==================== design 1
Design 1, M2 wires:
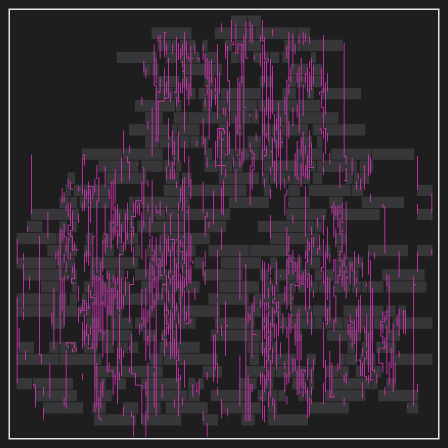
Design 1, sequential cells grouped by signal name:
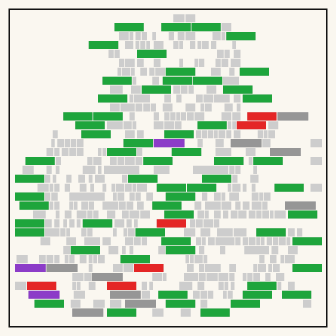
--- config.mk ---
export PLATFORM = sky130hd
export DESIGN_NAME = sc_button_conditioner
export DESIGN_NICKNAME = d
export VERILOG_FILES = /design/src/rtl/sc_button_conditioner.sv
export SDC_FILE = /design/constraint.sdc
export NUM_CORES = 1
export LEC_CHECK = 0
export CORE_UTILIZATION = 45
export CTS_CLUSTER_SIZE = 30
export DETAILED_ROUTE_END_ITERATION = 8
export PLACE_DENSITY = 0.69
export SYNTH_ARGS = -nofsm -noshare
export SYNTH_HDL_FRONTEND = slang
export SYNTH_SLANG_ARGS = --single-unit
--- constraint.sdc ---
create_clock -name SC_BUTTON_CONDITIONER_CLOCK_50 -period 2.86 [get_ports SC_BUTTON_CONDITIONER_CLOCK_50]
set_input_delay 0.286 -clock SC_BUTTON_CONDITIONER_CLOCK_50 [delete_from_list [all_inputs] [get_ports SC_BUTTON_CONDITIONER_CLOCK_50]]
set_output_delay 0.286 -clock SC_BUTTON_CONDITIONER_CLOCK_50 [all_outputs]
set_load 0.01 [all_outputs]
--- src/rtl/sc_button_conditioner.sv ---
// sc_button_conditioner
// Conditions three raw active-low push-buttons (start, left, right) into
// debounced active-low levels plus a one-cycle active-low press pulse each.
// Every button gets its own identical channel: a two-flop synchronizer, a
// debounce counter and a four-state FSM with registered outputs. The
// channels share only the clock and the reset.

module sc_button_conditioner #(
    parameter int DEBOUNCE_CYCLES = 500000,
    parameter int CNT_WIDTH       = 20
) (
    input  logic SC_BUTTON_CONDITIONER_CLOCK_50,
    input  logic SC_BUTTON_CONDITIONER_RESET_InLow,
    input  logic SC_BUTTON_CONDITIONER_startButton_InLow,
    input  logic SC_BUTTON_CONDITIONER_leftButton_InLow,
    input  logic SC_BUTTON_CONDITIONER_rightButton_InLow,
    output logic SC_BUTTON_CONDITIONER_startButton_OutLow,
    output logic SC_BUTTON_CONDITIONER_leftButton_OutLow,
    output logic SC_BUTTON_CONDITIONER_rightButton_OutLow,
    output logic SC_BUTTON_CONDITIONER_startPress_OutLow,
    output logic SC_BUTTON_CONDITIONER_leftPress_OutLow,
    output logic SC_BUTTON_CONDITIONER_rightPress_OutLow
);

    localparam int NUM_BUTTONS = 3;

    // Last counter value of a debounce window; reaching it with the input
    // still stable completes the window.
    localparam logic [CNT_WIDTH-1:0] CNT_LAST = CNT_WIDTH'(DEBOUNCE_CYCLES - 1);

    typedef enum logic [1:0] {
        ST_IDLE         = 2'd0,  // released, waiting for a low sample
        ST_PRESS_WAIT   = 2'd1,  // low seen, counting stable low samples
        ST_HELD         = 2'd2,  // press accepted, waiting for a high sample
        ST_RELEASE_WAIT = 2'd3   // high seen, counting stable high samples
    } state_t;

    logic                   w_clk;
    logic                   w_rst_n;
    logic [NUM_BUTTONS-1:0] w_raw_n;
    logic [NUM_BUTTONS-1:0] w_level_n;
    logic [NUM_BUTTONS-1:0] w_press_n;

    assign w_clk   = SC_BUTTON_CONDITIONER_CLOCK_50;
    assign w_rst_n = SC_BUTTON_CONDITIONER_RESET_InLow;

    // Channel order: 0 = start, 1 = left, 2 = right.
    assign w_raw_n = {SC_BUTTON_CONDITIONER_rightButton_InLow,
                      SC_BUTTON_CONDITIONER_leftButton_InLow,
                      SC_BUTTON_CONDITIONER_startButton_InLow};

    assign SC_BUTTON_CONDITIONER_startButton_OutLow = w_level_n[0];
    assign SC_BUTTON_CONDITIONER_leftButton_OutLow  = w_level_n[1];
    assign SC_BUTTON_CONDITIONER_rightButton_OutLow = w_level_n[2];
    assign SC_BUTTON_CONDITIONER_startPress_OutLow  = w_press_n[0];
    assign SC_BUTTON_CONDITIONER_leftPress_OutLow   = w_press_n[1];
    assign SC_BUTTON_CONDITIONER_rightPress_OutLow  = w_press_n[2];

    for (genvar g = 0; g < NUM_BUTTONS; g++) begin : g_channel

        logic                 r_sync1;
        logic                 r_sync2;
        state_t               r_state;
        logic [CNT_WIDTH-1:0] r_cnt;
        logic                 r_level_n;
        logic                 r_press_n;

        state_t               w_state_next;
        logic [CNT_WIDTH-1:0] w_cnt_next;
        logic                 w_level_next_n;
        logic                 w_press_next_n;

        // Two-flop synchronizer; resets to the released level so a reset never
        // looks like a press.
        always_ff @(posedge w_clk or negedge w_rst_n) begin
            if (!w_rst_n) begin
                r_sync1 <= 1'b1;
                r_sync2 <= 1'b1;
            end else begin
                // NOTE: non-blocking assignments make r_sync2 take the old
                // r_sync1, giving the intended two-edge delay; blocking here
                // would collapse the chain into a single flop.
                r_sync1 <= w_raw_n[g];
                r_sync2 <= r_sync1;
            end
        end

        // State register, debounce counter and registered outputs.
        always_ff @(posedge w_clk or negedge w_rst_n) begin
            if (!w_rst_n) begin
                r_state   <= ST_IDLE;
                r_cnt     <= '0;
                r_level_n <= 1'b1;
                r_press_n <= 1'b1;
            end else begin
                r_state   <= w_state_next;
                r_cnt     <= w_cnt_next;
                r_level_n <= w_level_next_n;
                r_press_n <= w_press_next_n;
            end
        end

        // Next-state and next-counter decode from the synchronized input.
        always_comb begin
            // NOTE: defaulting every output of this block first means no path
            // leaves a value unassigned, so no latch is inferred.
            w_state_next = r_state;
            w_cnt_next   = r_cnt;
            case (r_state)
                ST_IDLE: begin
                    if (!r_sync2) begin
                        w_state_next = ST_PRESS_WAIT;
                        w_cnt_next   = '0;
                    end
                end
                ST_PRESS_WAIT: begin
                    if (r_sync2) begin
                        // Bounce: the low did not last a full window.
                        w_state_next = ST_IDLE;
                        w_cnt_next   = '0;
                    end else if (r_cnt == CNT_LAST) begin
                        w_state_next = ST_HELD;
                        w_cnt_next   = '0;
                    end else begin
                        w_cnt_next = r_cnt + CNT_WIDTH'(1);
                    end
                end
                ST_HELD: begin
                    if (r_sync2) begin
                        w_state_next = ST_RELEASE_WAIT;
                        w_cnt_next   = '0;
                    end
                end
                ST_RELEASE_WAIT: begin
                    if (!r_sync2) begin
                        // Release bounce: stay pressed, no new pulse.
                        w_state_next = ST_HELD;
                        w_cnt_next   = '0;
                    end else if (r_cnt == CNT_LAST) begin
                        w_state_next = ST_IDLE;
                        w_cnt_next   = '0;
                    end else begin
                        w_cnt_next = r_cnt + CNT_WIDTH'(1);
                    end
                end
                default: begin
                    w_state_next = ST_IDLE;
                    w_cnt_next   = '0;
                end
            endcase
        end

        // Output decode from the upcoming state so the registered outputs
        // change on the same edge as the state transition.
        always_comb begin
            w_level_next_n = !((w_state_next == ST_HELD) ||
                               (w_state_next == ST_RELEASE_WAIT));
            w_press_next_n = !((r_state == ST_PRESS_WAIT) &&
                               (w_state_next == ST_HELD));
        end

        assign w_level_n[g] = r_level_n;
        assign w_press_n[g] = r_press_n;

    end : g_channel

endmodule

==> impl_summary.log <==
[report] implementation figures
INFO  metric outcome = finished clean
INFO  metric fin_hold_ws = 0.0558 ns
INFO  metric max_clock_freq = 0.439 GHz
INFO  metric post_dp_hpwl = 5260 um
INFO  metric post_drt_wl_per_cell = 14.9 um
INFO  metric part_of_the_total_power_dissipated_in_sequential_elements = 50.2%
INFO  metric worstReg2RegEnd = g_channel[0].r_cnt[17]
INFO  metric yosys.stat.seqShare = 49.1%
INFO  metric via_count_of_the_first_global_routing_pass = 2999
INFO  metric source_of_the_worst_register_to_register_timing_path = g_channel[0].r_cnt[0]
INFO  metric worst-path-max-fanout = 20
INFO  metric ios = 11
INFO  metric powerDensity = 516 nW/um^2
INFO  metric die_h = 96.4 um
INFO  metric combinationalPowerShare = 5.0%
INFO  metric cp.arrival = 2.55 ns
INFO  metric insertion_delay = 0.36 ns
About 'M2 wires' of design 1:
share of all routed wire: 45%
main direction: vertical
wire length on this layer: 3630 um
longest straight run: 35.2 um

About 'sequential cells grouped by signal name' of design 1:
| netlist name | colour | sequential cells |
|---|---|---|
| g_channel.r_state | red | 6 |
| g_channel.r_cnt | green | 60 |
| g_channel.r_sync1 | purple | 3 |
not coloured: 9

per-layer routing:
| layer | global-route usage, % | part of all wire, % | routed length (um) |
|---|---|---|---|
| met1 | 26.3 | 50 | 3980 |
| met2 | 29.7 | 45 | 3630 |
| met3 | 3.32 | 3.3 | 264 |
| met4 | 8.33 | 1.5 | 122 |
| met5 | 0 | 0 | 0 |
layout make-up:
class	instances	area share [%]
clock buffers	11	3.20
clock inverters	5	2.41
inverters	3	0.255
flip-flops and latches	78	44.5
well taps	108	3.06
repair buffers	14	2.89
multi-input cells	319	43.7

==================== design 2
File: src/rtl/stream_mux_4to1.sv
// stream_mux_4to1: 4-to-1 valid/ready stream merger with registered output and source index.
// Define RR_ARB_EN for round-robin arbitration; otherwise fixed priority (channel 0 highest).
module stream_mux_4to1 #(
  parameter int W = 8,
  parameter int CNT_W = 16
) (
  input  logic             clk,
  input  logic             rst,
  input  logic [3:0]       in_valid,
  input  logic [4*W-1:0]   in_data,
  output logic [3:0]       in_ready,
  output logic             out_valid,
  output logic [W-1:0]     out_data,
  output logic [1:0]       out_sel,
  input  logic             out_ready,
  output logic [CNT_W-1:0] beat_cnt
);
  logic [1:0] last_grant, base, g;
  logic       hit, load_en;
  assign load_en = !out_valid || out_ready;
`ifdef RR_ARB_EN
  assign base = last_grant + 2'd1;
`else
  logic unused_last;
  assign base = 2'd0;
  assign unused_last = ^last_grant;
`endif
  // Scan the search order backwards so the earliest requester is written last and wins.
  always_comb begin
    g = 2'd0;
    hit = 1'b0;
    for (int k = 3; k >= 0; k--) begin
      if (in_valid[base + 2'(k)]) begin
        g = base + 2'(k);
        hit = 1'b1;
      end
    end
  end
  assign in_ready = (rst || !load_en || !hit) ? 4'b0000 : 4'b0001 << g;
  always_ff @(posedge clk) begin
    if (rst) begin
      out_valid  <= 1'b0;
      out_data   <= '0;
      out_sel    <= 2'd0;
      beat_cnt   <= '0;
      last_grant <= 2'd3;
    end else if (|in_ready) begin
      out_valid  <= 1'b1;
      out_data   <= in_data[g*W +: W];
      out_sel    <= g;
      last_grant <= g;
      beat_cnt   <= beat_cnt + CNT_W'(1);
    end else if (load_en) begin
      out_valid  <= 1'b0;
    end
  end
endmodule

File: config.mk
export PLATFORM = sky130hd
export DESIGN_NAME = stream_mux_4to1
export DESIGN_NICKNAME = d
export VERILOG_FILES = /design/src/rtl/stream_mux_4to1.sv
export SDC_FILE = /design/constraint.sdc
export NUM_CORES = 1
export LEC_CHECK = 0
export CAP_MARGIN = 20
export CORE_MARGIN = 2
export CORE_UTILIZATION = 30
export DETAILED_ROUTE_END_ITERATION = 8
export HOLD_SLACK_MARGIN = 0.05
export MAX_ROUTING_LAYER = met4
export SLEW_MARGIN = 0
export SYNTH_ARGS = -nofsm -noshare
export SYNTH_HDL_FRONTEND = slang
export SYNTH_SLANG_ARGS = --single-unit
File: constraint.sdc
create_clock -name clk -period 3.1 [get_ports clk]
set_input_delay 0.465 -clock clk [delete_from_list [all_inputs] [get_ports clk]]
set_output_delay 0.465 -clock clk [all_outputs]
set_load 0.03 [all_outputs]
Design 2, signal wires on met1:
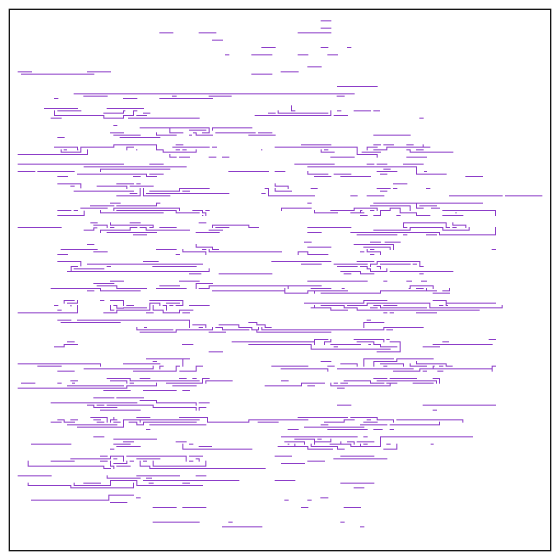
nets with wire on the layer: 247
wire length on this layer: 2160 um
longest straight run: 39.1 um
share of all routed wire: 47%
main direction: horizontal

Design 2, local utilization:
The die is cut into 8 by 8 equal tiles; white is low, dark blue is high, 0 to 100% covered.
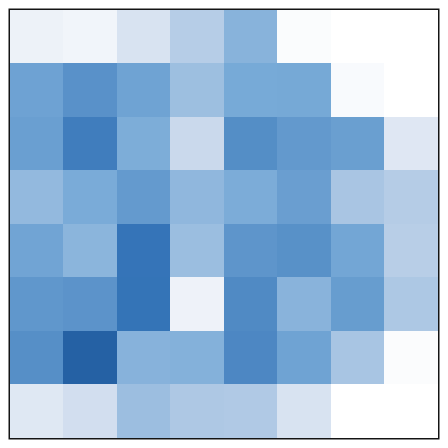
emptiest ninth of the die: north-east
fullest tile: 80%
tiles over 75% full: 1.6%
densest ninth of the die: west
nearly empty tiles: 9.4%
mean over tiles: 39%

Design 2, sequential cells grouped by signal name:
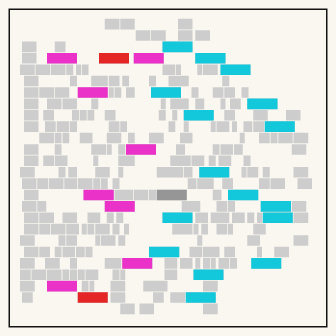
| netlist name | colour | sequential cells |
|---|---|---|
| out_data | magenta | 8 |
| out_sel | red | 2 |
| beat_cnt | cyan | 16 |
not coloured: 1

==> impl_summary.log <==
[report] implementation figures
INFO  metric part_of_the_total_power_dissipated_in_sequential_elements = 47.7%
INFO  metric hp-class = reg -> reg
INFO  metric grt_overflow_total = 0
INFO  metric path_buffers = 2
INFO  metric top_area_cell = sky130_fd_sc_hd__dfxtp_1
INFO  metric min_delay_worst_endpoint = beat_cnt[15]
INFO  metric worst_path_dominant_cell_family = buffers and inverters
INFO  metric yosys_register_bits = 27
INFO  metric setup-tns-final = 0 ns
INFO  metric antenna_violations_before_repair = 0
INFO  metric setup_violations = 0
INFO  metric logic_area = 891 um^2
INFO  metric timing.final.crit_period = 2.54 ns
INFO  metric final_wirelength = 4570 um
INFO  metric worst-endpoint-required = 2.63 ns
INFO  metric outcome = finished clean
INFO  metric final.period_utilization = 81.9%
INFO  metric netlist_instances = 182
INFO  metric clock_buffer_count_from_cts = 3
INFO  metric number_of_hold_violations_in_the_final_report = 0
INFO  metric cp-startpoint = in_valid[1]
[cells by family (layout without fill, tap and decap cells)]
family | after synthesis | count (layout) | synth area share, %
xor+xnor | 3 | 3 | 1.72
buf+inv | 19 | 85 | 6.54
fa+ha+maj | 1 | 1 | 0.817
compound gates | 72 | 72 | 30.5
flops | 27 | 27 | 35.3
mux | 1 | 1 | 0.654
simple gates | 59 | 59 | 24.5
[registers in the layout (all words and copies together) (netlist names)]
name       count
beat_cnt      16
out_valid      1
out_data       8
out_sel        2

==================== design 3
Design 3, signal wires on met1:
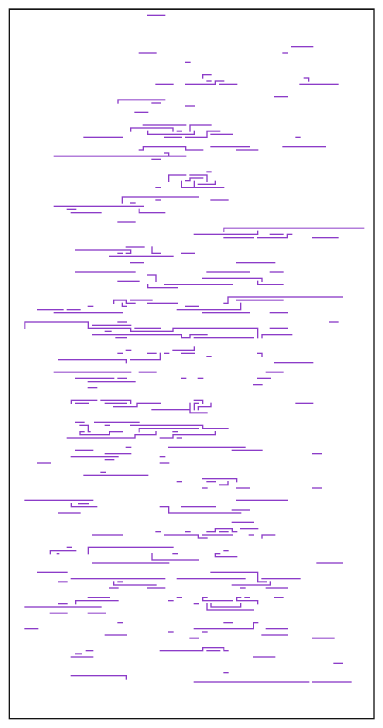
Design 3, sequential cells grouped by signal name:
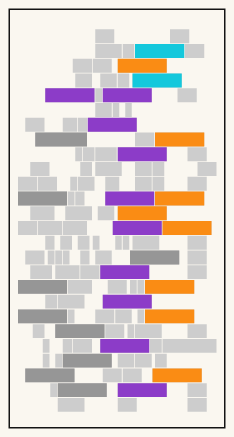
**src/rtl/wd_bus_sequencer.sv**
```systemverilog
// wd_bus_sequencer: bus master for the watchdog ABUS/DBUS write port.
// Arbitrates round-robin between a host configuration port (CFG) and a
// service-kick port (SVC), and wraps each write in the unlock protocol:
// pattern cycle, data cycle, gap cycle (ACK). WDFAIL blocks new grants and
// aborts an in-flight write with ERR.
//
// Ports:
//   CLK, RST            clock (rising edge), asynchronous active-low reset
//   CFG_REQ/ADDR/DATA   host write request (level), address, data
//   CFG_ACK, CFG_ERR    one-cycle completion / abort pulses for CFG
//   SVC_REQ             service write request (level)
//   SVC_ACK, SVC_ERR    one-cycle completion / abort pulses for SVC
//   WDFAIL              watchdog failure flag
//   ABUS, DBUS          watchdog address / data bus (registered)
//   BUSY                high while a write is in progress
//
// Optional build macro WD_AUTO_SERVICE_EN: an internal free-running counter
// raises a service request every SVC_PERIOD clocks.
module wd_bus_sequencer #(
   parameter logic [7:0]  UNLOCK_PATTERN = 8'hA5,
   parameter logic [7:0]  IDLE_DATA      = 8'h00,
   parameter logic [1:0]  SVC_ADDR       = 2'b11,
   parameter logic [7:0]  SVC_DATA       = 8'h01,
   parameter logic [15:0] SVC_PERIOD     = 16'd1000
) (
   input  logic       CLK,
   input  logic       RST,
   input  logic       CFG_REQ,
   input  logic [1:0] CFG_ADDR,
   input  logic [7:0] CFG_DATA,
   output logic       CFG_ACK,
   output logic       CFG_ERR,
   input  logic       SVC_REQ,
   output logic       SVC_ACK,
   output logic       SVC_ERR,
   input  logic       WDFAIL,
   output logic [1:0] ABUS,
   output logic [7:0] DBUS,
   output logic       BUSY
);

   localparam int unsigned AW = 2;
   localparam int unsigned DW = 8;

   typedef enum logic [1:0] {
      ST_IDLE   = 2'd0,
      ST_UNLOCK = 2'd1,
      ST_WRITE  = 2'd2,
      ST_GAP    = 2'd3
   } state_t;

   typedef struct packed {
      logic [AW-1:0] addr;
      logic [DW-1:0] data;
   } wr_t;

   state_t        state, state_nx;
   wr_t           wr, wr_nx;
   logic          owner_svc, owner_svc_nx;   // 1: current write belongs to SVC
   logic          prio_svc, prio_svc_nx;     // 1: SVC wins a tie
   logic [AW-1:0] abus_nx;
   logic [DW-1:0] dbus_nx;
   logic          busy_nx, cfg_ack_nx, cfg_err_nx, svc_ack_nx, svc_err_nx;

   logic          svc_req_c;
   logic          grant_c;
   logic          pick_svc_c;

   // Service request source: external port, optionally OR-ed with auto-service
`ifdef WD_AUTO_SERVICE_EN
   logic [15:0] svc_cnt;
   logic        svc_pend;
   logic        svc_wrap_c;

   assign svc_wrap_c = (svc_cnt == 16'(SVC_PERIOD - 16'd1));
   assign svc_req_c  = SVC_REQ | svc_pend;

   // Period counter holds during WDFAIL; a wrap while pending is dropped
   always_ff @(posedge CLK or negedge RST) begin
      if (!RST) begin
         svc_cnt  <= 16'd0;
         svc_pend <= 1'b0;
      end else begin
         if (!WDFAIL) begin
            svc_cnt <= svc_wrap_c ? 16'd0 : 16'(svc_cnt + 16'd1);
         end
         if (!WDFAIL && svc_wrap_c) begin
            svc_pend <= 1'b1;
         end else if (grant_c && pick_svc_c) begin
            svc_pend <= 1'b0;
         end
      end
   end
`else
   logic unused_svc_period;
   assign unused_svc_period = ^SVC_PERIOD;
   assign svc_req_c         = SVC_REQ;
`endif

   // Arbitration: single request wins outright; a tie goes to prio_svc
   assign grant_c    = (state == ST_IDLE) && !WDFAIL && (CFG_REQ || svc_req_c);
   assign pick_svc_c = svc_req_c && (!CFG_REQ || prio_svc);

   // State and registered outputs
   always_ff @(posedge CLK or negedge RST) begin
      if (!RST) begin
         state     <= ST_IDLE;
         wr        <= '0;
         owner_svc <= 1'b0;
         prio_svc  <= 1'b1;
         ABUS      <= '0;
         DBUS      <= IDLE_DATA;
         BUSY      <= 1'b0;
         CFG_ACK   <= 1'b0;
         CFG_ERR   <= 1'b0;
         SVC_ACK   <= 1'b0;
         SVC_ERR   <= 1'b0;
      end else begin
         state     <= state_nx;
         wr        <= wr_nx;
         owner_svc <= owner_svc_nx;
         prio_svc  <= prio_svc_nx;
         ABUS      <= abus_nx;
         DBUS      <= dbus_nx;
         BUSY      <= busy_nx;
         CFG_ACK   <= cfg_ack_nx;
         CFG_ERR   <= cfg_err_nx;
         SVC_ACK   <= svc_ack_nx;
         SVC_ERR   <= svc_err_nx;
      end
   end

   // Next state plus next-cycle bus/handshake values
   always_comb begin
      state_nx     = state;
      wr_nx        = wr;
      owner_svc_nx = owner_svc;
      prio_svc_nx  = prio_svc;
      abus_nx      = '0;
      dbus_nx      = IDLE_DATA;
      busy_nx      = 1'b0;
      cfg_ack_nx   = 1'b0;
      cfg_err_nx   = 1'b0;
      svc_ack_nx   = 1'b0;
      svc_err_nx   = 1'b0;

      case (state)
         ST_IDLE: begin
            if (grant_c) begin
               state_nx     = ST_UNLOCK;
               owner_svc_nx = pick_svc_c;
               prio_svc_nx  = !pick_svc_c;
               wr_nx        = pick_svc_c ? '{addr: SVC_ADDR, data: SVC_DATA}
                                         : '{addr: CFG_ADDR, data: CFG_DATA};
               dbus_nx      = UNLOCK_PATTERN;
               busy_nx      = 1'b1;
            end
         end
         ST_UNLOCK: begin
            if (WDFAIL) begin
               state_nx   = ST_IDLE;
               cfg_err_nx = !owner_svc;
               svc_err_nx = owner_svc;
            end else begin
               state_nx = ST_WRITE;
               abus_nx  = wr.addr;
               dbus_nx  = wr.data;
               busy_nx  = 1'b1;
            end
         end
         ST_WRITE: begin
            if (WDFAIL) begin
               state_nx   = ST_IDLE;
               cfg_err_nx = !owner_svc;
               svc_err_nx = owner_svc;
            end else begin
               state_nx   = ST_GAP;
               busy_nx    = 1'b1;
               cfg_ack_nx = !owner_svc;
               svc_ack_nx = owner_svc;
            end
         end
         ST_GAP: begin
            state_nx = ST_IDLE;
         end
         default: begin
            state_nx = ST_IDLE;
         end
      endcase
   end

endmodule

```
**config.mk**
```make
export PLATFORM = sky130hd
export DESIGN_NAME = wd_bus_sequencer
export DESIGN_NICKNAME = d
export VERILOG_FILES = /design/src/rtl/wd_bus_sequencer.sv
export SDC_FILE = /design/constraint.sdc
export NUM_CORES = 1
export LEC_CHECK = 0
export CAP_MARGIN = 20
export CORE_ASPECT_RATIO = 2
export CORE_MARGIN = 1
export CORE_UTILIZATION = 40
export CTS_CLUSTER_SIZE = 12
export DETAILED_ROUTE_END_ITERATION = 8
export GPL_TIMING_DRIVEN = 0
export PLACE_DENSITY = 0.68
export SLEW_MARGIN = 10
export SYNTH_ARGS = -nofsm -noshare
export SYNTH_HDL_FRONTEND = slang
export SYNTH_SLANG_ARGS = --single-unit
```
**constraint.sdc**
```tcl
create_clock -name CLK -period 2.2 [get_ports CLK]
set_input_delay 0.33 -clock CLK [delete_from_list [all_inputs] [get_ports CLK]]
set_output_delay 0.33 -clock CLK [all_outputs]
set_load 0.005 [all_outputs]
```
==> impl_summary.log <==
[report] implementation figures
INFO  metric cts_root_buffer = sky130_fd_sc_hd__clkbuf_8
INFO  metric setup_violations = 0
INFO  metric r2r_setup_slack = 0.67 ns
INFO  metric yosys_register_bits = 29
INFO  metric synth_cell_type_count = 24
INFO  metric fin_hold_ws = 0.457 ns
INFO  metric number_of_hold_violations_in_the_final_report = 0
INFO  metric num-nonclk-buffers = 33
INFO  metric top_power_group = registers
INFO  metric cp-startpoint = state[1]
INFO  metric placement_rows = 26
INFO  metric cp_num_cells = 6
INFO  metric grt_overflow_total = 0
INFO  metric cts.sinks = 29
INFO  metric largest_net_degree_at_the_start_of_global_routing = 18
INFO  metric worst_path_dominant_cell_family = flip-flops
INFO  metric synthesis_to_layout_area_growth = 39.1%
INFO  metric ys_dominant_reg_cell = sky130_fd_sc_hd__dfrtp_1
INFO  metric remaining_drc_errors = 0
INFO  metric outcome = finished clean
INFO  metric grt_setup_unrepaired = false
## Picture notes: 'signal wires on met1' of design 3
wire length on this layer: 773 um
longest straight run: 15.2 um

## Picture notes: 'sequential cells grouped by signal name' of design 3
| netlist name | colour | sequential cells |
|---|---|---|
| wr | purple | 10 |
| ABUS | cyan | 2 |
| DBUS | orange | 8 |

[logic make-up (layout without fill, tap and decap cells)]
| kind of cell | Yosys count | in the layout | share of synthesized area, % |
|---|---|---|---|
| fa+ha+maj | 5 | 5 | 5.57 |
| simple gates | 30 | 30 | 13.7 |
| compound gates | 16 | 16 | 11.0 |
| buf+inv | 6 | 43 | 3.01 |
| flops | 29 | 29 | 64.8 |
| mux | 2 | 2 | 1.90 |
[registers in the layout, indices dropped and copies added, names as in the netlist, 2 cells and up]
register / cells
state: 2
DBUS: 8
wr: 10
ABUS: 2

==================== design 4
[src/rtl/load_store_unit.sv]
// -----------------------------------------------------------------------------
// load_store_unit
//   Bridges a single-outstanding pipeline load/store request onto a word-wide
//   synchronous data memory. Sub-word stores are done as read-modify-write.
//   Little-endian byte lanes.
//
// Configuration macro:
//   LSU_MISALIGN_TRAP_EN  defined   : misaligned half/word accesses issue no
//                                     memory access and respond with
//                                     resp_error=1, resp_rdata=0.
//                         undefined : misalignment is never flagged;
//                                     low address bits below the access size
//                                     are ignored.
//
// Ports:
//   clk, reset                 clock, synchronous active-high reset
//   req_valid / req_ready      request handshake (ready only in IDLE)
//   req_write, req_size,       access type, size (00 B, 01 H, 1x W),
//   req_signed                 load sign-extension select
//   req_addr, req_wdata        byte address, right-justified store data
//   resp_valid / resp_rdata /  one-cycle completion pulse, extended load
//   resp_error                 data, misalignment flag
//   mem_address                word index (latched addr >> 2)
//   mem_read_en / mem_write_en memory strobes, one cycle each
//   mem_data_out / mem_data_in memory write / read data
// -----------------------------------------------------------------------------
module load_store_unit #(
  parameter int ADDR_WIDTH = 32
) (
  input  logic                  clk,
  input  logic                  reset,
  input  logic                  req_valid,
  output logic                  req_ready,
  input  logic                  req_write,
  input  logic [1:0]            req_size,
  input  logic                  req_signed,
  input  logic [ADDR_WIDTH-1:0] req_addr,
  input  logic [31:0]           req_wdata,
  output logic                  resp_valid,
  output logic [31:0]           resp_rdata,
  output logic                  resp_error,
  output logic [ADDR_WIDTH-1:0] mem_address,
  output logic                  mem_read_en,
  output logic                  mem_write_en,
  output logic [31:0]           mem_data_out,
  input  logic [31:0]           mem_data_in
);

  typedef enum logic [1:0] {IDLE, READ, WRITE, RESP} state_t;

  state_t      r_state;
  logic [1:0]  r_lane;    // latched addr[1:0]
  logic [1:0]  r_size;
  logic        r_signed;
  logic        r_write;
  logic [15:0] r_wdata;   // only sub-word stores need the data after accept

  logic w_accept;
  logic w_misalign;
  logic w_needs_read;

  assign w_accept     = req_valid && req_ready;
  // Loads and sub-word stores both go through READ; only word stores skip it.
  assign w_needs_read = !req_write || !req_size[1];

`ifdef LSU_MISALIGN_TRAP_EN
  assign w_misalign = ((req_size == 2'b01) && req_addr[0]) ||
                      (req_size[1] && (req_addr[1:0] != 2'b00));
`else
  assign w_misalign = 1'b0;
`endif

  // Pick the addressed lane out of a memory word and extend it.
  function automatic logic [31:0] load_extract(input logic [31:0] word,
                                               input logic [1:0]  lane,
                                               input logic [1:0]  size,
                                               input logic        sext);
    logic [7:0]  b;
    logic [15:0] h;
    b = word[{lane, 3'b000} +: 8];
    h = word[{lane[1], 4'b0000} +: 16];
    case (size)
      2'b00:   load_extract = {{24{sext & b[7]}}, b};
      2'b01:   load_extract = {{16{sext & h[15]}}, h};
      default: load_extract = word;
    endcase
  endfunction

  // Replace the addressed lane(s) of a memory word with store data.
  function automatic logic [31:0] store_merge(input logic [31:0] word,
                                              input logic [15:0] wdata,
                                              input logic [1:0]  lane,
                                              input logic [1:0]  size);
    logic [31:0] m;
    m = word;
    if (size == 2'b00) m[{lane, 3'b000} +: 8]     = wdata[7:0];
    else               m[{lane[1], 4'b0000} +: 16] = wdata;
    store_merge = m;
  endfunction

  // NOTE: all state and registered outputs use non-blocking assignments so
  // every register samples pre-edge values regardless of statement order.
  always_ff @(posedge clk) begin
    if (reset) begin
      r_state      <= IDLE;
      r_lane       <= '0;
      r_size       <= '0;
      r_signed     <= 1'b0;
      r_write      <= 1'b0;
      r_wdata      <= '0;
      req_ready    <= 1'b1;
      resp_valid   <= 1'b0;
      resp_rdata   <= '0;
      resp_error   <= 1'b0;
      mem_address  <= '0;
      mem_read_en  <= 1'b0;
      mem_write_en <= 1'b0;
      mem_data_out <= '0;
    end else begin
      // NOTE: strobes default low each cycle; only the branch entering the
      // matching state raises them, which yields exact one-cycle pulses.
      resp_valid   <= 1'b0;
      mem_read_en  <= 1'b0;
      mem_write_en <= 1'b0;

      case (r_state)
        IDLE: begin
          if (w_accept) begin
            r_lane      <= req_addr[1:0];
            r_size      <= req_size;
            r_signed    <= req_signed;
            r_write     <= req_write;
            r_wdata     <= req_wdata[15:0];
            mem_address <= req_addr >> 2;
            req_ready   <= 1'b0;
            if (w_misalign) begin
              r_state    <= RESP;
              resp_valid <= 1'b1;
              resp_error <= 1'b1;
              resp_rdata <= '0;
            end else if (w_needs_read) begin
              r_state     <= READ;
              mem_read_en <= 1'b1;
            end else begin
              r_state      <= WRITE;
              mem_write_en <= 1'b1;
              mem_data_out <= req_wdata;
            end
          end
        end

        READ: begin
          if (r_write) begin
            r_state      <= WRITE;
            mem_write_en <= 1'b1;
            mem_data_out <= store_merge(mem_data_in, r_wdata, r_lane, r_size);
          end else begin
            r_state    <= RESP;
            resp_valid <= 1'b1;
            resp_error <= 1'b0;
            resp_rdata <= load_extract(mem_data_in, r_lane, r_size, r_signed);
          end
        end

        WRITE: begin
          r_state    <= RESP;
          resp_valid <= 1'b1;
          resp_error <= 1'b0;
          resp_rdata <= '0;
        end

        RESP: begin
          r_state   <= IDLE;
          req_ready <= 1'b1;
        end

        default: begin
          r_state   <= IDLE;
          req_ready <= 1'b1;
        end
      endcase
    end
  end

endmodule

[config.mk]
export PLATFORM = sky130hd
export DESIGN_NAME = load_store_unit
export DESIGN_NICKNAME = d
export VERILOG_FILES = /design/src/rtl/load_store_unit.sv
export SDC_FILE = /design/constraint.sdc
export NUM_CORES = 1
export LEC_CHECK = 0
export ABC_AREA = 1
export CAP_MARGIN = 0
export CORE_ASPECT_RATIO = 0.9
export CORE_MARGIN = 5
export CORE_UTILIZATION = 51
export CTS_CLUSTER_DIAMETER = 200
export DETAILED_ROUTE_END_ITERATION = 7
export GPL_ROUTABILITY_DRIVEN = 1
export PLACE_DENSITY = 0.86
export SKIP_LAST_GASP = 1
export SLEW_MARGIN = 20
export SYNTH_ARGS = -nofsm -noshare
export SYNTH_HDL_FRONTEND = slang
export SYNTH_SLANG_ARGS = --single-unit
export TNS_END_PERCENT = 100
[constraint.sdc]
create_clock -name clk -period 4.7 [get_ports clk]
set_input_delay 0.94 -clock clk [delete_from_list [all_inputs] [get_ports clk]]
set_output_delay 0.94 -clock clk [all_outputs]
set_load 0.005 [all_outputs]
Design 4, local utilization:
The die is cut into 13 by 12 equal tiles; white is low, dark blue is high, 0 to 100% covered.
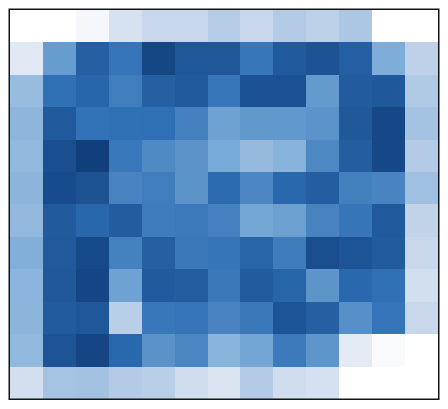
fullest tile: 94%
mean over tiles: 58%
emptiest ninth of the die: south-east
densest ninth of the die: west

Design 4, signal wires on met1:
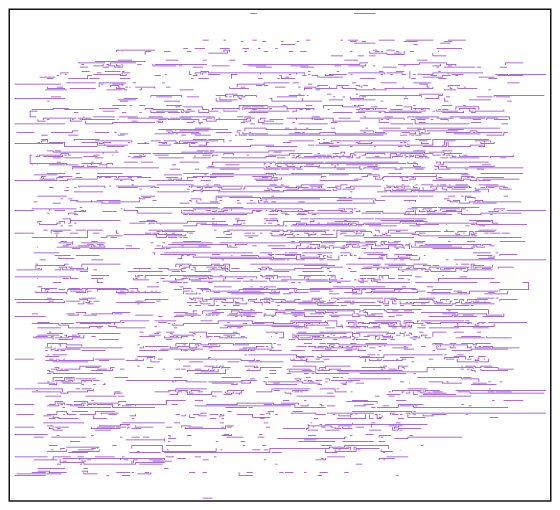
nets with wire on the layer: 1100
share of all routed wire: 40%
main direction: horizontal

==> impl_summary.log <==
[report] implementation figures
INFO  metric synthAdderAreaFrac = 1.91%
INFO  metric ios = 204
INFO  metric die_h = 118 um
INFO  metric worst-path-max-fanout = 46
INFO  metric post-synth-top-area-fraction = 37.2%
INFO  metric synthArstFlopShare = 0%
INFO  metric num-nonclk-buffers = 206
INFO  metric outcome = finished clean
INFO  metric worstPathCellList = clkdlybuf4s50_1 -> buf_4 -> inv_2 -> buf_4 -> o21ai_0 -> nor2_1
INFO  metric source_of_the_worst_register_to_register_timing_path = r_lane[0]
INFO  metric synthesis_to_layout_area_growth = 37.8%
INFO  metric clock_tree_from_tritoncts = built
INFO  metric wirelength_met1 = 8670 um
INFO  metric global_route.usage.met1 = 35.6%
INFO  metric dpl_worst_slack = 1.65 ns
INFO  metric layout_top_cells_excl_fill_tap = sky130_fd_sc_hd__clkdlybuf4s50_1 (200), sky130_fd_sc_hd__nand2_1 (189), sky130_fd_sc_hd__a21oi_1 (135)
INFO  metric timing.max_slew.rel_slack = 28.2%
INFO  metric cp_num_cells = 6
INFO  metric cts_root_buffer = sky130_fd_sc_hd__clkbuf_16
INFO  metric powerDensity = 532 nW/um^2
INFO  metric post-place-cells = 1272
INFO  metric routed_wire_length_on_met3 = 2620 um
INFO  metric initial_utilization = 51.9%
INFO  metric placement_rows = 39
INFO  metric synth-simple-area-share = 24.5%
INFO  metric via_count = 7228
INFO  metric grt_setup_unrepaired = false
INFO  metric ant_nets = 0
## state kept, by name, indices dropped and copies added (netlist names)
| register | flops |
|---|---|
| mem_address | 30 |
| mem_data_out | 32 |
| mem_read_en | 1 |
| mem_write_en | 1 |
| r_lane | 2 |
| r_signed | 1 |
| r_size | 2 |
| r_state | 2 |
| r_wdata | 16 |
| r_write | 1 |
| req_ready | 1 |
| resp_rdata | 32 |
| resp_valid | 1 |
## where the power goes
part           switching [mW]  internal (mW)  total, mW
combinational            1.21          0.885       2.09
sequential              0.201           1.31       1.51
clock                   0.459          0.746       1.20
total                    1.87           2.94       4.81

==================== design 5
Design 5, cell placement:
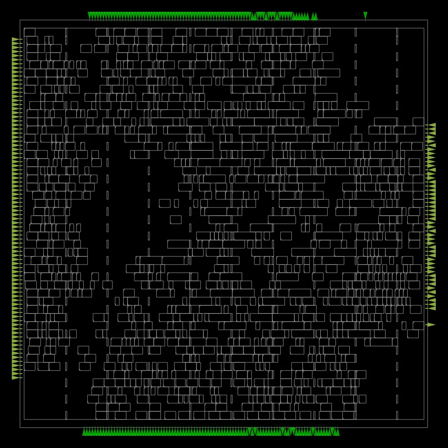
Design 5, M2 wires:
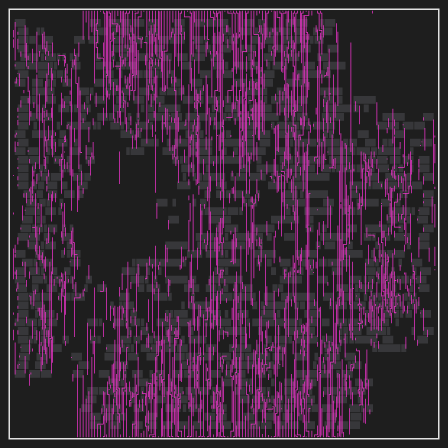
Design 5, sequential cells grouped by signal name:
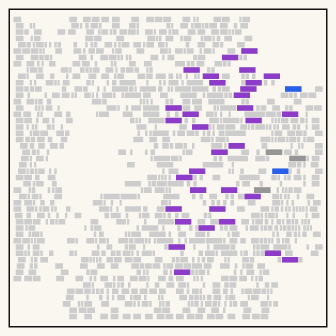
<file path="src/rtl/adder_share_pkg.sv">
// adder_share_pkg: shared widths and the round-robin pick helper for adder_share_arb.
package adder_share_pkg;
   localparam int DATA_W = 32;
   localparam int SUM_W = 33;
   localparam int MAX_REQ = 16;
   typedef struct packed {
      logic       found;
      logic [3:0] idx;
   } pick_t;
   function automatic pick_t rr_pick(input logic [MAX_REQ-1:0] valid, input logic [3:0] ptr, input int n);
      pick_t p;
      int j;
      p = '0;
      for (int k = 0; k < MAX_REQ; k++) begin
         j = (int'(ptr) + k) % n;
         if (k < n && !p.found && valid[j[3:0]]) begin
            p.found = 1'b1;
            p.idx = j[3:0];
         end
      end
      return p;
   endfunction
endpackage

</file>
<file path="src/rtl/adder_share_arb_rr_arbiter.sv">
// rr_arbiter: combinational round-robin winner select; owns the rotating pointer.
module rr_arbiter import adder_share_pkg::*; #(
   parameter int NREQ = 4,
   parameter int ID_W = $clog2(NREQ)
) (
   input  logic            clk,
   input  logic            rst,
   input  logic [NREQ-1:0] req_valid_i,
   input  logic            can_issue_i,
   output logic [NREQ-1:0] grant_o,
   output logic [ID_W-1:0] win_id_o
);
   logic [ID_W-1:0] rr_ptr_q, rr_ptr_d;
   pick_t pick;
   logic accept;
   always_comb begin
      pick = rr_pick(MAX_REQ'(req_valid_i), 4'(rr_ptr_q), NREQ);
      win_id_o = ID_W'(pick.idx);
      accept = pick.found & can_issue_i & ~rst;
      grant_o = accept ? NREQ'(1) << win_id_o : '0;
      rr_ptr_d = (win_id_o == ID_W'(NREQ - 1)) ? '0 : win_id_o + 1'b1;
   end
   always_ff @(posedge clk) begin
      if (rst) rr_ptr_q <= '0;
      else if (accept) rr_ptr_q <= rr_ptr_d;
   end
endmodule

</file>
<file path="src/rtl/csa32.sv">
// csa32: 32-bit carry-skip adder, eight 4-bit ripple blocks with propagate bypass.
module csa32 (
   input  logic [31:0] a_i,
   input  logic [31:0] b_i,
   input  logic        cin_i,
   output logic [31:0] sum_o,
   output logic        cout_o
);
   logic c, r;
   always_comb begin
      c = cin_i;
      r = 1'b0;
      sum_o = '0;
      for (int k = 0; k < 8; k++) begin
         r = c;
         for (int j = 4 * k; j < 4 * k + 4; j++) begin
            sum_o[j] = a_i[j] ^ b_i[j] ^ r;
            r = (a_i[j] & b_i[j]) | (r & (a_i[j] ^ b_i[j]));
         end
         c = &(a_i[4*k +: 4] ^ b_i[4*k +: 4]) ? c : r;
      end
      cout_o = c;
   end
endmodule

</file>
<file path="src/rtl/adder_share_arb.sv">
// adder_share_arb: round-robin time-sharing of one csa32 adder among NREQ requesters.
// Define ADDER_SHARE_ARB_SUB_EN to add per-requester subtract (req_sub / resp_is_sub).
module adder_share_arb import adder_share_pkg::*; #(
   parameter int NREQ = 4,
   parameter int ID_W = $clog2(NREQ)
) (
   input  logic                   clk,
   input  logic                   rst,
   input  logic [NREQ-1:0]        req_valid,
   input  logic [NREQ*DATA_W-1:0] req_a,
   input  logic [NREQ*DATA_W-1:0] req_b,
   input  logic [NREQ-1:0]        req_cin,
`ifdef ADDER_SHARE_ARB_SUB_EN
   input  logic [NREQ-1:0]        req_sub,
   output logic                   resp_is_sub,
`endif
   output logic [NREQ-1:0]        req_ready,
   output logic                   resp_valid,
   output logic [SUM_W-1:0]       resp_sum,
   output logic [ID_W-1:0]        resp_id,
   input  logic                   resp_ready
);
   logic resp_valid_q, resp_valid_d;
   logic [SUM_W-1:0] resp_sum_q, resp_sum_d;
   logic [ID_W-1:0] resp_id_q, resp_id_d, win;
   logic can_issue, accept, cin_eff, add_cout;
   logic [DATA_W-1:0] a_mux, b_eff, add_sum;
   rr_arbiter #(.NREQ(NREQ), .ID_W(ID_W)) u_arb (
      .clk(clk), .rst(rst), .req_valid_i(req_valid), .can_issue_i(can_issue),
      .grant_o(req_ready), .win_id_o(win)
   );
   assign a_mux = req_a[DATA_W*win +: DATA_W];
`ifdef ADDER_SHARE_ARB_SUB_EN
   logic resp_is_sub_q;
   // Subtract is A + ~B + 1; carry-out then reads as the no-borrow flag.
   assign b_eff = req_sub[win] ? ~req_b[DATA_W*win +: DATA_W] : req_b[DATA_W*win +: DATA_W];
   assign cin_eff = req_sub[win] | req_cin[win];
   always_ff @(posedge clk) begin
      if (rst) resp_is_sub_q <= 1'b0;
      else if (accept) resp_is_sub_q <= req_sub[win];
   end
   assign resp_is_sub = resp_is_sub_q;
`else
   assign b_eff = req_b[DATA_W*win +: DATA_W];
   assign cin_eff = req_cin[win];
`endif
   csa32 u_add (.a_i(a_mux), .b_i(b_eff), .cin_i(cin_eff), .sum_o(add_sum), .cout_o(add_cout));
   always_comb begin
      can_issue = ~resp_valid_q | resp_ready;
      accept = |req_ready;
      resp_valid_d = accept | (resp_valid_q & ~resp_ready);
      resp_sum_d = accept ? {add_cout, add_sum} : resp_sum_q;
      resp_id_d = accept ? win : resp_id_q;
   end
   always_ff @(posedge clk) begin
      if (rst) begin
         resp_valid_q <= 1'b0;
         resp_sum_q <= '0;
         resp_id_q <= '0;
      end else begin
         resp_valid_q <= resp_valid_d;
         resp_sum_q <= resp_sum_d;
         resp_id_q <= resp_id_d;
      end
   end
   assign resp_valid = resp_valid_q;
   assign resp_sum = resp_sum_q;
   assign resp_id = resp_id_q;
endmodule

</file>
<file path="config.mk">
export PLATFORM = sky130hd
export DESIGN_NAME = adder_share_arb
export DESIGN_NICKNAME = d
export VERILOG_FILES = /design/src/rtl/adder_share_pkg.sv /design/src/rtl/adder_share_arb_rr_arbiter.sv /design/src/rtl/csa32.sv /design/src/rtl/adder_share_arb.sv
export SDC_FILE = /design/constraint.sdc
export NUM_CORES = 1
export LEC_CHECK = 0
export ABC_AREA = 1
export CORE_UTILIZATION = 30
export CTS_CLUSTER_DIAMETER = 30
export DETAILED_ROUTE_END_ITERATION = 6
export PLACE_DENSITY = 0.66
export SYNTH_ARGS = -nofsm -noshare
export SYNTH_HDL_FRONTEND = slang
export SYNTH_SLANG_ARGS = --single-unit
</file>
<file path="constraint.sdc">
create_clock -name clk -period 49.6 [get_ports clk]
set_clock_uncertainty 0.2 [all_clocks]
set_input_delay 9.92 -clock clk [delete_from_list [all_inputs] [get_ports clk]]
set_output_delay 9.92 -clock clk [all_outputs]
set_load 0.02 [all_outputs]
</file>
==> impl_summary.log <==
[report] implementation figures
INFO  metric outcome = finished clean
INFO  metric hp-class = reg -> reg
INFO  metric min_delay_src = resp_id[1]
INFO  metric worstReg2RegEnd = resp_sum[31]
INFO  metric r2r_setup_slack = 30.34 ns
INFO  metric groute.usage.overall = 21.2%
INFO  metric ys_dominant_reg_cell = sky130_fd_sc_hd__dfxtp_1
INFO  metric placement_rows = 48
INFO  metric remaining_drc_errors = 0
INFO  metric setup_violations = 0
INFO  metric startpoint_type = input pin
INFO  metric post_dp_hpwl = 16500 um
INFO  metric slew_violations = 0
INFO  metric critical_path.endpoint_type = flop
INFO  metric max_clock_freq = 0.0349 GHz
INFO  metric die_area = 18500 um^2
INFO  metric critical_path.max_stage_delay = 0.65 ns
INFO  metric clock_buffer_count_from_cts = 5
INFO  metric logic_area = 3900 um^2
INFO  metric initial_utilization = 30.9%
INFO  metric cp_num_cells = 66
INFO  metric cp.arrival = 28.60 ns
INFO  metric final_nets = 1421
About 'cell placement' of design 5:
non-filler cells in the finished layout: 1312
number of inserted filler cells in the final layout: 1783

About 'M2 wires' of design 5:
nets with wire on the layer: 1074
main direction: vertical
longest straight run: 79.5 um

About 'sequential cells grouped by signal name' of design 5:
| netlist name | colour | sequential cells |
|---|---|---|
| resp_sum | purple | 33 |
| resp_id | blue | 2 |

==> registers in the layout, indices dropped and copies added, names as in the netlist <==
name / cells
resp_sum: 33
resp_id: 2
resp_valid: 1
u_arb.rr_ptr_q: 2
==> layout make-up <==
class	count	share of cell area (%)
flip-flops and latches	38	8.78
repair buffers	310	35.7
well taps	225	3.25
clock inverters	2	0.144
clock buffers	6	1.60
multi-input cells	605	45.0
inverters	126	5.47

==================== design 6
==> src/rtl/seq_pattern_tx.sv <==
// seq_pattern_tx: MSB-first serial frame transmitter with idle gap and a Moore-aligned pattern reference.
// Optional even parity bit after the data when TX_PARITY_EN is defined.
module seq_pattern_tx #(
  parameter int WIDTH = 8,
  parameter int GAP_BITS = 2,
  parameter logic [3:0] PATTERN = 4'b1011
) (
  input  logic clk,
  input  logic rst,
  input  logic [WIDTH-1:0] din,
  input  logic din_valid,
  output logic din_ready,
  output logic xout,
  output logic busy,
  output logic frame_done,
  output logic exp_z
);
`ifdef TX_PARITY_EN
  localparam int PAR = 1;
`else
  localparam int PAR = 0;
`endif
  localparam int CW = $clog2(WIDTH + GAP_BITS + 2);
  localparam logic [CW-1:0] W_C = CW'(WIDTH);
  localparam logic [CW-1:0] F_C = CW'(WIDTH + PAR);
  localparam logic [CW-1:0] G_C = CW'(GAP_BITS);
  typedef enum logic [1:0] {IDLE, SHIFT, GAP} state_t;
  state_t state;
  logic [WIDTH-1:0] sr;
  logic [CW-1:0] cnt;
  logic [3:0] hist;
  logic par;
  assign din_ready = (state == IDLE);
  assign exp_z = (hist == PATTERN);
`ifdef TX_PARITY_EN
  always_ff @(posedge clk)
    if (rst) par <= 1'b0;
    else if (state == IDLE && din_valid) par <= ^din;
`else
  assign par = 1'b0;
`endif
  // cnt counts bit times already presented in SHIFT, then gap cycles in GAP
  always_ff @(posedge clk) begin
    if (rst) begin
      state <= IDLE;
      sr <= '0;
      cnt <= '0;
      xout <= 1'b0;
      busy <= 1'b0;
      frame_done <= 1'b0;
      hist <= '0;
    end else begin
      hist <= {hist[2:0], xout};
      frame_done <= 1'b0;
      case (state)
        IDLE: begin
          xout <= 1'b0;
          if (din_valid) begin
            sr <= din << 1;
            xout <= din[WIDTH-1];
            busy <= 1'b1;
            cnt <= CW'(1);
            state <= SHIFT;
          end
        end
        SHIFT: begin
          if (cnt < W_C) begin
            xout <= sr[WIDTH-1];
            sr <= sr << 1;
            cnt <= cnt + CW'(1);
          end else if (cnt < F_C) begin
            xout <= par;
            cnt <= cnt + CW'(1);
          end else begin
            xout <= 1'b0;
            cnt <= CW'(1);
            if (GAP_BITS > 0) state <= GAP;
            else begin
              state <= IDLE;
              busy <= 1'b0;
              frame_done <= 1'b1;
            end
          end
        end
        GAP: begin
          xout <= 1'b0;
          if (cnt < G_C) cnt <= cnt + CW'(1);
          else begin
            state <= IDLE;
            busy <= 1'b0;
            frame_done <= 1'b1;
          end
        end
        default: state <= IDLE;
      endcase
    end
  end
endmodule

==> config.mk <==
export PLATFORM = sky130hd
export DESIGN_NAME = seq_pattern_tx
export DESIGN_NICKNAME = d
export VERILOG_FILES = /design/src/rtl/seq_pattern_tx.sv
export SDC_FILE = /design/constraint.sdc
export NUM_CORES = 1
export LEC_CHECK = 0
export CAP_MARGIN = 0
export CORE_ASPECT_RATIO = 1.1
export CORE_MARGIN = 5
export CORE_UTILIZATION = 54
export DETAILED_ROUTE_END_ITERATION = 10
export GPL_TIMING_DRIVEN = 0
export PLACE_DENSITY = 0.8
export SLEW_MARGIN = 20
export SYNTH_ARGS = -nofsm -noshare
export SYNTH_HDL_FRONTEND = slang
export SYNTH_SLANG_ARGS = --single-unit
export TNS_END_PERCENT = 100
==> constraint.sdc <==
create_clock -name clk -period 3.4 [get_ports clk]
set_input_delay 0.68 -clock clk [delete_from_list [all_inputs] [get_ports clk]]
set_output_delay 0.68 -clock clk [all_outputs]
set_load 0.03 [all_outputs]
==> impl_summary.log <==
[report] implementation figures
INFO  metric outcome = finished clean
INFO  metric top_power_group = registers
INFO  metric clock_buffer_count_from_cts = 3
INFO  metric synth-cells-yosys = 102
INFO  metric gr_busiest_metal = met2
INFO  metric pwr.group.sequential = 270 uW
INFO  metric layout.area.seq = 400 um^2
INFO  metric gr-usage-met3 = 3.60%
INFO  metric p_leak = 0.453 nW
INFO  metric largest_registers = sr (7), cnt (4), hist (4)
INFO  metric dpl_worst_slack = 1.26 ns
INFO  metric slew_violations = 0
INFO  metric power_clock = 193 uW
INFO  metric critical_path_class = reg -> out
INFO  metric antenna_violations_before_repair = 0
INFO  metric grt_setup_unrepaired = false
INFO  metric mean_instance_size_in_the_synthesized_netlist = 9.30 um^2
INFO  metric worst-endpoint-required = 2.72 ns
INFO  metric max_flop_register = sr
INFO  metric remaining_drc_errors = 0
INFO  metric layout_top_cells_excl_fill_tap = sky130_fd_sc_hd__dfxtp_1 (20), sky130_fd_sc_hd__clkdlybuf4s50_1 (15), sky130_fd_sc_hd__a211oi_1 (9), sky130_fd_sc_hd__nor2_1 (9), sky130_fd_sc_hd__mux2i_1 (7)
INFO  metric cts_setup_buffers = 0
INFO  metric comb-power = 138 uW
INFO  metric largest_register_ffs = 7
INFO  metric worstHoldPathCells = 1
INFO  metric synth_area = 948 um^2
INFO  metric r2r_setup_slack = 1.61 ns
INFO  metric detailroute.wirelength.met2 = 996 um
INFO  metric clock-skew-final = 0.00356 ns
## final cells by class
cell class                      instances  area share, %
Buffer                                  4           1.49
Clock buffer                            3           1.92
Clock inverter                          1           2.56
Inverter                                6           1.92
Multi-Input combinational cell         72           43.3
Sequential cell                        20           34.2
Tap cell                               17           1.81
Timing Repair Buffer                   15           12.8
## critical path, stage by stage (launching register included)
cell,delay [ns]
sky130_fd_sc_hd__dfxtp_1,0.36
sky130_fd_sc_hd__inv_1,0.09
sky130_fd_sc_hd__ha_1,0.26
sky130_fd_sc_hd__clkdlybuf4s50_1,0.71
Design 6, local utilization:
The die is cut into 10 by 11 equal tiles; white is low, dark blue is high, 0 to 100% covered.
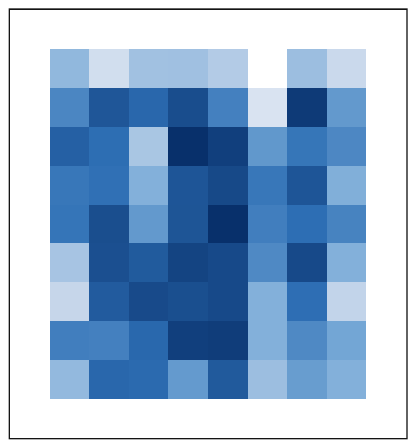
nearly empty tiles: 36%
tiles over 75% full: 26%
fullest tile: 100%

Design 6, sequential cells grouped by signal name:
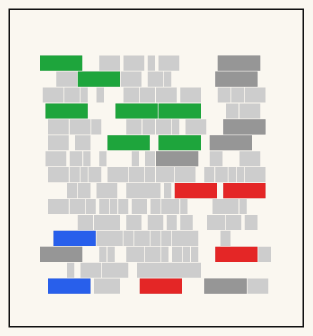
| netlist name | colour | sequential cells |
|---|---|---|
| state | blue | 2 |
| cnt | red | 4 |
| sr | green | 7 |
not coloured: 7


==================== design 7
--- src/rtl/cache_set_assoc_ctrl_if.sv ---
// CPU and backing-memory bus bundle for the set-associative cache controller.
// master: CPU/memory side; slave: controller side.
interface cache_set_assoc_ctrl_if;
  logic       cpu_req;
  logic       cpu_we;
  logic [7:0] cpu_addr;
  logic [7:0] cpu_wdata;
  logic       cpu_done;
  logic [7:0] cpu_rdata;
  logic       mem_req;
  logic       mem_we;
  logic [7:0] mem_addr;
  logic [7:0] mem_wdata;
  logic [7:0] mem_rdata;
  logic       mem_ack;

  modport master (
    output cpu_req, cpu_we, cpu_addr, cpu_wdata,
    output mem_rdata, mem_ack,
    input  cpu_done, cpu_rdata,
    input  mem_req, mem_we, mem_addr, mem_wdata
  );

  modport slave (
    input  cpu_req, cpu_we, cpu_addr, cpu_wdata,
    input  mem_rdata, mem_ack,
    output cpu_done, cpu_rdata,
    output mem_req, mem_we, mem_addr, mem_wdata
  );
endinterface

--- src/rtl/cache_set_assoc_ctrl.sv ---
// 2-way, 2-line, 8-byte-block cache controller; write-through, no-write-allocate.
// Define CACHE_CTRL_STATS_EN to add saturating hit_count/miss_count outputs.
module cache_set_assoc_ctrl (
  input  logic       clk,
  input  logic       rst_n,
  cache_set_assoc_ctrl_if.slave bus,
  output logic [7:0] cache_data,
  output logic       cache_rdline,
  output logic [2:0] cache_rdoffset,
  output logic       cache_rdentry,
  output logic       cache_wrline,
  output logic [2:0] cache_wroffset,
  output logic       cache_wrentry,
  output logic       cache_wren,
  input  logic [7:0] cache_q
`ifdef CACHE_CTRL_STATS_EN
  ,
  output logic [15:0] hit_count,
  output logic [15:0] miss_count
`endif
);

  typedef enum logic [2:0] {
    S_IDLE,
    S_LOOKUP,
    S_RD,
    S_FILL,
    S_WMEM,
    S_DONE
  } state_e;

  state_e state_q, state_d;

  logic       we_q, we_d;
  logic [7:0] addr_q, addr_d;
  logic [7:0] wdata_q, wdata_d;
  logic [7:0] rdata_q, rdata_d;
  logic [2:0] cnt_q, cnt_d;
  logic       way_q, way_d;
  logic       hit_q, hit_d;
  logic       first_q, first_d;

  // indexed [way][line]
  logic [1:0][1:0]      valid_q, valid_d;
  logic [1:0][1:0][3:0] tag_q, tag_d;
  logic [1:0]           lru_q, lru_d;

  logic       line;
  logic [3:0] ltag;
  logic       hit0;
  logic       hit1;
  logic       hit;
  logic       hway;
  logic       victim;

  assign line = addr_q[3];
  assign ltag = addr_q[7:4];
  assign hit0 = valid_q[0][line] && (tag_q[0][line] == ltag);
  assign hit1 = valid_q[1][line] && (tag_q[1][line] == ltag);
  assign hit  = hit0 | hit1;
  assign hway = ~hit0;

  always_comb begin
    victim = lru_q[line];
    if (!valid_q[0][line]) begin
      victim = 1'b0;
    end else if (!valid_q[1][line]) begin
      victim = 1'b1;
    end
  end

  always_ff @(posedge clk) begin
    if (!rst_n) begin
      state_q <= S_IDLE;
      we_q    <= 1'b0;
      addr_q  <= '0;
      wdata_q <= '0;
      rdata_q <= '0;
      cnt_q   <= '0;
      way_q   <= 1'b0;
      hit_q   <= 1'b0;
      first_q <= 1'b0;
      valid_q <= '0;
      tag_q   <= '0;
      lru_q   <= '0;
    end else begin
      state_q <= state_d;
      we_q    <= we_d;
      addr_q  <= addr_d;
      wdata_q <= wdata_d;
      rdata_q <= rdata_d;
      cnt_q   <= cnt_d;
      way_q   <= way_d;
      hit_q   <= hit_d;
      first_q <= first_d;
      valid_q <= valid_d;
      tag_q   <= tag_d;
      lru_q   <= lru_d;
    end
  end

  always_comb begin
    state_d = state_q;
    we_d    = we_q;
    addr_d  = addr_q;
    wdata_d = wdata_q;
    rdata_d = rdata_q;
    cnt_d   = cnt_q;
    way_d   = way_q;
    hit_d   = hit_q;
    first_d = first_q;
    valid_d = valid_q;
    tag_d   = tag_q;
    lru_d   = lru_q;
    unique case (state_q)
      S_IDLE: begin
        if (bus.cpu_req) begin
          we_d    = bus.cpu_we;
          addr_d  = bus.cpu_addr;
          wdata_d = bus.cpu_wdata;
          first_d = 1'b1;
          state_d = S_LOOKUP;
        end
      end
      S_LOOKUP: begin
        first_d = 1'b0;
        way_d   = hway;
        hit_d   = hit;
        // LRU names the way that did not hit
        if (hit) begin
          lru_d[line] = hit0;
        end
        if (we_q) begin
          state_d = S_WMEM;
        end else if (hit) begin
          state_d = S_RD;
        end else begin
          way_d                = victim;
          valid_d[victim][line] = 1'b0;
          tag_d[victim][line]   = ltag;
          cnt_d                = '0;
          state_d              = S_FILL;
        end
      end
      S_RD: begin
        rdata_d = cache_q;
        state_d = S_DONE;
      end
      S_FILL: begin
        if (bus.mem_ack) begin
          cnt_d = cnt_q + 3'd1;
          if (cnt_q == 3'd7) begin
            valid_d[way_q][line] = 1'b1;
            state_d              = S_LOOKUP;
          end
        end
      end
      S_WMEM: begin
        if (bus.mem_ack) begin
          state_d = S_DONE;
        end
      end
      S_DONE: begin
        state_d = S_IDLE;
      end
      default: begin
        state_d = S_IDLE;
      end
    endcase
  end

  assign bus.cpu_rdata = rdata_q;

  always_comb begin
    bus.cpu_done   = 1'b0;
    bus.mem_req    = 1'b0;
    bus.mem_we     = 1'b0;
    bus.mem_addr   = '0;
    bus.mem_wdata  = '0;
    cache_data     = '0;
    cache_rdline   = 1'b0;
    cache_rdoffset = '0;
    cache_rdentry  = 1'b0;
    cache_wrline   = 1'b0;
    cache_wroffset = '0;
    cache_wrentry  = 1'b0;
    cache_wren     = 1'b0;
    unique case (state_q)
      S_LOOKUP: begin
        cache_rdline   = line;
        cache_rdoffset = addr_q[2:0];
        cache_rdentry  = hway;
      end
      S_RD: begin
        cache_rdline   = line;
        cache_rdoffset = addr_q[2:0];
        cache_rdentry  = way_q;
      end
      S_FILL: begin
        bus.mem_req  = 1'b1;
        bus.mem_addr = {addr_q[7:3], cnt_q};
        if (bus.mem_ack) begin
          cache_wren     = 1'b1;
          cache_wrentry  = way_q;
          cache_wrline   = line;
          cache_wroffset = cnt_q;
          cache_data     = bus.mem_rdata;
        end
      end
      S_WMEM: begin
        bus.mem_req   = 1'b1;
        bus.mem_we    = 1'b1;
        bus.mem_addr  = addr_q;
        bus.mem_wdata = wdata_q;
        if (bus.mem_ack && hit_q) begin
          cache_wren     = 1'b1;
          cache_wrentry  = way_q;
          cache_wrline   = line;
          cache_wroffset = addr_q[2:0];
          cache_data     = wdata_q;
        end
      end
      S_DONE: begin
        bus.cpu_done = 1'b1;
      end
      default: begin
      end
    endcase
  end

`ifdef CACHE_CTRL_STATS_EN
  logic [15:0] hit_cnt_q, hit_cnt_d;
  logic [15:0] miss_cnt_q, miss_cnt_d;

  // only the first lookup of a request counts
  always_comb begin
    hit_cnt_d  = hit_cnt_q;
    miss_cnt_d = miss_cnt_q;
    if (state_q == S_LOOKUP && first_q) begin
      if (hit) begin
        if (hit_cnt_q != 16'hFFFF) begin
          hit_cnt_d = hit_cnt_q + 16'd1;
        end
      end else if (miss_cnt_q != 16'hFFFF) begin
        miss_cnt_d = miss_cnt_q + 16'd1;
      end
    end
  end

  always_ff @(posedge clk) begin
    if (!rst_n) begin
      hit_cnt_q  <= '0;
      miss_cnt_q <= '0;
    end else begin
      hit_cnt_q  <= hit_cnt_d;
      miss_cnt_q <= miss_cnt_d;
    end
  end

  assign hit_count  = hit_cnt_q;
  assign miss_count = miss_cnt_q;
`endif

endmodule
--- src/flat_wrapper.sv ---
// flat-port wrapper written by rule: the top's interface ports become plain ports
module cache_set_assoc_ctrl_flat 
  (clk, rst_n, cache_data, cache_rdline, cache_rdoffset, cache_rdentry, cache_wrline, cache_wroffset, cache_wrentry, cache_wren, cache_q, bus_cpu_req, bus_cpu_we, bus_cpu_addr, bus_cpu_wdata, bus_mem_rdata, bus_mem_ack, bus_cpu_done, bus_cpu_rdata, bus_mem_req, bus_mem_we, bus_mem_addr, bus_mem_wdata);
  cache_set_assoc_ctrl_if bus_i ();
  input  logic clk;
  input  logic rst_n;
  output logic [7:0] cache_data;
  output logic cache_rdline;
  output logic [2:0] cache_rdoffset;
  output logic cache_rdentry;
  output logic cache_wrline;
  output logic [2:0] cache_wroffset;
  output logic cache_wrentry;
  output logic cache_wren;
  input  logic [7:0] cache_q;
  input wire logic [$bits(bus_i.cpu_req)-1:0] bus_cpu_req;
  input wire logic [$bits(bus_i.cpu_we)-1:0] bus_cpu_we;
  input wire logic [$bits(bus_i.cpu_addr)-1:0] bus_cpu_addr;
  input wire logic [$bits(bus_i.cpu_wdata)-1:0] bus_cpu_wdata;
  input wire logic [$bits(bus_i.mem_rdata)-1:0] bus_mem_rdata;
  input wire logic [$bits(bus_i.mem_ack)-1:0] bus_mem_ack;
  output wire logic [$bits(bus_i.cpu_done)-1:0] bus_cpu_done;
  output wire logic [$bits(bus_i.cpu_rdata)-1:0] bus_cpu_rdata;
  output wire logic [$bits(bus_i.mem_req)-1:0] bus_mem_req;
  output wire logic [$bits(bus_i.mem_we)-1:0] bus_mem_we;
  output wire logic [$bits(bus_i.mem_addr)-1:0] bus_mem_addr;
  output wire logic [$bits(bus_i.mem_wdata)-1:0] bus_mem_wdata;
  assign bus_i.cpu_req = bus_cpu_req;
  assign bus_i.cpu_we = bus_cpu_we;
  assign bus_i.cpu_addr = bus_cpu_addr;
  assign bus_i.cpu_wdata = bus_cpu_wdata;
  assign bus_i.mem_rdata = bus_mem_rdata;
  assign bus_i.mem_ack = bus_mem_ack;
  assign bus_cpu_done = bus_i.cpu_done;
  assign bus_cpu_rdata = bus_i.cpu_rdata;
  assign bus_mem_req = bus_i.mem_req;
  assign bus_mem_we = bus_i.mem_we;
  assign bus_mem_addr = bus_i.mem_addr;
  assign bus_mem_wdata = bus_i.mem_wdata;
  cache_set_assoc_ctrl u_core (.clk(clk), .rst_n(rst_n), .bus(bus_i), .cache_data(cache_data), .cache_rdline(cache_rdline), .cache_rdoffset(cache_rdoffset), .cache_rdentry(cache_rdentry), .cache_wrline(cache_wrline), .cache_wroffset(cache_wroffset), .cache_wrentry(cache_wrentry), .cache_wren(cache_wren), .cache_q(cache_q));
endmodule
--- config.mk ---
export PLATFORM = sky130hd
export DESIGN_NAME = cache_set_assoc_ctrl_flat
export DESIGN_NICKNAME = d
export VERILOG_FILES = /design/src/rtl/cache_set_assoc_ctrl_if.sv /design/src/rtl/cache_set_assoc_ctrl.sv /design/src/flat_wrapper.sv
export SDC_FILE = /design/constraint.sdc
export NUM_CORES = 1
export LEC_CHECK = 0
export CAP_MARGIN = 20
export CORE_UTILIZATION = 51
export DETAILED_ROUTE_END_ITERATION = 7
export PLACE_DENSITY = 0.86
export RECOVER_POWER = 25
export SLEW_MARGIN = 25
export SYNTH_ARGS = -nofsm -noshare
export SYNTH_HDL_FRONTEND = slang
export SYNTH_SLANG_ARGS = --single-unit
--- constraint.sdc ---
create_clock -name clk -period 5.3 [get_ports clk]
set_input_delay 0.53 -clock clk [delete_from_list [all_inputs] [get_ports clk]]
set_output_delay 0.53 -clock clk [all_outputs]
set_load 0.05 [all_outputs]
Design 7, sequential cells grouped by signal name:
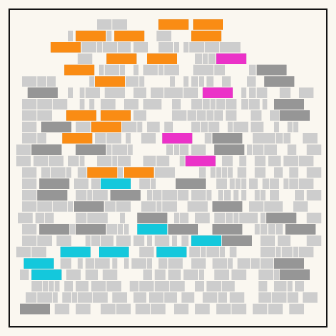
| netlist name | colour | sequential cells |
|---|---|---|
| u_core.tag_q | orange | 16 |
| u_core.valid_q | magenta | 4 |
| u_core.wdata_q | cyan | 8 |

Design 7, local utilization:
The die is cut into 8 by 8 equal tiles; white is low, dark blue is high, 0 to 100% covered.
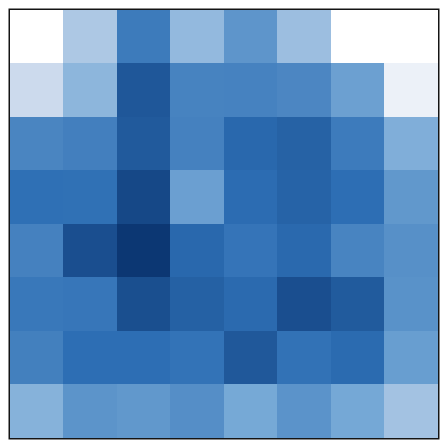
fullest tile: 97%
emptiest ninth of the die: north-east
nearly empty tiles: 4.7%
mean over tiles: 63%
tiles over 75% full: 31%

Design 7, M2 wires:
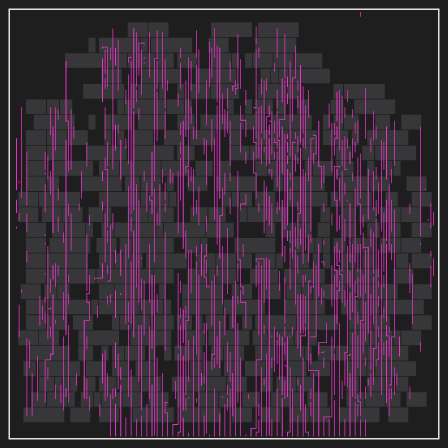
nets with wire on the layer: 369
wire length on this layer: 3610 um
share of all routed wire: 51%
longest straight run: 34.3 um

==> impl_summary.log <==
[report] implementation figures
INFO  metric area_dominant_class = multi-input combinational cells
INFO  metric timing.final.crit_period = 3.70 ns
INFO  metric part_of_the_total_power_dissipated_in_sequential_elements = 47.7%
INFO  metric remaining_drc_errors = 0
INFO  metric internal-power = 664 uW
INFO  metric slew_violations = 43
INFO  metric final_nets = 430
INFO  metric via_count_of_the_first_global_routing_pass = 2315
INFO  metric crit_path_end = cache_wrline
INFO  metric top_cells_by_count = sky130_fd_sc_hd__nand2_1 (70), sky130_fd_sc_hd__dfxtp_1 (55), sky130_fd_sc_hd__mux2i_1 (30)
INFO  metric layout.area.seq = 1100 um^2
INFO  metric coreArea = 5170 um^2
INFO  metric count_of_max_cap_constraint_violations = 1
INFO  metric die_extent_in_x = 75.6 um
INFO  metric first_pass_iters = 4
INFO  metric outcome = finished, violations left
INFO  metric die_h = 75.6 um
INFO  metric final.period_utilization = 69.9%
INFO  metric ff2ff_path_depth = 6
INFO  metric startpoint_type = flop
INFO  metric violations = capacitance limit, slew limit
INFO  metric area_share_clock_buf_inv = 2.39%
INFO  metric comb-cell-share = 42.0%
INFO  metric mean_instance_size_in_the_synthesized_netlist = 8.57 um^2
INFO  metric synth_area = 2760 um^2
## worst max-delay path, cell delays in order, from the launching register on
cell                              delay [ns]
sky130_fd_sc_hd__dfxtp_1                0.53
sky130_fd_sc_hd__and3b_1                0.39
sky130_fd_sc_hd__and2_0                 0.77
sky130_fd_sc_hd__or2_2                  0.26
sky130_fd_sc_hd__and2_1                 0.12
sky130_fd_sc_hd__clkdlybuf4s50_1        0.80

==================== design 8
[config.mk]
export PLATFORM = sky130hd
export DESIGN_NAME = bin_sched_flat
export DESIGN_NICKNAME = d
export VERILOG_FILES = /design/src/rtl/bin_sched_pkg.sv /design/src/rtl/bin_sched_if.sv /design/src/rtl/bin_sched_step.sv /design/src/rtl/bin_sched.sv /design/src/flat_wrapper.sv
export SDC_FILE = /design/constraint.sdc
export NUM_CORES = 1
export LEC_CHECK = 0
export CAP_MARGIN = 10
export CORE_ASPECT_RATIO = 1.25
export CORE_MARGIN = 5
export CORE_UTILIZATION = 41
export DETAILED_ROUTE_END_ITERATION = 7
export PLACE_DENSITY = 0.73
export SLEW_MARGIN = 20
export SYNTH_ARGS = -nofsm -noshare
export SYNTH_HDL_FRONTEND = slang
export SYNTH_SLANG_ARGS = --single-unit
[constraint.sdc]
create_clock -name clk_i -period 3.21 [get_ports clk_i]
set_clock_uncertainty 0.05 [all_clocks]
set_input_delay 0.8025 -clock clk_i [delete_from_list [all_inputs] [get_ports clk_i]]
set_output_delay 0.8025 -clock clk_i [all_outputs]
set_load 0.05 [all_outputs]
[src/rtl/bin_sched_pkg.sv]
// Shared types and defaults for the bin scheduler: FSM states, the command record and the
// numbins clamp used when a command is loaded.
package bin_sched_pkg;

  localparam int unsigned WIDTH_DEF    = 4;
  localparam int unsigned MAX_BINS_DEF = 127;

  typedef enum logic [1:0] {
    StIdle,
    StRun,
    StHold
  } state_e;

  typedef struct packed {
    logic [7:0] pstate;
    logic       bypass;
    logic [6:0] numbins;
  } cmd_t;

  function automatic logic [6:0] clamp_bins(input logic [6:0] n, input int unsigned max_bins);
    return (32'(n) > max_bins) ? 7'(max_bins) : n;
  endfunction

endpackage

[src/rtl/bin_sched_if.sv]
// Command, decoder and output-beat signals of the bin scheduler.
// master = the scheduler itself, slave = the surrounding command source / decoder / sink.
interface bin_sched_if
  import bin_sched_pkg::*;
#(
  parameter int unsigned WIDTH = WIDTH_DEF
) ();

  logic             cmd_valid;
  logic             cmd_ready;
  logic [7:0]       cmd_pstate;
  logic             cmd_bypass;
  logic [6:0]       cmd_numbins;

  logic             dec_en;
  logic             dec_bypass;
  logic [7:0]       dec_pstate;
  logic [1:0]       dec_n_bin;
  logic [WIDTH-1:0] dec_bin;

  logic             bin_valid;
  logic             bin_ready;
  logic [WIDTH-1:0] bin_data;
  logic [2:0]       bin_cnt;
  logic             bin_last;

  logic             busy;

  modport master (
    input  cmd_valid, cmd_pstate, cmd_bypass, cmd_numbins, dec_bin, bin_ready,
    output cmd_ready, dec_en, dec_bypass, dec_pstate, dec_n_bin,
           bin_valid, bin_data, bin_cnt, bin_last, busy
  );

  modport slave (
    output cmd_valid, cmd_pstate, cmd_bypass, cmd_numbins, dec_bin, bin_ready,
    input  cmd_ready, dec_en, dec_bypass, dec_pstate, dec_n_bin,
           bin_valid, bin_data, bin_cnt, bin_last, busy
  );

endinterface

[src/rtl/bin_sched_step.sv]
// Combinational step-size calculator: one bin per step for regular bins, up to WIDTH for bypass.
module bin_sched_step
  import bin_sched_pkg::*;
#(
  parameter int unsigned WIDTH = WIDTH_DEF
) (
  input  logic       bypass_i,
  input  logic [6:0] rem_i,
  output logic [2:0] step_o,
  output logic [1:0] n_bin_o
);

  always_comb begin
    if (!bypass_i) begin
      step_o = 3'd1;
    end else if (rem_i < 7'(WIDTH)) begin
      step_o = rem_i[2:0];
    end else begin
      step_o = 3'(WIDTH);
    end
    n_bin_o = 2'(step_o - 3'd1);
  end

endmodule

[src/rtl/bin_sched.sv]
// Bin scheduler: splits a command into decoder steps and registers decoded bins into beats.
// Optional BIN_SCHED_PREFETCH_EN adds a one-entry command buffer so commands chain without a gap.
module bin_sched
  import bin_sched_pkg::*;
#(
  parameter int unsigned WIDTH    = WIDTH_DEF,
  parameter int unsigned MAX_BINS = MAX_BINS_DEF
) (
  input  logic         clk_i,
  input  logic         reset_ni,
  bin_sched_if.master  bus_io
);

  state_e           state_q, state_d;
  logic [7:0]       pstate_q, pstate_d;
  logic             bypass_q, bypass_d;
  logic [6:0]       rem_q, rem_d;
  logic             bin_valid_q, bin_valid_d;
  logic [WIDTH-1:0] bin_data_q, bin_data_d;
  logic [2:0]       bin_cnt_q, bin_cnt_d;
  logic             bin_last_q, bin_last_d;

  logic [2:0]       step;
  logic [1:0]       n_bin;
  logic             dec_en, last_step, cmd_hs, load_ok, src_v;
  logic [WIDTH-1:0] mask;
  logic [6:0]       src_bins;
  cmd_t             cmd_in, src;

`ifdef BIN_SCHED_PREFETCH_EN
  cmd_t             buf_q, buf_d;
  logic             buf_valid_q, buf_valid_d;
`endif

  bin_sched_step #(
    .WIDTH (WIDTH)
  ) u_step (
    .bypass_i (bypass_q),
    .rem_i    (rem_q),
    .step_o   (step),
    .n_bin_o  (n_bin)
  );

  assign cmd_in = '{pstate: bus_io.cmd_pstate, bypass: bus_io.cmd_bypass,
                    numbins: bus_io.cmd_numbins};

`ifdef BIN_SCHED_PREFETCH_EN
  assign bus_io.cmd_ready = reset_ni && !buf_valid_q;
`else
  assign bus_io.cmd_ready = reset_ni && (state_q == StIdle);
`endif

  assign cmd_hs    = bus_io.cmd_valid && bus_io.cmd_ready;
  // Never issue a step into an output register that cannot drain this cycle.
  assign dec_en    = (state_q == StRun) && (!bin_valid_q || bus_io.bin_ready);
  assign last_step = dec_en && (rem_q == 7'(step));

  always_comb begin
    for (int i = 0; i < int'(WIDTH); i++) begin
      mask[i] = (3'(i) < step);
    end
  end

  always_comb begin
    state_d     = state_q;
    pstate_d    = pstate_q;
    bypass_d    = bypass_q;
    rem_d       = rem_q;
    bin_valid_d = bin_valid_q;
    bin_data_d  = bin_data_q;
    bin_cnt_d   = bin_cnt_q;
    bin_last_d  = bin_last_q;
    load_ok     = 1'b0;
`ifdef BIN_SCHED_PREFETCH_EN
    buf_d       = buf_q;
    buf_valid_d = buf_valid_q;
    src         = buf_valid_q ? buf_q : cmd_in;
    src_v       = buf_valid_q || cmd_hs;
`else
    src         = cmd_in;
    src_v       = cmd_hs;
`endif
    src_bins    = clamp_bins(src.numbins, MAX_BINS);

    case (state_q)
      StIdle: load_ok = 1'b1;
      StRun: begin
        if (dec_en) begin
          rem_d = rem_q - 7'(step);
          if (last_step) begin
            state_d = StIdle;
            load_ok = 1'b1;
          end
        end else begin
          state_d = StHold;
        end
      end
      StHold: begin
        if (bus_io.bin_ready) state_d = StRun;
      end
      default: state_d = StIdle;
    endcase

    // A new command is taken either from idle or straight after the final step.
    if (load_ok && src_v) begin
      pstate_d = src.pstate;
      bypass_d = src.bypass;
      rem_d    = src_bins;
      state_d  = (src_bins != 7'd0) ? StRun : StIdle;
    end

`ifdef BIN_SCHED_PREFETCH_EN
    if (load_ok && buf_valid_q) begin
      buf_valid_d = 1'b0;
    end else if (cmd_hs && !load_ok) begin
      buf_d       = cmd_in;
      buf_valid_d = 1'b1;
    end
`endif

    if (dec_en) begin
      bin_valid_d = 1'b1;
      bin_data_d  = bus_io.dec_bin & mask;
      bin_cnt_d   = step;
      bin_last_d  = last_step;
    end else if (bus_io.bin_ready) begin
      bin_valid_d = 1'b0;
    end
  end

  always_ff @(posedge clk_i or negedge reset_ni) begin
    if (!reset_ni) begin
      state_q     <= StIdle;
      pstate_q    <= '0;
      bypass_q    <= 1'b0;
      rem_q       <= '0;
      bin_valid_q <= 1'b0;
      bin_data_q  <= '0;
      bin_cnt_q   <= '0;
      bin_last_q  <= 1'b0;
`ifdef BIN_SCHED_PREFETCH_EN
      buf_q       <= '0;
      buf_valid_q <= 1'b0;
`endif
    end else begin
      state_q     <= state_d;
      pstate_q    <= pstate_d;
      bypass_q    <= bypass_d;
      rem_q       <= rem_d;
      bin_valid_q <= bin_valid_d;
      bin_data_q  <= bin_data_d;
      bin_cnt_q   <= bin_cnt_d;
      bin_last_q  <= bin_last_d;
`ifdef BIN_SCHED_PREFETCH_EN
      buf_q       <= buf_d;
      buf_valid_q <= buf_valid_d;
`endif
    end
  end

  assign bus_io.dec_en     = dec_en;
  assign bus_io.dec_bypass = bypass_q;
  assign bus_io.dec_pstate = pstate_q;
  assign bus_io.dec_n_bin  = (state_q == StRun) ? n_bin : 2'd0;
  assign bus_io.bin_valid  = bin_valid_q;
  assign bus_io.bin_data   = bin_data_q;
  assign bus_io.bin_cnt    = bin_cnt_q;
  assign bus_io.bin_last   = bin_last_q;
  assign bus_io.busy       = (state_q != StIdle) || bin_valid_q;

endmodule

[src/flat_wrapper.sv]
// flat-port wrapper written by rule: the top's interface ports become plain ports
module bin_sched_flat import bin_sched_pkg::*;
#(
  parameter int unsigned WIDTH    = WIDTH_DEF,
  parameter int unsigned MAX_BINS = MAX_BINS_DEF
)
  (clk_i, reset_ni, bus_io_cmd_valid, bus_io_cmd_pstate, bus_io_cmd_bypass, bus_io_cmd_numbins, bus_io_dec_bin, bus_io_bin_ready, bus_io_cmd_ready, bus_io_dec_en, bus_io_dec_bypass, bus_io_dec_pstate, bus_io_dec_n_bin, bus_io_bin_valid, bus_io_bin_data, bus_io_bin_cnt, bus_io_bin_last, bus_io_busy);
  bin_sched_if #(.WIDTH(WIDTH)) bus_io_i ();
  input  logic clk_i;
  input  logic reset_ni;
  input wire logic [$bits(bus_io_i.cmd_valid)-1:0] bus_io_cmd_valid;
  input wire logic [$bits(bus_io_i.cmd_pstate)-1:0] bus_io_cmd_pstate;
  input wire logic [$bits(bus_io_i.cmd_bypass)-1:0] bus_io_cmd_bypass;
  input wire logic [$bits(bus_io_i.cmd_numbins)-1:0] bus_io_cmd_numbins;
  input wire logic [$bits(bus_io_i.dec_bin)-1:0] bus_io_dec_bin;
  input wire logic [$bits(bus_io_i.bin_ready)-1:0] bus_io_bin_ready;
  output wire logic [$bits(bus_io_i.cmd_ready)-1:0] bus_io_cmd_ready;
  output wire logic [$bits(bus_io_i.dec_en)-1:0] bus_io_dec_en;
  output wire logic [$bits(bus_io_i.dec_bypass)-1:0] bus_io_dec_bypass;
  output wire logic [$bits(bus_io_i.dec_pstate)-1:0] bus_io_dec_pstate;
  output wire logic [$bits(bus_io_i.dec_n_bin)-1:0] bus_io_dec_n_bin;
  output wire logic [$bits(bus_io_i.bin_valid)-1:0] bus_io_bin_valid;
  output wire logic [$bits(bus_io_i.bin_data)-1:0] bus_io_bin_data;
  output wire logic [$bits(bus_io_i.bin_cnt)-1:0] bus_io_bin_cnt;
  output wire logic [$bits(bus_io_i.bin_last)-1:0] bus_io_bin_last;
  output wire logic [$bits(bus_io_i.busy)-1:0] bus_io_busy;
  assign bus_io_i.cmd_valid = bus_io_cmd_valid;
  assign bus_io_i.cmd_pstate = bus_io_cmd_pstate;
  assign bus_io_i.cmd_bypass = bus_io_cmd_bypass;
  assign bus_io_i.cmd_numbins = bus_io_cmd_numbins;
  assign bus_io_i.dec_bin = bus_io_dec_bin;
  assign bus_io_i.bin_ready = bus_io_bin_ready;
  assign bus_io_cmd_ready = bus_io_i.cmd_ready;
  assign bus_io_dec_en = bus_io_i.dec_en;
  assign bus_io_dec_bypass = bus_io_i.dec_bypass;
  assign bus_io_dec_pstate = bus_io_i.dec_pstate;
  assign bus_io_dec_n_bin = bus_io_i.dec_n_bin;
  assign bus_io_bin_valid = bus_io_i.bin_valid;
  assign bus_io_bin_data = bus_io_i.bin_data;
  assign bus_io_bin_cnt = bus_io_i.bin_cnt;
  assign bus_io_bin_last = bus_io_i.bin_last;
  assign bus_io_busy = bus_io_i.busy;
  bin_sched #(.WIDTH(WIDTH), .MAX_BINS(MAX_BINS)) u_core (.clk_i(clk_i), .reset_ni(reset_ni), .bus_io(bus_io_i));
endmodule
Design 8, cell placement:
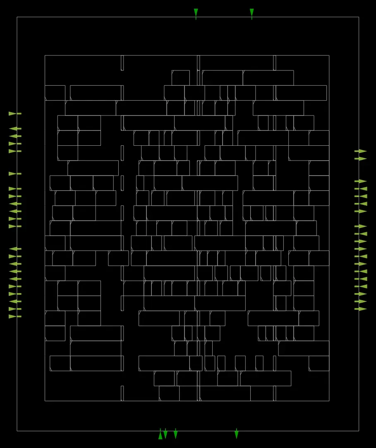
Cell Rows: 23
non-filler cells in the finished layout: 217
fraction of area in registers: 34.4%

Design 8, local utilization:
The die is cut into 6 by 7 equal tiles; white is low, dark blue is high, 0 to 100% covered.
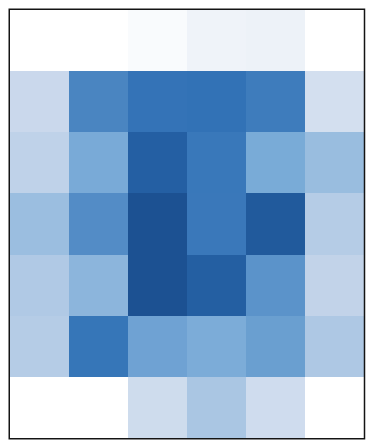
nearly empty tiles: 14%
fullest tile: 87%
densest ninth of the die: centre
tiles over 75% full: 12%
mean over tiles: 41%

Design 8, signal wires on met1:
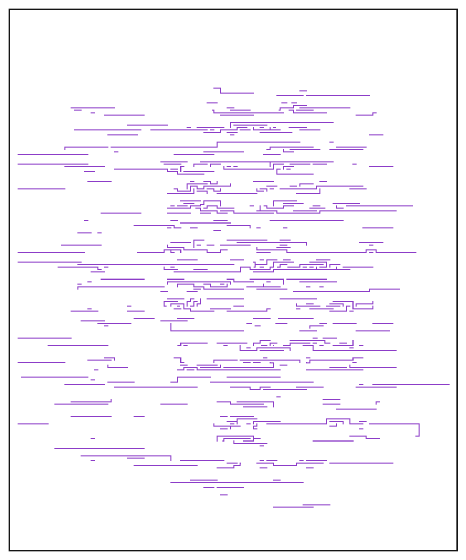
nets with wire on the layer: 172
share of all routed wire: 41%
longest straight run: 21.6 um

==> flip-flops by register name, summed over array words and instances (netlist names) <==
signal                    count
u_core.bus_io.dec_pstate      8
u_core.rem_q                  7
u_core.bus_io.bin_cnt         3
u_core.bus_io.dec_bypass      1
u_core.bus_io.bin_data        4
u_core.bus_io.bin_valid       1
u_core.bus_io.bin_last        1
u_core.state_q                2
==> routing by layer <==
layer / wire, um / GRT usage, % / part of all wire [%]
met5: 0 / 0 / 0
met2: 1710 / 28.2 / 48
met1: 1450 / 21.3 / 41
met4: 46 / 4.48 / 1.3
met3: 354 / 4.63 / 9.9
==> impl_summary.log <==
[report] implementation figures
INFO  metric outcome = finished clean
INFO  metric insertion_delay = 0.26 ns
INFO  metric grt_pass1_wl = 5960 um
INFO  metric synth-edff-count = 0
INFO  metric p_leak = 0.836 nW
INFO  metric comb-cell-share = 34.0%
INFO  metric ant_nets = 0
INFO  metric internal-power = 1.14 mW
INFO  metric cts.sinks = 27
INFO  metric top_cells_by_count = sky130_fd_sc_hd__dfrtp_1 (27), sky130_fd_sc_hd__nand2_1 (15), sky130_fd_sc_hd__mux2_2 (8)
INFO  metric min_delay_worst_endpoint = u_core.bus_io.bin_data[1]
INFO  metric synth_dominant_cell_count = sky130_fd_sc_hd__dfrtp_1
INFO  metric worstReg2RegEnd = u_core.rem_q[5]
INFO  metric pwr.group.sequential = 671 uW
INFO  metric num-multi-input-gates = 94
INFO  metric combinationalPowerShare = 62.7%
INFO  metric synth_chip_area = 1380 um^2
INFO  metric slew_violations = 0
INFO  metric worstPathCellList = or4_4 -> nor2_2 -> nand3_1 -> ha_1 -> o21ai_1 -> a32oi_4 -> or4_1 -> a31o_1
INFO  metric source_of_the_worst_register_to_register_timing_path = u_core.rem_q[4]
INFO  metric min_delay_src = u_core.bus_io.bin_data[1]
INFO  metric yosys.stat.seqShare = 48.8%
INFO  metric design_power_total = 2.30 mW
INFO  metric antenna_cells_inserted = 0
INFO  metric critical_path.endpoint_type = flop
INFO  metric area_dominant_class = registers
INFO  metric grt_setup_unrepaired = false
INFO  metric gp_congestion = 0.811

==================== design 9
===== src/rtl/pipeline_stall_controller_pkg.sv =====
// Shared pipeline control types: sequencer state encoding and per-stage
// write/flush/bubble control words.
package pipeline_stall_controller_pkg;

    typedef enum logic [1:0] {
        ST_RUN           = 2'd0,
        ST_LU_HOLD       = 2'd1,
        ST_MEM_FREEZE    = 2'd2,
        ST_REDIRECT_PEND = 2'd3
    } state_t;

    typedef struct packed {
        logic pc_write;
        logic if_id_write;
        logic if_id_flush;
        logic id_ex_bubble;
        logic ex_mem_write;
        logic mem_wb_write;
    } stage_ctrl_t;

    // Bubble value loaded into ID/EX: all control bits cleared
    localparam int unsigned ID_EX_CTRL_W = 8;
    localparam logic [ID_EX_CTRL_W-1:0] ID_EX_NOP_CTRL = '0;

    localparam stage_ctrl_t CTRL_FREEZE = '0;
    localparam stage_ctrl_t CTRL_RUN    = '{1'b1, 1'b1, 1'b0, 1'b0, 1'b1, 1'b1};
    localparam stage_ctrl_t CTRL_FLUSH  = '{1'b1, 1'b1, 1'b1, 1'b1, 1'b1, 1'b1};
    localparam stage_ctrl_t CTRL_STALL  = '{1'b0, 1'b0, 1'b0, 1'b1, 1'b1, 1'b1};

endpackage


===== src/rtl/pipeline_stall_controller_if.sv =====
// Hazard/memory request inputs and per-stage control outputs of the
// stall sequencer, plus its debug counters.
interface pipeline_stall_controller_if #(
    parameter int CNT_W = 32
);
    logic             load_use_stall;
    logic             ex_redirect;
    logic             imem_busy;
    logic             dmem_busy;
    logic             pc_write;
    logic             if_id_write;
    logic             if_id_flush;
    logic             id_ex_bubble;
    logic             ex_mem_write;
    logic             mem_wb_write;
    logic [CNT_W-1:0] stall_cycles;
    logic [CNT_W-1:0] flush_count;
    logic             mem_timeout;

    modport master (
        output load_use_stall, ex_redirect, imem_busy, dmem_busy,
        input  pc_write, if_id_write, if_id_flush, id_ex_bubble,
        input  ex_mem_write, mem_wb_write,
        input  stall_cycles, flush_count, mem_timeout
    );

    modport slave (
        input  load_use_stall, ex_redirect, imem_busy, dmem_busy,
        output pc_write, if_id_write, if_id_flush, id_ex_bubble,
        output ex_mem_write, mem_wb_write,
        output stall_cycles, flush_count, mem_timeout
    );
endinterface


===== src/rtl/pipeline_stall_controller_sat_counter.sv =====
// Saturating up-counter with enable and asynchronous active-high reset.
module sat_counter #(
    parameter int W = 32
) (
    input  logic         clk,
    input  logic         reset,
    input  logic         i_en,
    output logic [W-1:0] o_q
);
    logic [W-1:0] r_q;

    always_ff @(posedge clk or posedge reset) begin
        if (reset) begin
            r_q <= '0;
        end else if (i_en && !(&r_q)) begin
            r_q <= r_q + W'(1);
        end
    end

    assign o_q = r_q;
endmodule


===== src/rtl/pipeline_stall_controller.sv =====
// Pipeline stall/freeze/flush sequencer with perf counters and a
// memory-wait watchdog.
module pipeline_stall_controller
    import pipeline_stall_controller_pkg::*;
#(
    parameter int CNT_W       = 32,
    parameter int WDOG_CYCLES = 1024,
    parameter int WDOG_W      = 11
) (
    input  logic                         clk,
    input  logic                         reset,
    pipeline_stall_controller_if.slave   bus
);
    localparam logic [WDOG_W-1:0] WDOG_MAX = WDOG_W'(WDOG_CYCLES);

    state_t            r_state;
    state_t            w_state_nxt;
    stage_ctrl_t       w_ctrl;
    logic              w_flush_inc;
    logic              w_stall_inc;
    logic [WDOG_W-1:0] r_wdog;
    logic              r_timeout;
    logic              w_busy;

    always_ff @(posedge clk or posedge reset) begin
        if (reset) begin
            r_state <= ST_RUN;
        end else begin
            r_state <= w_state_nxt;
        end
    end

    always_comb begin
        w_ctrl      = CTRL_FREEZE;
        w_flush_inc = 1'b0;
        w_state_nxt = ST_RUN;
        if (reset) begin
            w_ctrl = CTRL_FREEZE;
        end else if (bus.dmem_busy) begin
            // A redirect arriving during a freeze must survive until exit
            if (bus.ex_redirect || r_state == ST_REDIRECT_PEND) begin
                w_state_nxt = ST_REDIRECT_PEND;
            end else begin
                w_state_nxt = ST_MEM_FREEZE;
            end
        end else if (bus.ex_redirect || r_state == ST_REDIRECT_PEND) begin
            w_ctrl      = CTRL_FLUSH;
            w_flush_inc = 1'b1;
        end else if (bus.load_use_stall && r_state != ST_LU_HOLD) begin
            w_ctrl      = CTRL_STALL;
            w_state_nxt = ST_LU_HOLD;
        end else if (bus.imem_busy) begin
            w_ctrl = CTRL_STALL;
        end else begin
            w_ctrl = CTRL_RUN;
        end
    end

    assign w_stall_inc = !w_ctrl.pc_write && !reset;

    sat_counter #(.W(CNT_W)) u_stall_cnt (
        .clk   (clk),
        .reset (reset),
        .i_en  (w_stall_inc),
        .o_q   (bus.stall_cycles)
    );

    sat_counter #(.W(CNT_W)) u_flush_cnt (
        .clk   (clk),
        .reset (reset),
        .i_en  (w_flush_inc),
        .o_q   (bus.flush_count)
    );

    assign w_busy = bus.dmem_busy || bus.imem_busy;

    always_ff @(posedge clk or posedge reset) begin
        if (reset) begin
            r_wdog    <= '0;
            r_timeout <= 1'b0;
        end else begin
            if (!w_busy) begin
                r_wdog <= '0;
            end else if (r_wdog != WDOG_MAX) begin
                r_wdog <= r_wdog + WDOG_W'(1);
            end
            if (w_busy && r_wdog == WDOG_MAX - WDOG_W'(1)) begin
                r_timeout <= 1'b1;
            end
        end
    end

    assign bus.pc_write     = w_ctrl.pc_write;
    assign bus.if_id_write  = w_ctrl.if_id_write;
    assign bus.if_id_flush  = w_ctrl.if_id_flush;
    assign bus.id_ex_bubble = w_ctrl.id_ex_bubble;
    assign bus.ex_mem_write = w_ctrl.ex_mem_write;
    assign bus.mem_wb_write = w_ctrl.mem_wb_write;
    assign bus.mem_timeout  = r_timeout;
endmodule

===== src/flat_wrapper.sv =====
// flat-port wrapper written by rule: the top's interface ports become plain ports
module pipeline_stall_controller_flat import pipeline_stall_controller_pkg::*;
#(
    parameter int CNT_W       = 32,
    parameter int WDOG_CYCLES = 1024,
    parameter int WDOG_W      = 11
)
  (clk, reset, bus_load_use_stall, bus_ex_redirect, bus_imem_busy, bus_dmem_busy, bus_pc_write, bus_if_id_write, bus_if_id_flush, bus_id_ex_bubble, bus_ex_mem_write, bus_mem_wb_write, bus_stall_cycles, bus_flush_count, bus_mem_timeout);
  pipeline_stall_controller_if #(.CNT_W(CNT_W)) bus_i ();
  input  logic clk;
  input  logic reset;
  input wire logic [$bits(bus_i.load_use_stall)-1:0] bus_load_use_stall;
  input wire logic [$bits(bus_i.ex_redirect)-1:0] bus_ex_redirect;
  input wire logic [$bits(bus_i.imem_busy)-1:0] bus_imem_busy;
  input wire logic [$bits(bus_i.dmem_busy)-1:0] bus_dmem_busy;
  output wire logic [$bits(bus_i.pc_write)-1:0] bus_pc_write;
  output wire logic [$bits(bus_i.if_id_write)-1:0] bus_if_id_write;
  output wire logic [$bits(bus_i.if_id_flush)-1:0] bus_if_id_flush;
  output wire logic [$bits(bus_i.id_ex_bubble)-1:0] bus_id_ex_bubble;
  output wire logic [$bits(bus_i.ex_mem_write)-1:0] bus_ex_mem_write;
  output wire logic [$bits(bus_i.mem_wb_write)-1:0] bus_mem_wb_write;
  output wire logic [$bits(bus_i.stall_cycles)-1:0] bus_stall_cycles;
  output wire logic [$bits(bus_i.flush_count)-1:0] bus_flush_count;
  output wire logic [$bits(bus_i.mem_timeout)-1:0] bus_mem_timeout;
  assign bus_i.load_use_stall = bus_load_use_stall;
  assign bus_i.ex_redirect = bus_ex_redirect;
  assign bus_i.imem_busy = bus_imem_busy;
  assign bus_i.dmem_busy = bus_dmem_busy;
  assign bus_pc_write = bus_i.pc_write;
  assign bus_if_id_write = bus_i.if_id_write;
  assign bus_if_id_flush = bus_i.if_id_flush;
  assign bus_id_ex_bubble = bus_i.id_ex_bubble;
  assign bus_ex_mem_write = bus_i.ex_mem_write;
  assign bus_mem_wb_write = bus_i.mem_wb_write;
  assign bus_stall_cycles = bus_i.stall_cycles;
  assign bus_flush_count = bus_i.flush_count;
  assign bus_mem_timeout = bus_i.mem_timeout;
  pipeline_stall_controller #(.CNT_W(CNT_W), .WDOG_CYCLES(WDOG_CYCLES), .WDOG_W(WDOG_W)) u_core (.clk(clk), .reset(reset), .bus(bus_i));
endmodule

===== config.mk =====
export PLATFORM = sky130hd
export DESIGN_NAME = pipeline_stall_controller_flat
export DESIGN_NICKNAME = d
export VERILOG_FILES = /design/src/rtl/pipeline_stall_controller_pkg.sv /design/src/rtl/pipeline_stall_controller_if.sv /design/src/rtl/pipeline_stall_controller_sat_counter.sv /design/src/rtl/pipeline_stall_controller.sv /design/src/flat_wrapper.sv
export SDC_FILE = /design/constraint.sdc
export NUM_CORES = 1
export LEC_CHECK = 0
export ABC_AREA = 1
export CAP_MARGIN = 0
export CORE_MARGIN = 3
export CORE_UTILIZATION = 50
export CTS_BUF_LIST = sky130_fd_sc_hd__clkbuf_4 sky130_fd_sc_hd__clkbuf_8
export DETAILED_ROUTE_END_ITERATION = 16
export PLACE_DENSITY = 0.85
export SETUP_SLACK_MARGIN = 0.5
export SYNTH_ARGS = -nofsm -noshare
export SYNTH_HDL_FRONTEND = slang
export SYNTH_HIERARCHICAL = 1
export SYNTH_SLANG_ARGS = --single-unit

===== constraint.sdc =====
create_clock -name clk -period 4.79 [get_ports clk]
set_input_delay 0.479 -clock clk [delete_from_list [all_inputs] [get_ports clk]]
set_output_delay 0.479 -clock clk [all_outputs]
set_load 0.02 [all_outputs]

Design 9, sequential cells grouped by signal name:
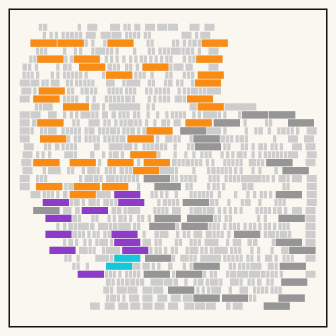
| netlist name | colour | sequential cells |
|---|---|---|
| u_core/r_state | cyan | 2 |
| u_core/u_flush_cnt/o_q | orange | 32 |
| u_core/r_wdog | purple | 11 |
not coloured: 33

Design 9, cell placement:
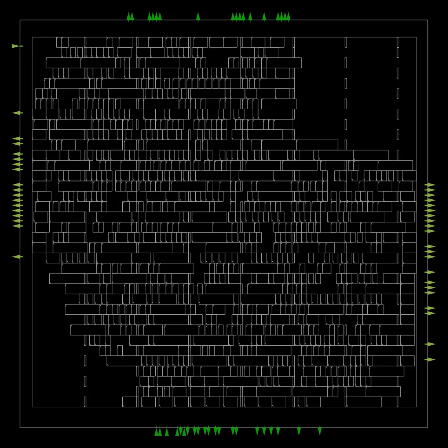
fraction of the core area covered by cells at the end of the flow: 62.6%
Cell Rows: 36
flip-flops: 78

==> impl_summary.log <==
[report] implementation figures
INFO  metric outcome = finished clean
INFO  metric cp.arrival = 2.45 ns
INFO  metric critical_path.max_stage_delay = 0.66 ns
INFO  metric worst_slew_pin_slew = 0.723 ns
INFO  metric top_cells_by_count = sky130_fd_sc_hd__nand2_1 (386), sky130_fd_sc_hd__nor2_1 (131), sky130_fd_sc_hd__dfrtp_1 (78)
INFO  metric timing.final.crit_period = 2.93 ns
INFO  metric gp_congestion = 0.959
INFO  metric clock_tree_from_tritoncts = built
INFO  metric layout-drive-gt1-share = 4.26%
INFO  metric cp_num_cells = 5
INFO  metric p_leak = 2.95 nW
INFO  metric antenna_violations_before_repair = 0
INFO  metric avgViaCountPerCell = 5.03
INFO  metric openroad.warnings = 27
INFO  metric netlist_instances = 813
INFO  metric coreArea = 9950 um^2
INFO  metric max_clock_freq = 0.341 GHz
INFO  metric detailroute.wirelength.met2 = 5950 um
INFO  metric ff2ff_path_depth = 10
INFO  metric mean_instance_size_in_the_synthesized_netlist = 6.39 um^2
INFO  metric synth_cell_type_count = 25
INFO  metric post-place-cells = 1010
INFO  metric min_delay_worst_endpoint = u_core/bus.mem_timeout
INFO  metric synth_area = 5190 um^2
INFO  metric ant_nets = 0
[flip-flops by register name (all words and copies together), names as in the netlist]
register / cells
u_core/u_flush_cnt/o_q: 32
u_core/r_state: 2
u_core/r_wdog: 11
u_core/u_stall_cnt/o_q: 32
u_core/bus.mem_timeout: 1
[placed cells by master, fill, tap and decap left out, drive strengths merged]
cell,n
a31oi,1
ha,4
clkdlybuf4s50,76
buf,2
nand3b,13
clkbuf,12
nand3,37
nor2,139
xnor2,10
bufinv,2
dfrtp,78
nand2,394
nor3,4
o21ai,11
clkinvlp,1
inv,79
nand4,9
a21oi,4
xor2,16

==================== design 10
Design 10, sequential cells grouped by signal name:
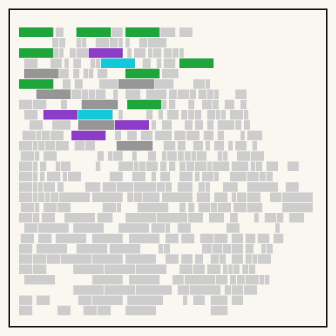
Design 10, local utilization:
The die is cut into 8 by 8 equal tiles; white is low, dark blue is high, 0 to 100% covered.
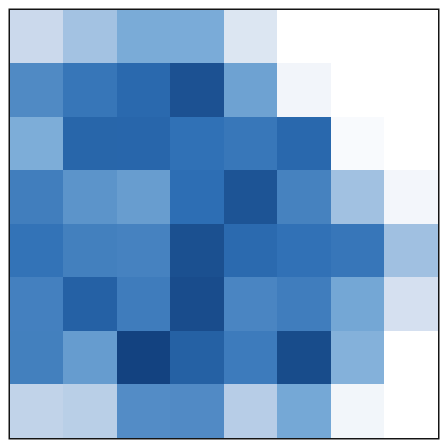
$ cat src/rtl/arb_pkg.sv
// Shared types and sizes for the round-robin decode arbiter.
// Also holds the combinational round-robin pick used by the top.
package arb_pkg;

   localparam int unsigned N_REQ  = 16;
   localparam int unsigned IDX_W  = 4;
   localparam int unsigned HOLD_W = 8;

   typedef enum logic [1:0] {
      IDLE  = 2'd0,
      GRANT = 2'd1,
      GAP   = 2'd2
   } state_t;

   typedef struct packed {
      logic             found;
      logic [IDX_W-1:0] idx;
   } pick_t;

   // First set request at or after ptr+1, wrapping; the smallest offset wins.
   function automatic pick_t rr_pick(input logic [N_REQ-1:0] req,
                                     input logic [IDX_W-1:0] ptr);
      pick_t            p;
      logic [IDX_W-1:0] cand;
      p = '0;
      for (int off = N_REQ; off >= 1; off--) begin
         cand = IDX_W'(32'(ptr) + 32'(off));
         if (req[cand]) begin
            p.found = 1'b1;
            p.idx   = cand;
         end
      end
      return p;
   endfunction

endpackage

$ cat src/rtl/rr_decode_arbiter_dec.sv
// 4-to-16 gate-level decoder: one AND of true/complement address literals per output.
module rr_decode_arbiter_dec
   import arb_pkg::*;
(
   input  logic [IDX_W-1:0] a,
   output logic [N_REQ-1:0] y
);

   logic [IDX_W-1:0] an;

   assign an = ~a;

   for (genvar i = 0; i < int'(N_REQ); i++) begin : g_dec
      localparam logic [IDX_W-1:0] SEL = IDX_W'(i);
      logic [IDX_W-1:0] lit;
      assign lit = (SEL & a) | (~SEL & an);
      and u_and (y[i], lit[3], lit[2], lit[1], lit[0]);
   end

endmodule

$ cat src/rtl/rr_decode_arbiter.sv
// Round-robin arbiter over 16 requesters with a hold limit, a one-cycle dead gap
// between holders, and a one-hot grant decoded from the registered holder index.
module rr_decode_arbiter
   import arb_pkg::*;
#(
   parameter int unsigned MAX_HOLD = 64
)
(
   input  logic             clk,
   input  logic             rst_n,
   input  logic [N_REQ-1:0] req,
   input  logic             release_i,
   output logic [IDX_W-1:0] grant_idx,
   output logic             grant_valid,
   output logic [N_REQ-1:0] grant,
   output logic             timeout_o
);

   localparam logic [HOLD_W-1:0] HOLD_LAST = HOLD_W'(MAX_HOLD - 1);

   state_t            state_q, state_d;
   logic [IDX_W-1:0]  ptr_q, ptr_d;
   logic [IDX_W-1:0]  idx_d;
   logic [HOLD_W-1:0] hold_q, hold_d;
   logic              valid_d;
   logic              timeout_d;
   logic              holder_done;
   logic              hold_hit;
   pick_t             pick;
   logic [N_REQ-1:0]  dec;

   // Next-state and next-output logic; defaults keep everything stable.
   always_comb begin
      state_d     = state_q;
      ptr_d       = ptr_q;
      idx_d       = grant_idx;
      hold_d      = hold_q;
      valid_d     = 1'b0;
      timeout_d   = 1'b0;
      pick        = rr_pick(req, ptr_q);
      holder_done = release_i | ~req[grant_idx];
      hold_hit    = (hold_q == HOLD_LAST);

      case (state_q)
         IDLE: begin
            if (pick.found) begin
               state_d = GRANT;
               ptr_d   = pick.idx;
               idx_d   = pick.idx;
               hold_d  = '0;
               valid_d = 1'b1;
            end
         end
         GRANT: begin
            if (hold_q != '1)
               hold_d = HOLD_W'(hold_q + 1'b1);
            // A release or dropped request takes priority over the hold limit.
            if (holder_done || hold_hit) begin
               state_d   = GAP;
               timeout_d = ~holder_done;
            end else begin
               valid_d = 1'b1;
            end
         end
         GAP: begin
            state_d = IDLE;
         end
         default: begin
            state_d = IDLE;
         end
      endcase
   end

   // State and registered outputs.
   always_ff @(posedge clk or negedge rst_n) begin
      if (!rst_n) begin
         state_q     <= IDLE;
         ptr_q       <= '1;
         hold_q      <= '0;
         grant_idx   <= '0;
         grant_valid <= 1'b0;
         timeout_o   <= 1'b0;
      end else begin
         state_q     <= state_d;
         ptr_q       <= ptr_d;
         hold_q      <= hold_d;
         grant_idx   <= idx_d;
         grant_valid <= valid_d;
         timeout_o   <= timeout_d;
      end
   end

   rr_decode_arbiter_dec u_dec (
      .a (grant_idx),
      .y (dec)
   );

   assign grant = dec & {N_REQ{grant_valid}};

endmodule

$ cat config.mk
export PLATFORM = sky130hd
export DESIGN_NAME = rr_decode_arbiter
export DESIGN_NICKNAME = d
export VERILOG_FILES = /design/src/rtl/arb_pkg.sv /design/src/rtl/rr_decode_arbiter_dec.sv /design/src/rtl/rr_decode_arbiter.sv
export SDC_FILE = /design/constraint.sdc
export NUM_CORES = 1
export LEC_CHECK = 0
export ABC_CLOCK_PERIOD_IN_PS = 10400
export CAP_MARGIN = 10
export CORE_MARGIN = 2
export CORE_UTILIZATION = 50
export DETAILED_ROUTE_END_ITERATION = 8
export HOLD_SLACK_MARGIN = 0.06
export PLACE_DENSITY = 0.75
export SETUP_SLACK_MARGIN = 0.5
export SLEW_MARGIN = 20
export SYNTH_ARGS = -nofsm -noshare
export SYNTH_HDL_FRONTEND = slang
export SYNTH_SLANG_ARGS = --single-unit
$ cat constraint.sdc
create_clock -name clk -period 10.4 [get_ports clk]
set_input_delay 1.56 -clock clk [delete_from_list [all_inputs] [get_ports clk]]
set_output_delay 1.56 -clock clk [all_outputs]
set_load 0.02 [all_outputs]
==> impl_summary.log <==
[report] implementation figures
INFO  metric grt_overflow_total = 0
INFO  metric critical_path.max_stage_delay = 0.97 ns
INFO  metric grt_util_met2 = 41.4%
INFO  metric dr.max_layer_used = met4
INFO  metric setup-tns-final = 0 ns
INFO  metric synth_cell_type_count = 64
INFO  metric grt_pass1_wl = 15200 um
INFO  metric worst_slew_pin_slew = 0.837 ns
INFO  metric worstHoldPathCells = 2
INFO  metric final_common_cell = sky130_fd_sc_hd__clkdlybuf4s50_1
INFO  metric synth_dominant_cell_count = sky130_fd_sc_hd__nor2_1
INFO  metric coreArea = 6030 um^2
INFO  metric synth-warning-count = 0
INFO  metric cp.arrival = 5.12 ns
INFO  metric synth-cells-yosys = 332
INFO  metric outcome = finished clean
INFO  metric avgViaCountPerCell = 7.29
INFO  metric dpl_worst_slack = 5.47 ns
INFO  metric synthAdderAreaFrac = 3.17%
INFO  metric synth-edff-count = 0
INFO  metric slew_violations = 0
INFO  metric gr_busiest_metal = met2
INFO  metric final_nets = 389
INFO  metric grt_setup_unrepaired = false
INFO  metric htreeDepth = 1
## Picture notes: 'sequential cells grouped by signal name' of design 10
| netlist name | colour | sequential cells |
|---|---|---|
| grant_idx | purple | 4 |
| state_q | cyan | 2 |
| hold_q | green | 8 |
not coloured: 6

## Picture notes: 'local utilization' of design 10
densest ninth of the die: centre
tiles over 75% full: 20%
mean over tiles: 51%
emptiest ninth of the die: north-east

## cell type report
| type | count | area (um^2) | area share [%] |
|---|---|---|---|
| tap | 75 | 93.8 | 2.59 |
| sequential | 20 | 505 | 13.9 |
| multi-input combinational | 285 | 2530 | 69.6 |
| timing repair buffer | 41 | 408 | 11.2 |
| clock buffer | 4 | 55.1 | 1.52 |
| inverter | 11 | 41.3 | 1.14 |
## state kept, by name, summed over array words and instances (netlist names)
register,flops
timeout_o,1
state_q,2
hold_q,8
grant_idx,4
ptr_q,4
grant_valid,1

==================== design 11
--- src/rtl/rgb_pwm_pkg.sv ---
// -----------------------------------------------------------------------------
// rgb_pwm_pkg
// Shared definitions for the RGB PWM LED driver: channel mode encoding,
// width of the blink/breathe period field and width of the channel index.
// -----------------------------------------------------------------------------
package rgb_pwm_pkg;

    typedef enum logic [1:0] {
        MODE_OFF     = 2'd0,
        MODE_STATIC  = 2'd1,
        MODE_BLINK   = 2'd2,
        MODE_BREATHE = 2'd3
    } pwm_mode_e;

    // Frames per blink half-period / breathe step, minus one.
    localparam int PERIOD_W = 8;

    // Channel index width on the configuration port.
    localparam int CHAN_W = 3;

endpackage

--- src/rtl/rgb_pwm_chan.sv ---
// -----------------------------------------------------------------------------
// rgb_pwm_chan
// One LED channel: mode engine (OFF / STATIC / BLINK / BREATHE) that updates the
// brightness level once per frame, plus the registered PWM comparator.
//
// Ports
//   clk48        in   clock
//   rst          in   synchronous active-high reset
//   frame_adv    in   strobe in the last cycle of a frame; level changes on this edge
//   apply        in   load new configuration on this frame boundary
//   apply_mode   in   mode to load
//   apply_duty   in   target brightness to load
//   apply_period in   frames per blink half-period / breathe step, minus one
//   pwm_cnt      in   shared PWM step counter
//   led_n        out  active-low LED drive (registered)
// -----------------------------------------------------------------------------
module rgb_pwm_chan
    import rgb_pwm_pkg::*;
#(
    parameter int PWM_BITS = 8
) (
    input  logic                clk48,
    input  logic                rst,
    input  logic                frame_adv,
    input  logic                apply,
    input  pwm_mode_e           apply_mode,
    input  logic [PWM_BITS-1:0] apply_duty,
    input  logic [PERIOD_W-1:0] apply_period,
    input  logic [PWM_BITS-1:0] pwm_cnt,
    output logic                led_n
);

    pwm_mode_e           mode;
    logic [PWM_BITS-1:0] duty;
    logic [PWM_BITS-1:0] level;
    logic [PERIOD_W-1:0] period;
    logic [PERIOD_W-1:0] frame_cnt;
    logic                phase_on;
    logic                dir_up;
    logic                period_done;
    logic [PWM_BITS-1:0] breathe_nxt;

    // Triangle-wave step for breathe mode.
    function automatic logic [PWM_BITS-1:0] breathe_step(input logic [PWM_BITS-1:0] lvl,
                                                         input logic                up);
        return up ? lvl + 1'b1 : lvl - 1'b1;
    endfunction

    assign period_done = (frame_cnt == period);
    assign breathe_nxt = breathe_step(level, dir_up);

    // Configuration data registers carry no reset; mode decides their use.
    always_ff @(posedge clk48) begin
        if (frame_adv && apply) begin
            duty   <= apply_duty;
            period <= apply_period;
        end
    end

    // Mode engine: level only moves on the frame boundary so every frame is
    // driven with a single, constant level.
    always_ff @(posedge clk48) begin
        if (rst) begin
            mode      <= MODE_OFF;
            level     <= '0;
            frame_cnt <= '0;
            phase_on  <= 1'b1;
            dir_up    <= 1'b1;
        end else if (frame_adv) begin
            if (apply) begin
                mode      <= apply_mode;
                frame_cnt <= '0;
                phase_on  <= 1'b1;
                dir_up    <= 1'b1;
                level     <= (apply_mode == MODE_STATIC || apply_mode == MODE_BLINK)
                             ? apply_duty : '0;
            end else begin
                frame_cnt <= period_done ? '0 : frame_cnt + 1'b1;
                if (period_done) begin
                    case (mode)
                        MODE_BLINK: begin
                            phase_on <= !phase_on;
                            level    <= phase_on ? '0 : duty;
                        end
                        MODE_BREATHE: begin
                            if (duty == '0) begin
                                level <= '0;
                            end else begin
                                level <= breathe_nxt;
                                if (breathe_nxt == duty)
                                    dir_up <= 1'b0;
                                else if (breathe_nxt == '0)
                                    dir_up <= 1'b1;
                            end
                        end
                        default: ;
                    endcase
                end
            end
        end
    end

    // Comparator stage: all-ones level means fully on, zero is never on.
    always_ff @(posedge clk48) begin
        if (rst)
            led_n <= 1'b1;
        else
            led_n <= !((&level) || (pwm_cnt < level));
    end

endmodule

--- src/rtl/rgb_pwm_driver.sv ---
// -----------------------------------------------------------------------------
// rgb_pwm_driver
// Multi-channel PWM LED driver. A prescaler produces PWM steps, a shared step
// counter defines the frame, and a single-entry configuration shadow is applied
// to its target channel at the next frame boundary.
//
// Ports
//   clk48       in   48 MHz clock
//   rst         in   synchronous active-high reset
//   cfg_valid   in   configuration request
//   cfg_ready   out  configuration may be accepted
//   cfg_chan    in   target channel index (out-of-range requests are dropped)
//   cfg_mode    in   0 OFF, 1 STATIC, 2 BLINK, 3 BREATHE
//   cfg_duty    in   target brightness
//   cfg_period  in   frames per blink half-period / breathe step, minus one
//   led_n       out  active-low LED drive, bit i = channel i
//   frame_tick  out  one-cycle pulse at each frame start
// -----------------------------------------------------------------------------
module rgb_pwm_driver
    import rgb_pwm_pkg::*;
#(
    parameter int CHANNELS = 3,
    parameter int PWM_BITS = 8,
    parameter int PRESCALE = 188
) (
    input  logic                clk48,
    input  logic                rst,
    input  logic                cfg_valid,
    output logic                cfg_ready,
    input  logic [CHAN_W-1:0]   cfg_chan,
    input  logic [1:0]          cfg_mode,
    input  logic [PWM_BITS-1:0] cfg_duty,
    input  logic [PERIOD_W-1:0] cfg_period,
    output logic [CHANNELS-1:0] led_n,
    output logic                frame_tick
);

    localparam int              PS_W    = (PRESCALE > 1) ? $clog2(PRESCALE) : 1;
    localparam logic [PS_W-1:0] PS_LAST = PS_W'(PRESCALE - 1);

    logic [PS_W-1:0]     presc_cnt;
    logic [PWM_BITS-1:0] pwm_cnt;
    logic                step;
    logic                frame_adv;
    logic                accept;
    logic                apply_any;
    logic                pending;

    logic [CHAN_W-1:0]   sh_chan;
    pwm_mode_e           sh_mode;
    logic [PWM_BITS-1:0] sh_duty;
    logic [PERIOD_W-1:0] sh_period;

    logic [CHAN_W-1:0]   ap_chan;
    pwm_mode_e           ap_mode;
    logic [PWM_BITS-1:0] ap_duty;
    logic [PERIOD_W-1:0] ap_period;

    assign step      = (presc_cnt == PS_LAST);
    // Last step of the frame: the edge that wraps pwm_cnt to 0.
    assign frame_adv = step && (&pwm_cnt);
    assign accept    = cfg_valid && cfg_ready;
    // A request accepted in the very last cycle of a frame bypasses the shadow
    // and still makes the upcoming frame.
    assign apply_any = frame_adv && (pending || accept);

    assign ap_chan   = pending ? sh_chan   : cfg_chan;
    assign ap_mode   = pending ? sh_mode   : pwm_mode_e'(cfg_mode);
    assign ap_duty   = pending ? sh_duty   : cfg_duty;
    assign ap_period = pending ? sh_period : cfg_period;

    always_ff @(posedge clk48) begin
        if (rst) begin
            presc_cnt  <= '0;
            pwm_cnt    <= '0;
            frame_tick <= 1'b0;
            pending    <= 1'b0;
            cfg_ready  <= 1'b0;
        end else begin
            presc_cnt  <= step ? '0 : presc_cnt + 1'b1;
            if (step)
                pwm_cnt <= pwm_cnt + 1'b1;
            frame_tick <= frame_adv;

            if (apply_any)
                pending <= 1'b0;
            else if (accept)
                pending <= 1'b1;

            // Ready returns one cycle after the frame_tick that consumed the
            // shadow, since pending is already clear during that cycle.
            if (accept)
                cfg_ready <= 1'b0;
            else if (!cfg_ready && !pending)
                cfg_ready <= 1'b1;
        end
    end

    // Shadow payload; validity is tracked by pending.
    always_ff @(posedge clk48) begin
        if (accept) begin
            sh_chan   <= cfg_chan;
            sh_mode   <= pwm_mode_e'(cfg_mode);
            sh_duty   <= cfg_duty;
            sh_period <= cfg_period;
        end
    end

    for (genvar i = 0; i < CHANNELS; i++) begin : g_chan
        logic apply_i;
        assign apply_i = apply_any && (ap_chan == CHAN_W'(i));

        rgb_pwm_chan #(
            .PWM_BITS (PWM_BITS)
        ) u_chan (
            .clk48        (clk48),
            .rst          (rst),
            .frame_adv    (frame_adv),
            .apply        (apply_i),
            .apply_mode   (ap_mode),
            .apply_duty   (ap_duty),
            .apply_period (ap_period),
            .pwm_cnt      (pwm_cnt),
            .led_n        (led_n[i])
        );
    end

endmodule
--- config.mk ---
export PLATFORM = sky130hd
export DESIGN_NAME = rgb_pwm_driver
export DESIGN_NICKNAME = d
export VERILOG_FILES = /design/src/rtl/rgb_pwm_pkg.sv /design/src/rtl/rgb_pwm_chan.sv /design/src/rtl/rgb_pwm_driver.sv
export SDC_FILE = /design/constraint.sdc
export NUM_CORES = 1
export LEC_CHECK = 0
export ABC_AREA = 1
export CAP_MARGIN = 10
export CORE_UTILIZATION = 40
export CTS_BUF_LIST = sky130_fd_sc_hd__clkbuf_8
export DETAILED_ROUTE_END_ITERATION = 16
export GPL_ROUTABILITY_DRIVEN = 0
export MAX_ROUTING_LAYER = met4
export PLACE_DENSITY_LB_ADDON = 0.1
export SLEW_MARGIN = 5
export SYNTH_ARGS = -nofsm -noshare
export SYNTH_HDL_FRONTEND = slang
export SYNTH_SLANG_ARGS = --single-unit
--- constraint.sdc ---
create_clock -name clk48 -period 3.1 [get_ports clk48]
set_clock_uncertainty 0.15 [all_clocks]
set_input_delay 0.31 -clock clk48 [delete_from_list [all_inputs] [get_ports clk48]]
set_output_delay 0.31 -clock clk48 [all_outputs]
set_load 0.02 [all_outputs]
==> impl_summary.log <==
[report] implementation figures
INFO  metric final.signal_inverter_count = 176
INFO  metric part_of_the_total_power_dissipated_in_sequential_elements = 54.5%
INFO  metric clock_buffer_count_from_cts = 17
INFO  metric synth-warning-count = 0
INFO  metric clockPowerShare = 39.9%
INFO  metric outcome = finished clean
INFO  metric area_dominant_class = multi-input combinational cells
INFO  metric layout.filler_cells = 2279
INFO  metric worst-path-max-fanout = 17
INFO  metric ios = 29
INFO  metric finalInstanceArea = 10200 um^2
INFO  metric internal-power = 2.84 mW
INFO  metric topCellsByArea = sky130_fd_sc_hd__edfxtp_1 (23%), sky130_fd_sc_hd__dfxtp_1 (18%), sky130_fd_sc_hd__nand2_1 (12%)
INFO  metric source_of_the_worst_register_to_register_timing_path = presc_cnt[0]
INFO  metric p_switching = 1.04 mW
INFO  metric clock_edge_transition_at_the_registers_on_the_reported_setup_and_hold_paths = 0.10 ns
INFO  metric fin_hold_ws = 0.280 ns
INFO  metric worstReg2RegEnd = g_chan[2].u_chan.duty[7]
INFO  metric combinationalPowerShare = 5.6%
INFO  metric cp-startpoint = presc_cnt[0]
## worst register-to-register path: cells and delay by family (launching register included)
family        cells  cell delay, ns
flops             1            0.37
buf+inv           1            0.25
simple gates      8            1.49
fa+ha+maj         1            0.23
## kinds of logic (layout without fill, tap and decap cells)
kind of cell | count (synthesis) | in the layout | synth area share, %
buf+inv | 202 | 253 | 8.90
flops | 151 | 151 | 40.4
xor+xnor | 41 | 41 | 3.99
compound gates | 173 | 173 | 11.7
mux | 1 | 1 | 0.109
simple gates | 566 | 566 | 27.9
fa+ha+maj | 50 | 50 | 7.05
Design 11, cell placement:
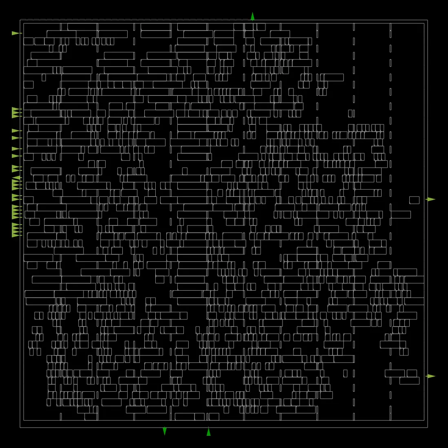
core footprint: 22600 um^2
fraction of the core area covered by cells at the end of the flow: 45.2%
tap cells: 285
flip-flops: 151

Design 11, local utilization:
The die is cut into 15 by 15 equal tiles; white is low, dark blue is high, 0 to 100% covered.
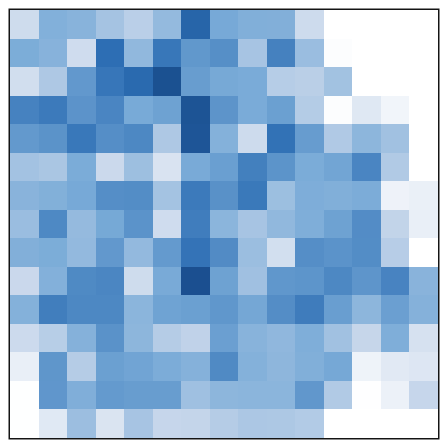
nearly empty tiles: 10%
tiles over 75% full: 2.7%
mean over tiles: 42%
fullest tile: 87%
emptiest ninth of the die: north-east


==================== design 12
Design 12, cell placement:
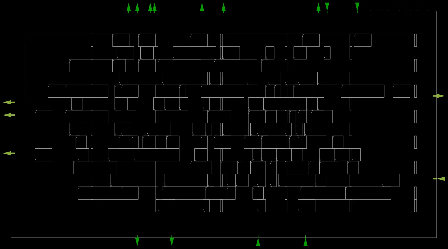
Design 12, sequential cells grouped by signal name:
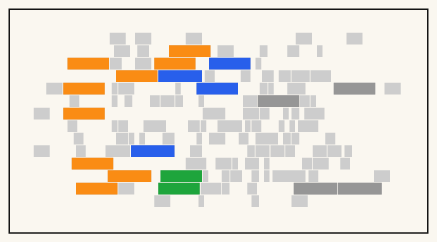
## config.mk

```make
export PLATFORM = sky130hd
export DESIGN_NAME = tug_playfield
export DESIGN_NICKNAME = d
export VERILOG_FILES = /design/src/rtl/tug_playfield.sv
export SDC_FILE = /design/constraint.sdc
export NUM_CORES = 1
export LEC_CHECK = 0
export CAP_MARGIN = 40
export CORE_ASPECT_RATIO = 0.5
export CORE_MARGIN = 3
export CORE_UTILIZATION = 30
export CTS_CLUSTER_DIAMETER = 60
export DETAILED_ROUTE_END_ITERATION = 7
export GPL_TIMING_DRIVEN = 0
export HOLD_SLACK_MARGIN = 0.12
export PLACE_DENSITY = 0.56
export RECOVER_POWER = 100
export SYNTH_ARGS = -nofsm -noshare
export SYNTH_HDL_FRONTEND = slang
export SYNTH_SLANG_ARGS = --single-unit
```

## constraint.sdc

```tcl
create_clock -name Clock -period 5.74 [get_ports Clock]
set_input_delay 1.148 -clock Clock [delete_from_list [all_inputs] [get_ports Clock]]
set_output_delay 1.148 -clock Clock [all_outputs]
set_load 0.05 [all_outputs]
```

## src/rtl/tug_playfield.sv

```systemverilog
// Tug-of-war rope controller: one lit LED moves one step per fresh key press.
// A press at either end declares a winner and freezes the rope until restartGame.
module tug_playfield #(
   parameter int LIGHTS = 9
) (
   input  logic              Clock,
   input  logic              Reset,
   input  logic              L,
   input  logic              R,
   input  logic              restartGame,
   output logic [LIGHTS-1:0] LEDR,
   output logic              LED1,
   output logic              LED9,
   output logic              p1Win,
   output logic              p2Win
);

   localparam int CTR = (LIGHTS + 1) / 2;
   localparam int PW  = $clog2(LIGHTS + 1);

   localparam logic [PW-1:0]     POS_MIN  = PW'(1);
   localparam logic [PW-1:0]     POS_MAX  = PW'(LIGHTS);
   localparam logic [PW-1:0]     POS_CTR  = PW'(CTR);
   localparam logic [LIGHTS-1:0] LEDR_CTR = LIGHTS'(1) << (CTR - 1);

   typedef enum logic [1:0] {
      PLAY,
      WIN1,
      WIN2
   } state_t;

   state_t            state;
   state_t            state_nxt;
   logic [PW-1:0]     pos;
   logic [PW-1:0]     pos_nxt;
   logic [LIGHTS-1:0] ledr_nxt;
   logic              p1_win_nxt;
   logic              p2_win_nxt;
   logic              l_prev;
   logic              r_prev;
   logic              press_l;
   logic              press_r;

   // Previous samples reset high so a key held through reset release is not a press.
   assign press_l = L & ~l_prev;
   assign press_r = R & ~r_prev;

   always_ff @(posedge Clock or negedge Reset) begin
      if (!Reset) begin
         state  <= PLAY;
         pos    <= POS_CTR;
         LEDR   <= LEDR_CTR;
         p1Win  <= 1'b0;
         p2Win  <= 1'b0;
         l_prev <= 1'b1;
         r_prev <= 1'b1;
      end else begin
         state  <= state_nxt;
         pos    <= pos_nxt;
         LEDR   <= ledr_nxt;
         p1Win  <= p1_win_nxt;
         p2Win  <= p2_win_nxt;
         l_prev <= L;
         r_prev <= R;
      end
   end

   always_comb begin
      state_nxt  = state;
      pos_nxt    = pos;
      p1_win_nxt = 1'b0;
      p2_win_nxt = 1'b0;
      unique case (state)
         PLAY: begin
            if (restartGame) begin
               pos_nxt = POS_CTR;
            end else if (press_l && press_r) begin
               pos_nxt = pos;
            end else if (press_r && pos == POS_MIN) begin
               state_nxt  = WIN1;
               p1_win_nxt = 1'b1;
            end else if (press_l && pos == POS_MAX) begin
               state_nxt  = WIN2;
               p2_win_nxt = 1'b1;
            end else if (press_r) begin
               pos_nxt = pos - POS_MIN;
            end else if (press_l) begin
               pos_nxt = pos + POS_MIN;
            end
         end
         WIN1, WIN2: begin
            if (restartGame) begin
               pos_nxt   = POS_CTR;
               state_nxt = PLAY;
            end
         end
         default: begin
            state_nxt = PLAY;
            pos_nxt   = POS_CTR;
         end
      endcase
   end

   // LEDR is registered from the next position so a move shows one cycle after the key rises.
   always_comb begin
      ledr_nxt = '0;
      for (int unsigned i = 0; i < LIGHTS; i++) begin
         ledr_nxt[i] = (pos_nxt == PW'(i + 1));
      end
   end

   assign LED1 = LEDR[0];
   assign LED9 = LEDR[LIGHTS-1];

endmodule

```

==> impl_summary.log <==
[report] implementation figures
INFO  metric largest_registers = LEDR (9), pos (4), state (2)
INFO  metric final_wirelength = 2170 um
INFO  metric cts.sinks = 19
INFO  metric timing.final.crit_period = 3.76 ns
INFO  metric antenna_violations_before_repair = 0
INFO  metric gr-usage-met3 = 2.94%
INFO  metric num-multi-input-gates = 72
INFO  metric critical_path_class = in -> reg
INFO  metric tap_cells = 48
INFO  metric outcome = finished clean
INFO  metric final_core_util = 41.3%
INFO  metric synth-simple-area-share = 25.8%
INFO  metric layout.buffer.nonclock.area_share = 14.6%
INFO  metric seq_share = 36.4%
INFO  metric post_cts_hold_buffers = 0
INFO  metric via_count = 797
About 'cell placement' of design 12:
number of inserted filler cells in the final layout: 325
Cell Rows: 14
core footprint: 3210 um^2
flip-flops: 19

About 'sequential cells grouped by signal name' of design 12:
| netlist name | colour | sequential cells |
|---|---|---|
| pos | blue | 4 |
| LEDR | orange | 9 |
| state | green | 2 |
not coloured: 4

==> path summary, 6_finish.rpt <==
path                            slack, ns  cells past startpoint  startpoint  endpoint
worst max-delay path                 1.98                      7           R   LEDR[6]
worst min-delay path                 0.58                      2    state[0]  state[0]
worst max register to register       2.72                      8      pos[0]   LEDR[6]
worst min register to register       0.58                      2    state[0]  state[0]
max in group asynchronous            3.57                      2       Reset  state[0]
min in group asynchronous            1.15                      1       Reset     p1Win
==> where the power goes <==
part           switching (mW)  internal [mW]
sequential             0.0232          0.171
combinational           0.181          0.112
clock                  0.0490         0.0490
total                   0.253          0.332


==> screenshots <==
Signal wires on met1.
Plate I
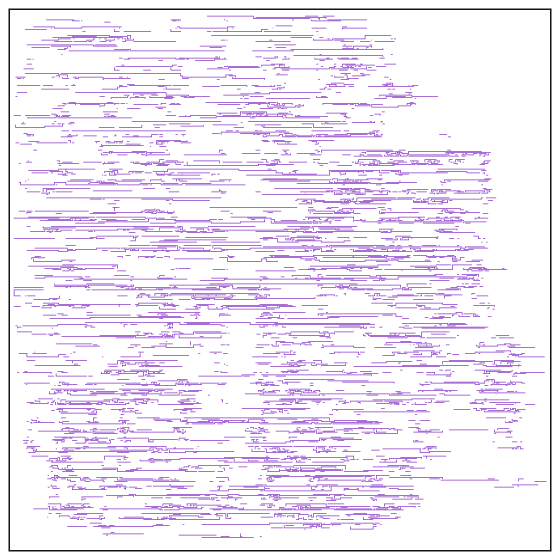
Plate II
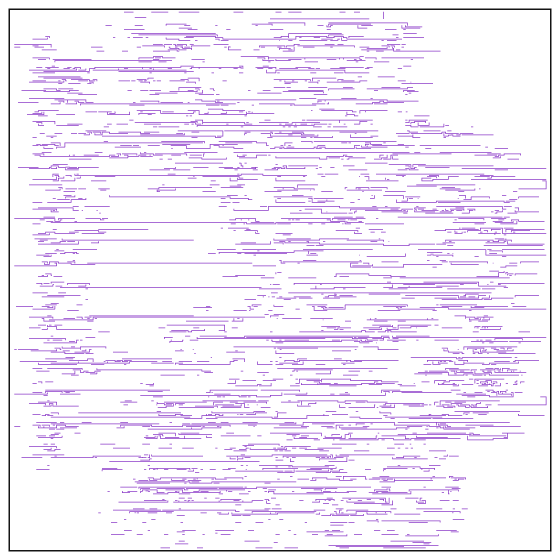
Plate III
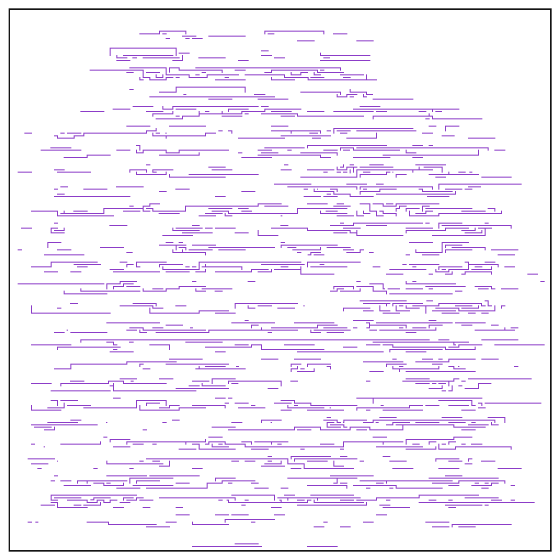
Plate IV
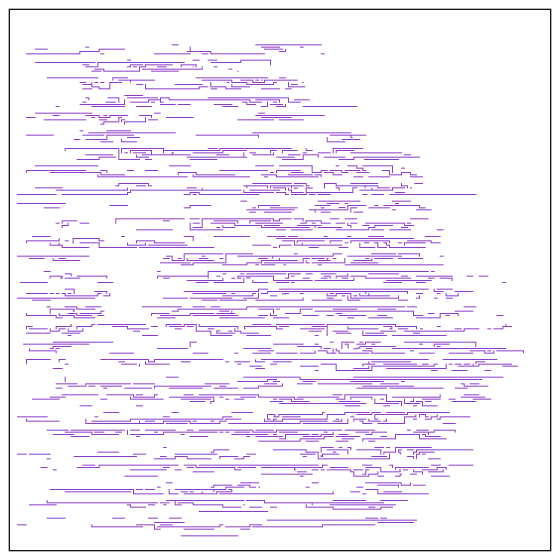
Plate V
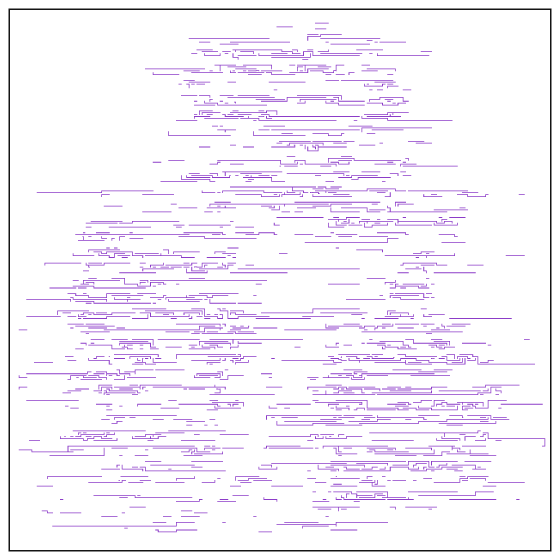
Plate VI
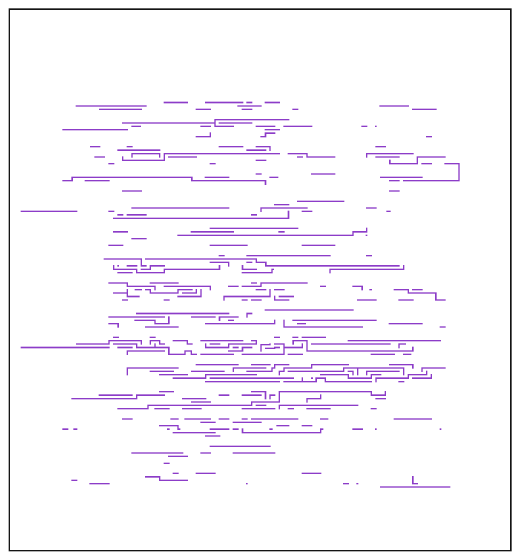
design 11 -> Plate I
design 6 -> Plate VI
design 1 -> Plate V
design 7 -> Plate III
design 10 -> Plate IV
design 5 -> Plate II


==> layout pictures side by side <==
M2 wires.
picture 1
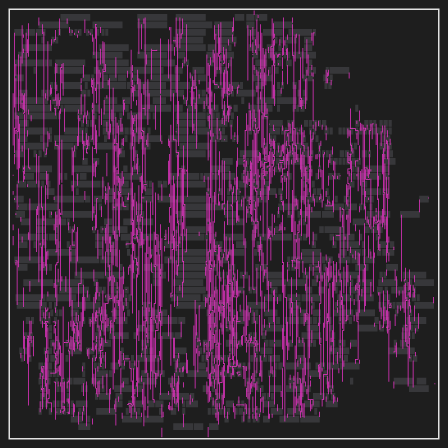
picture 2
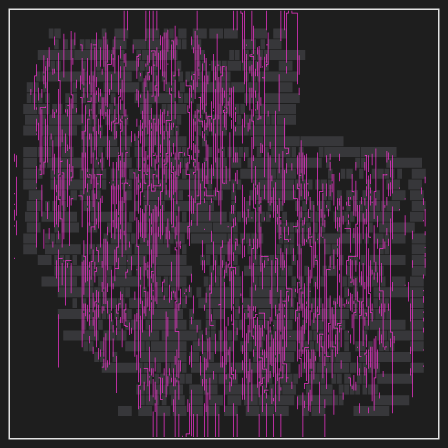
picture 3
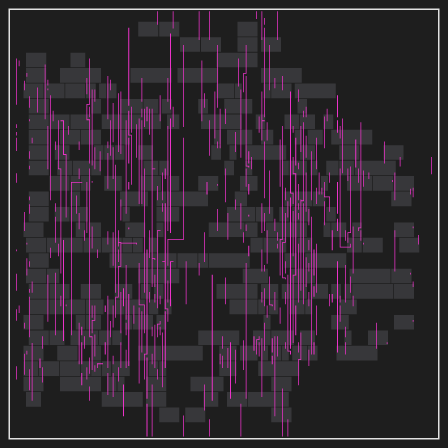
picture 4
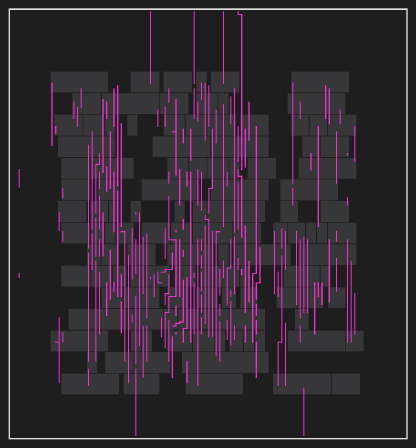
picture 5
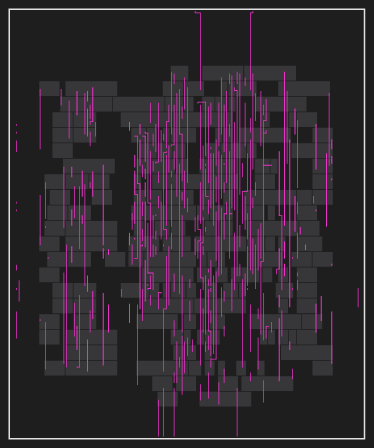
picture 6
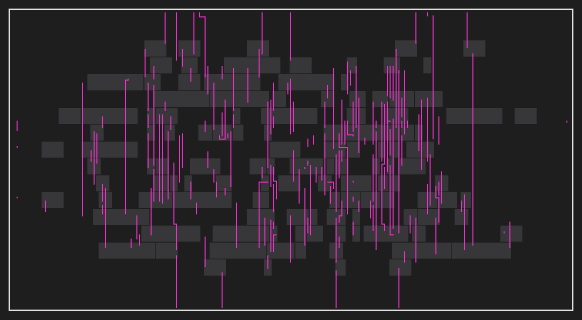
Design 9 is picture 2.
Design 6 is picture 4.
Design 2 is picture 3.
Design 12 is picture 6.
Design 11 is picture 1.
Design 8 is picture 5.

Power figures rest on the tool's default switching activity, not on a simulated workload.
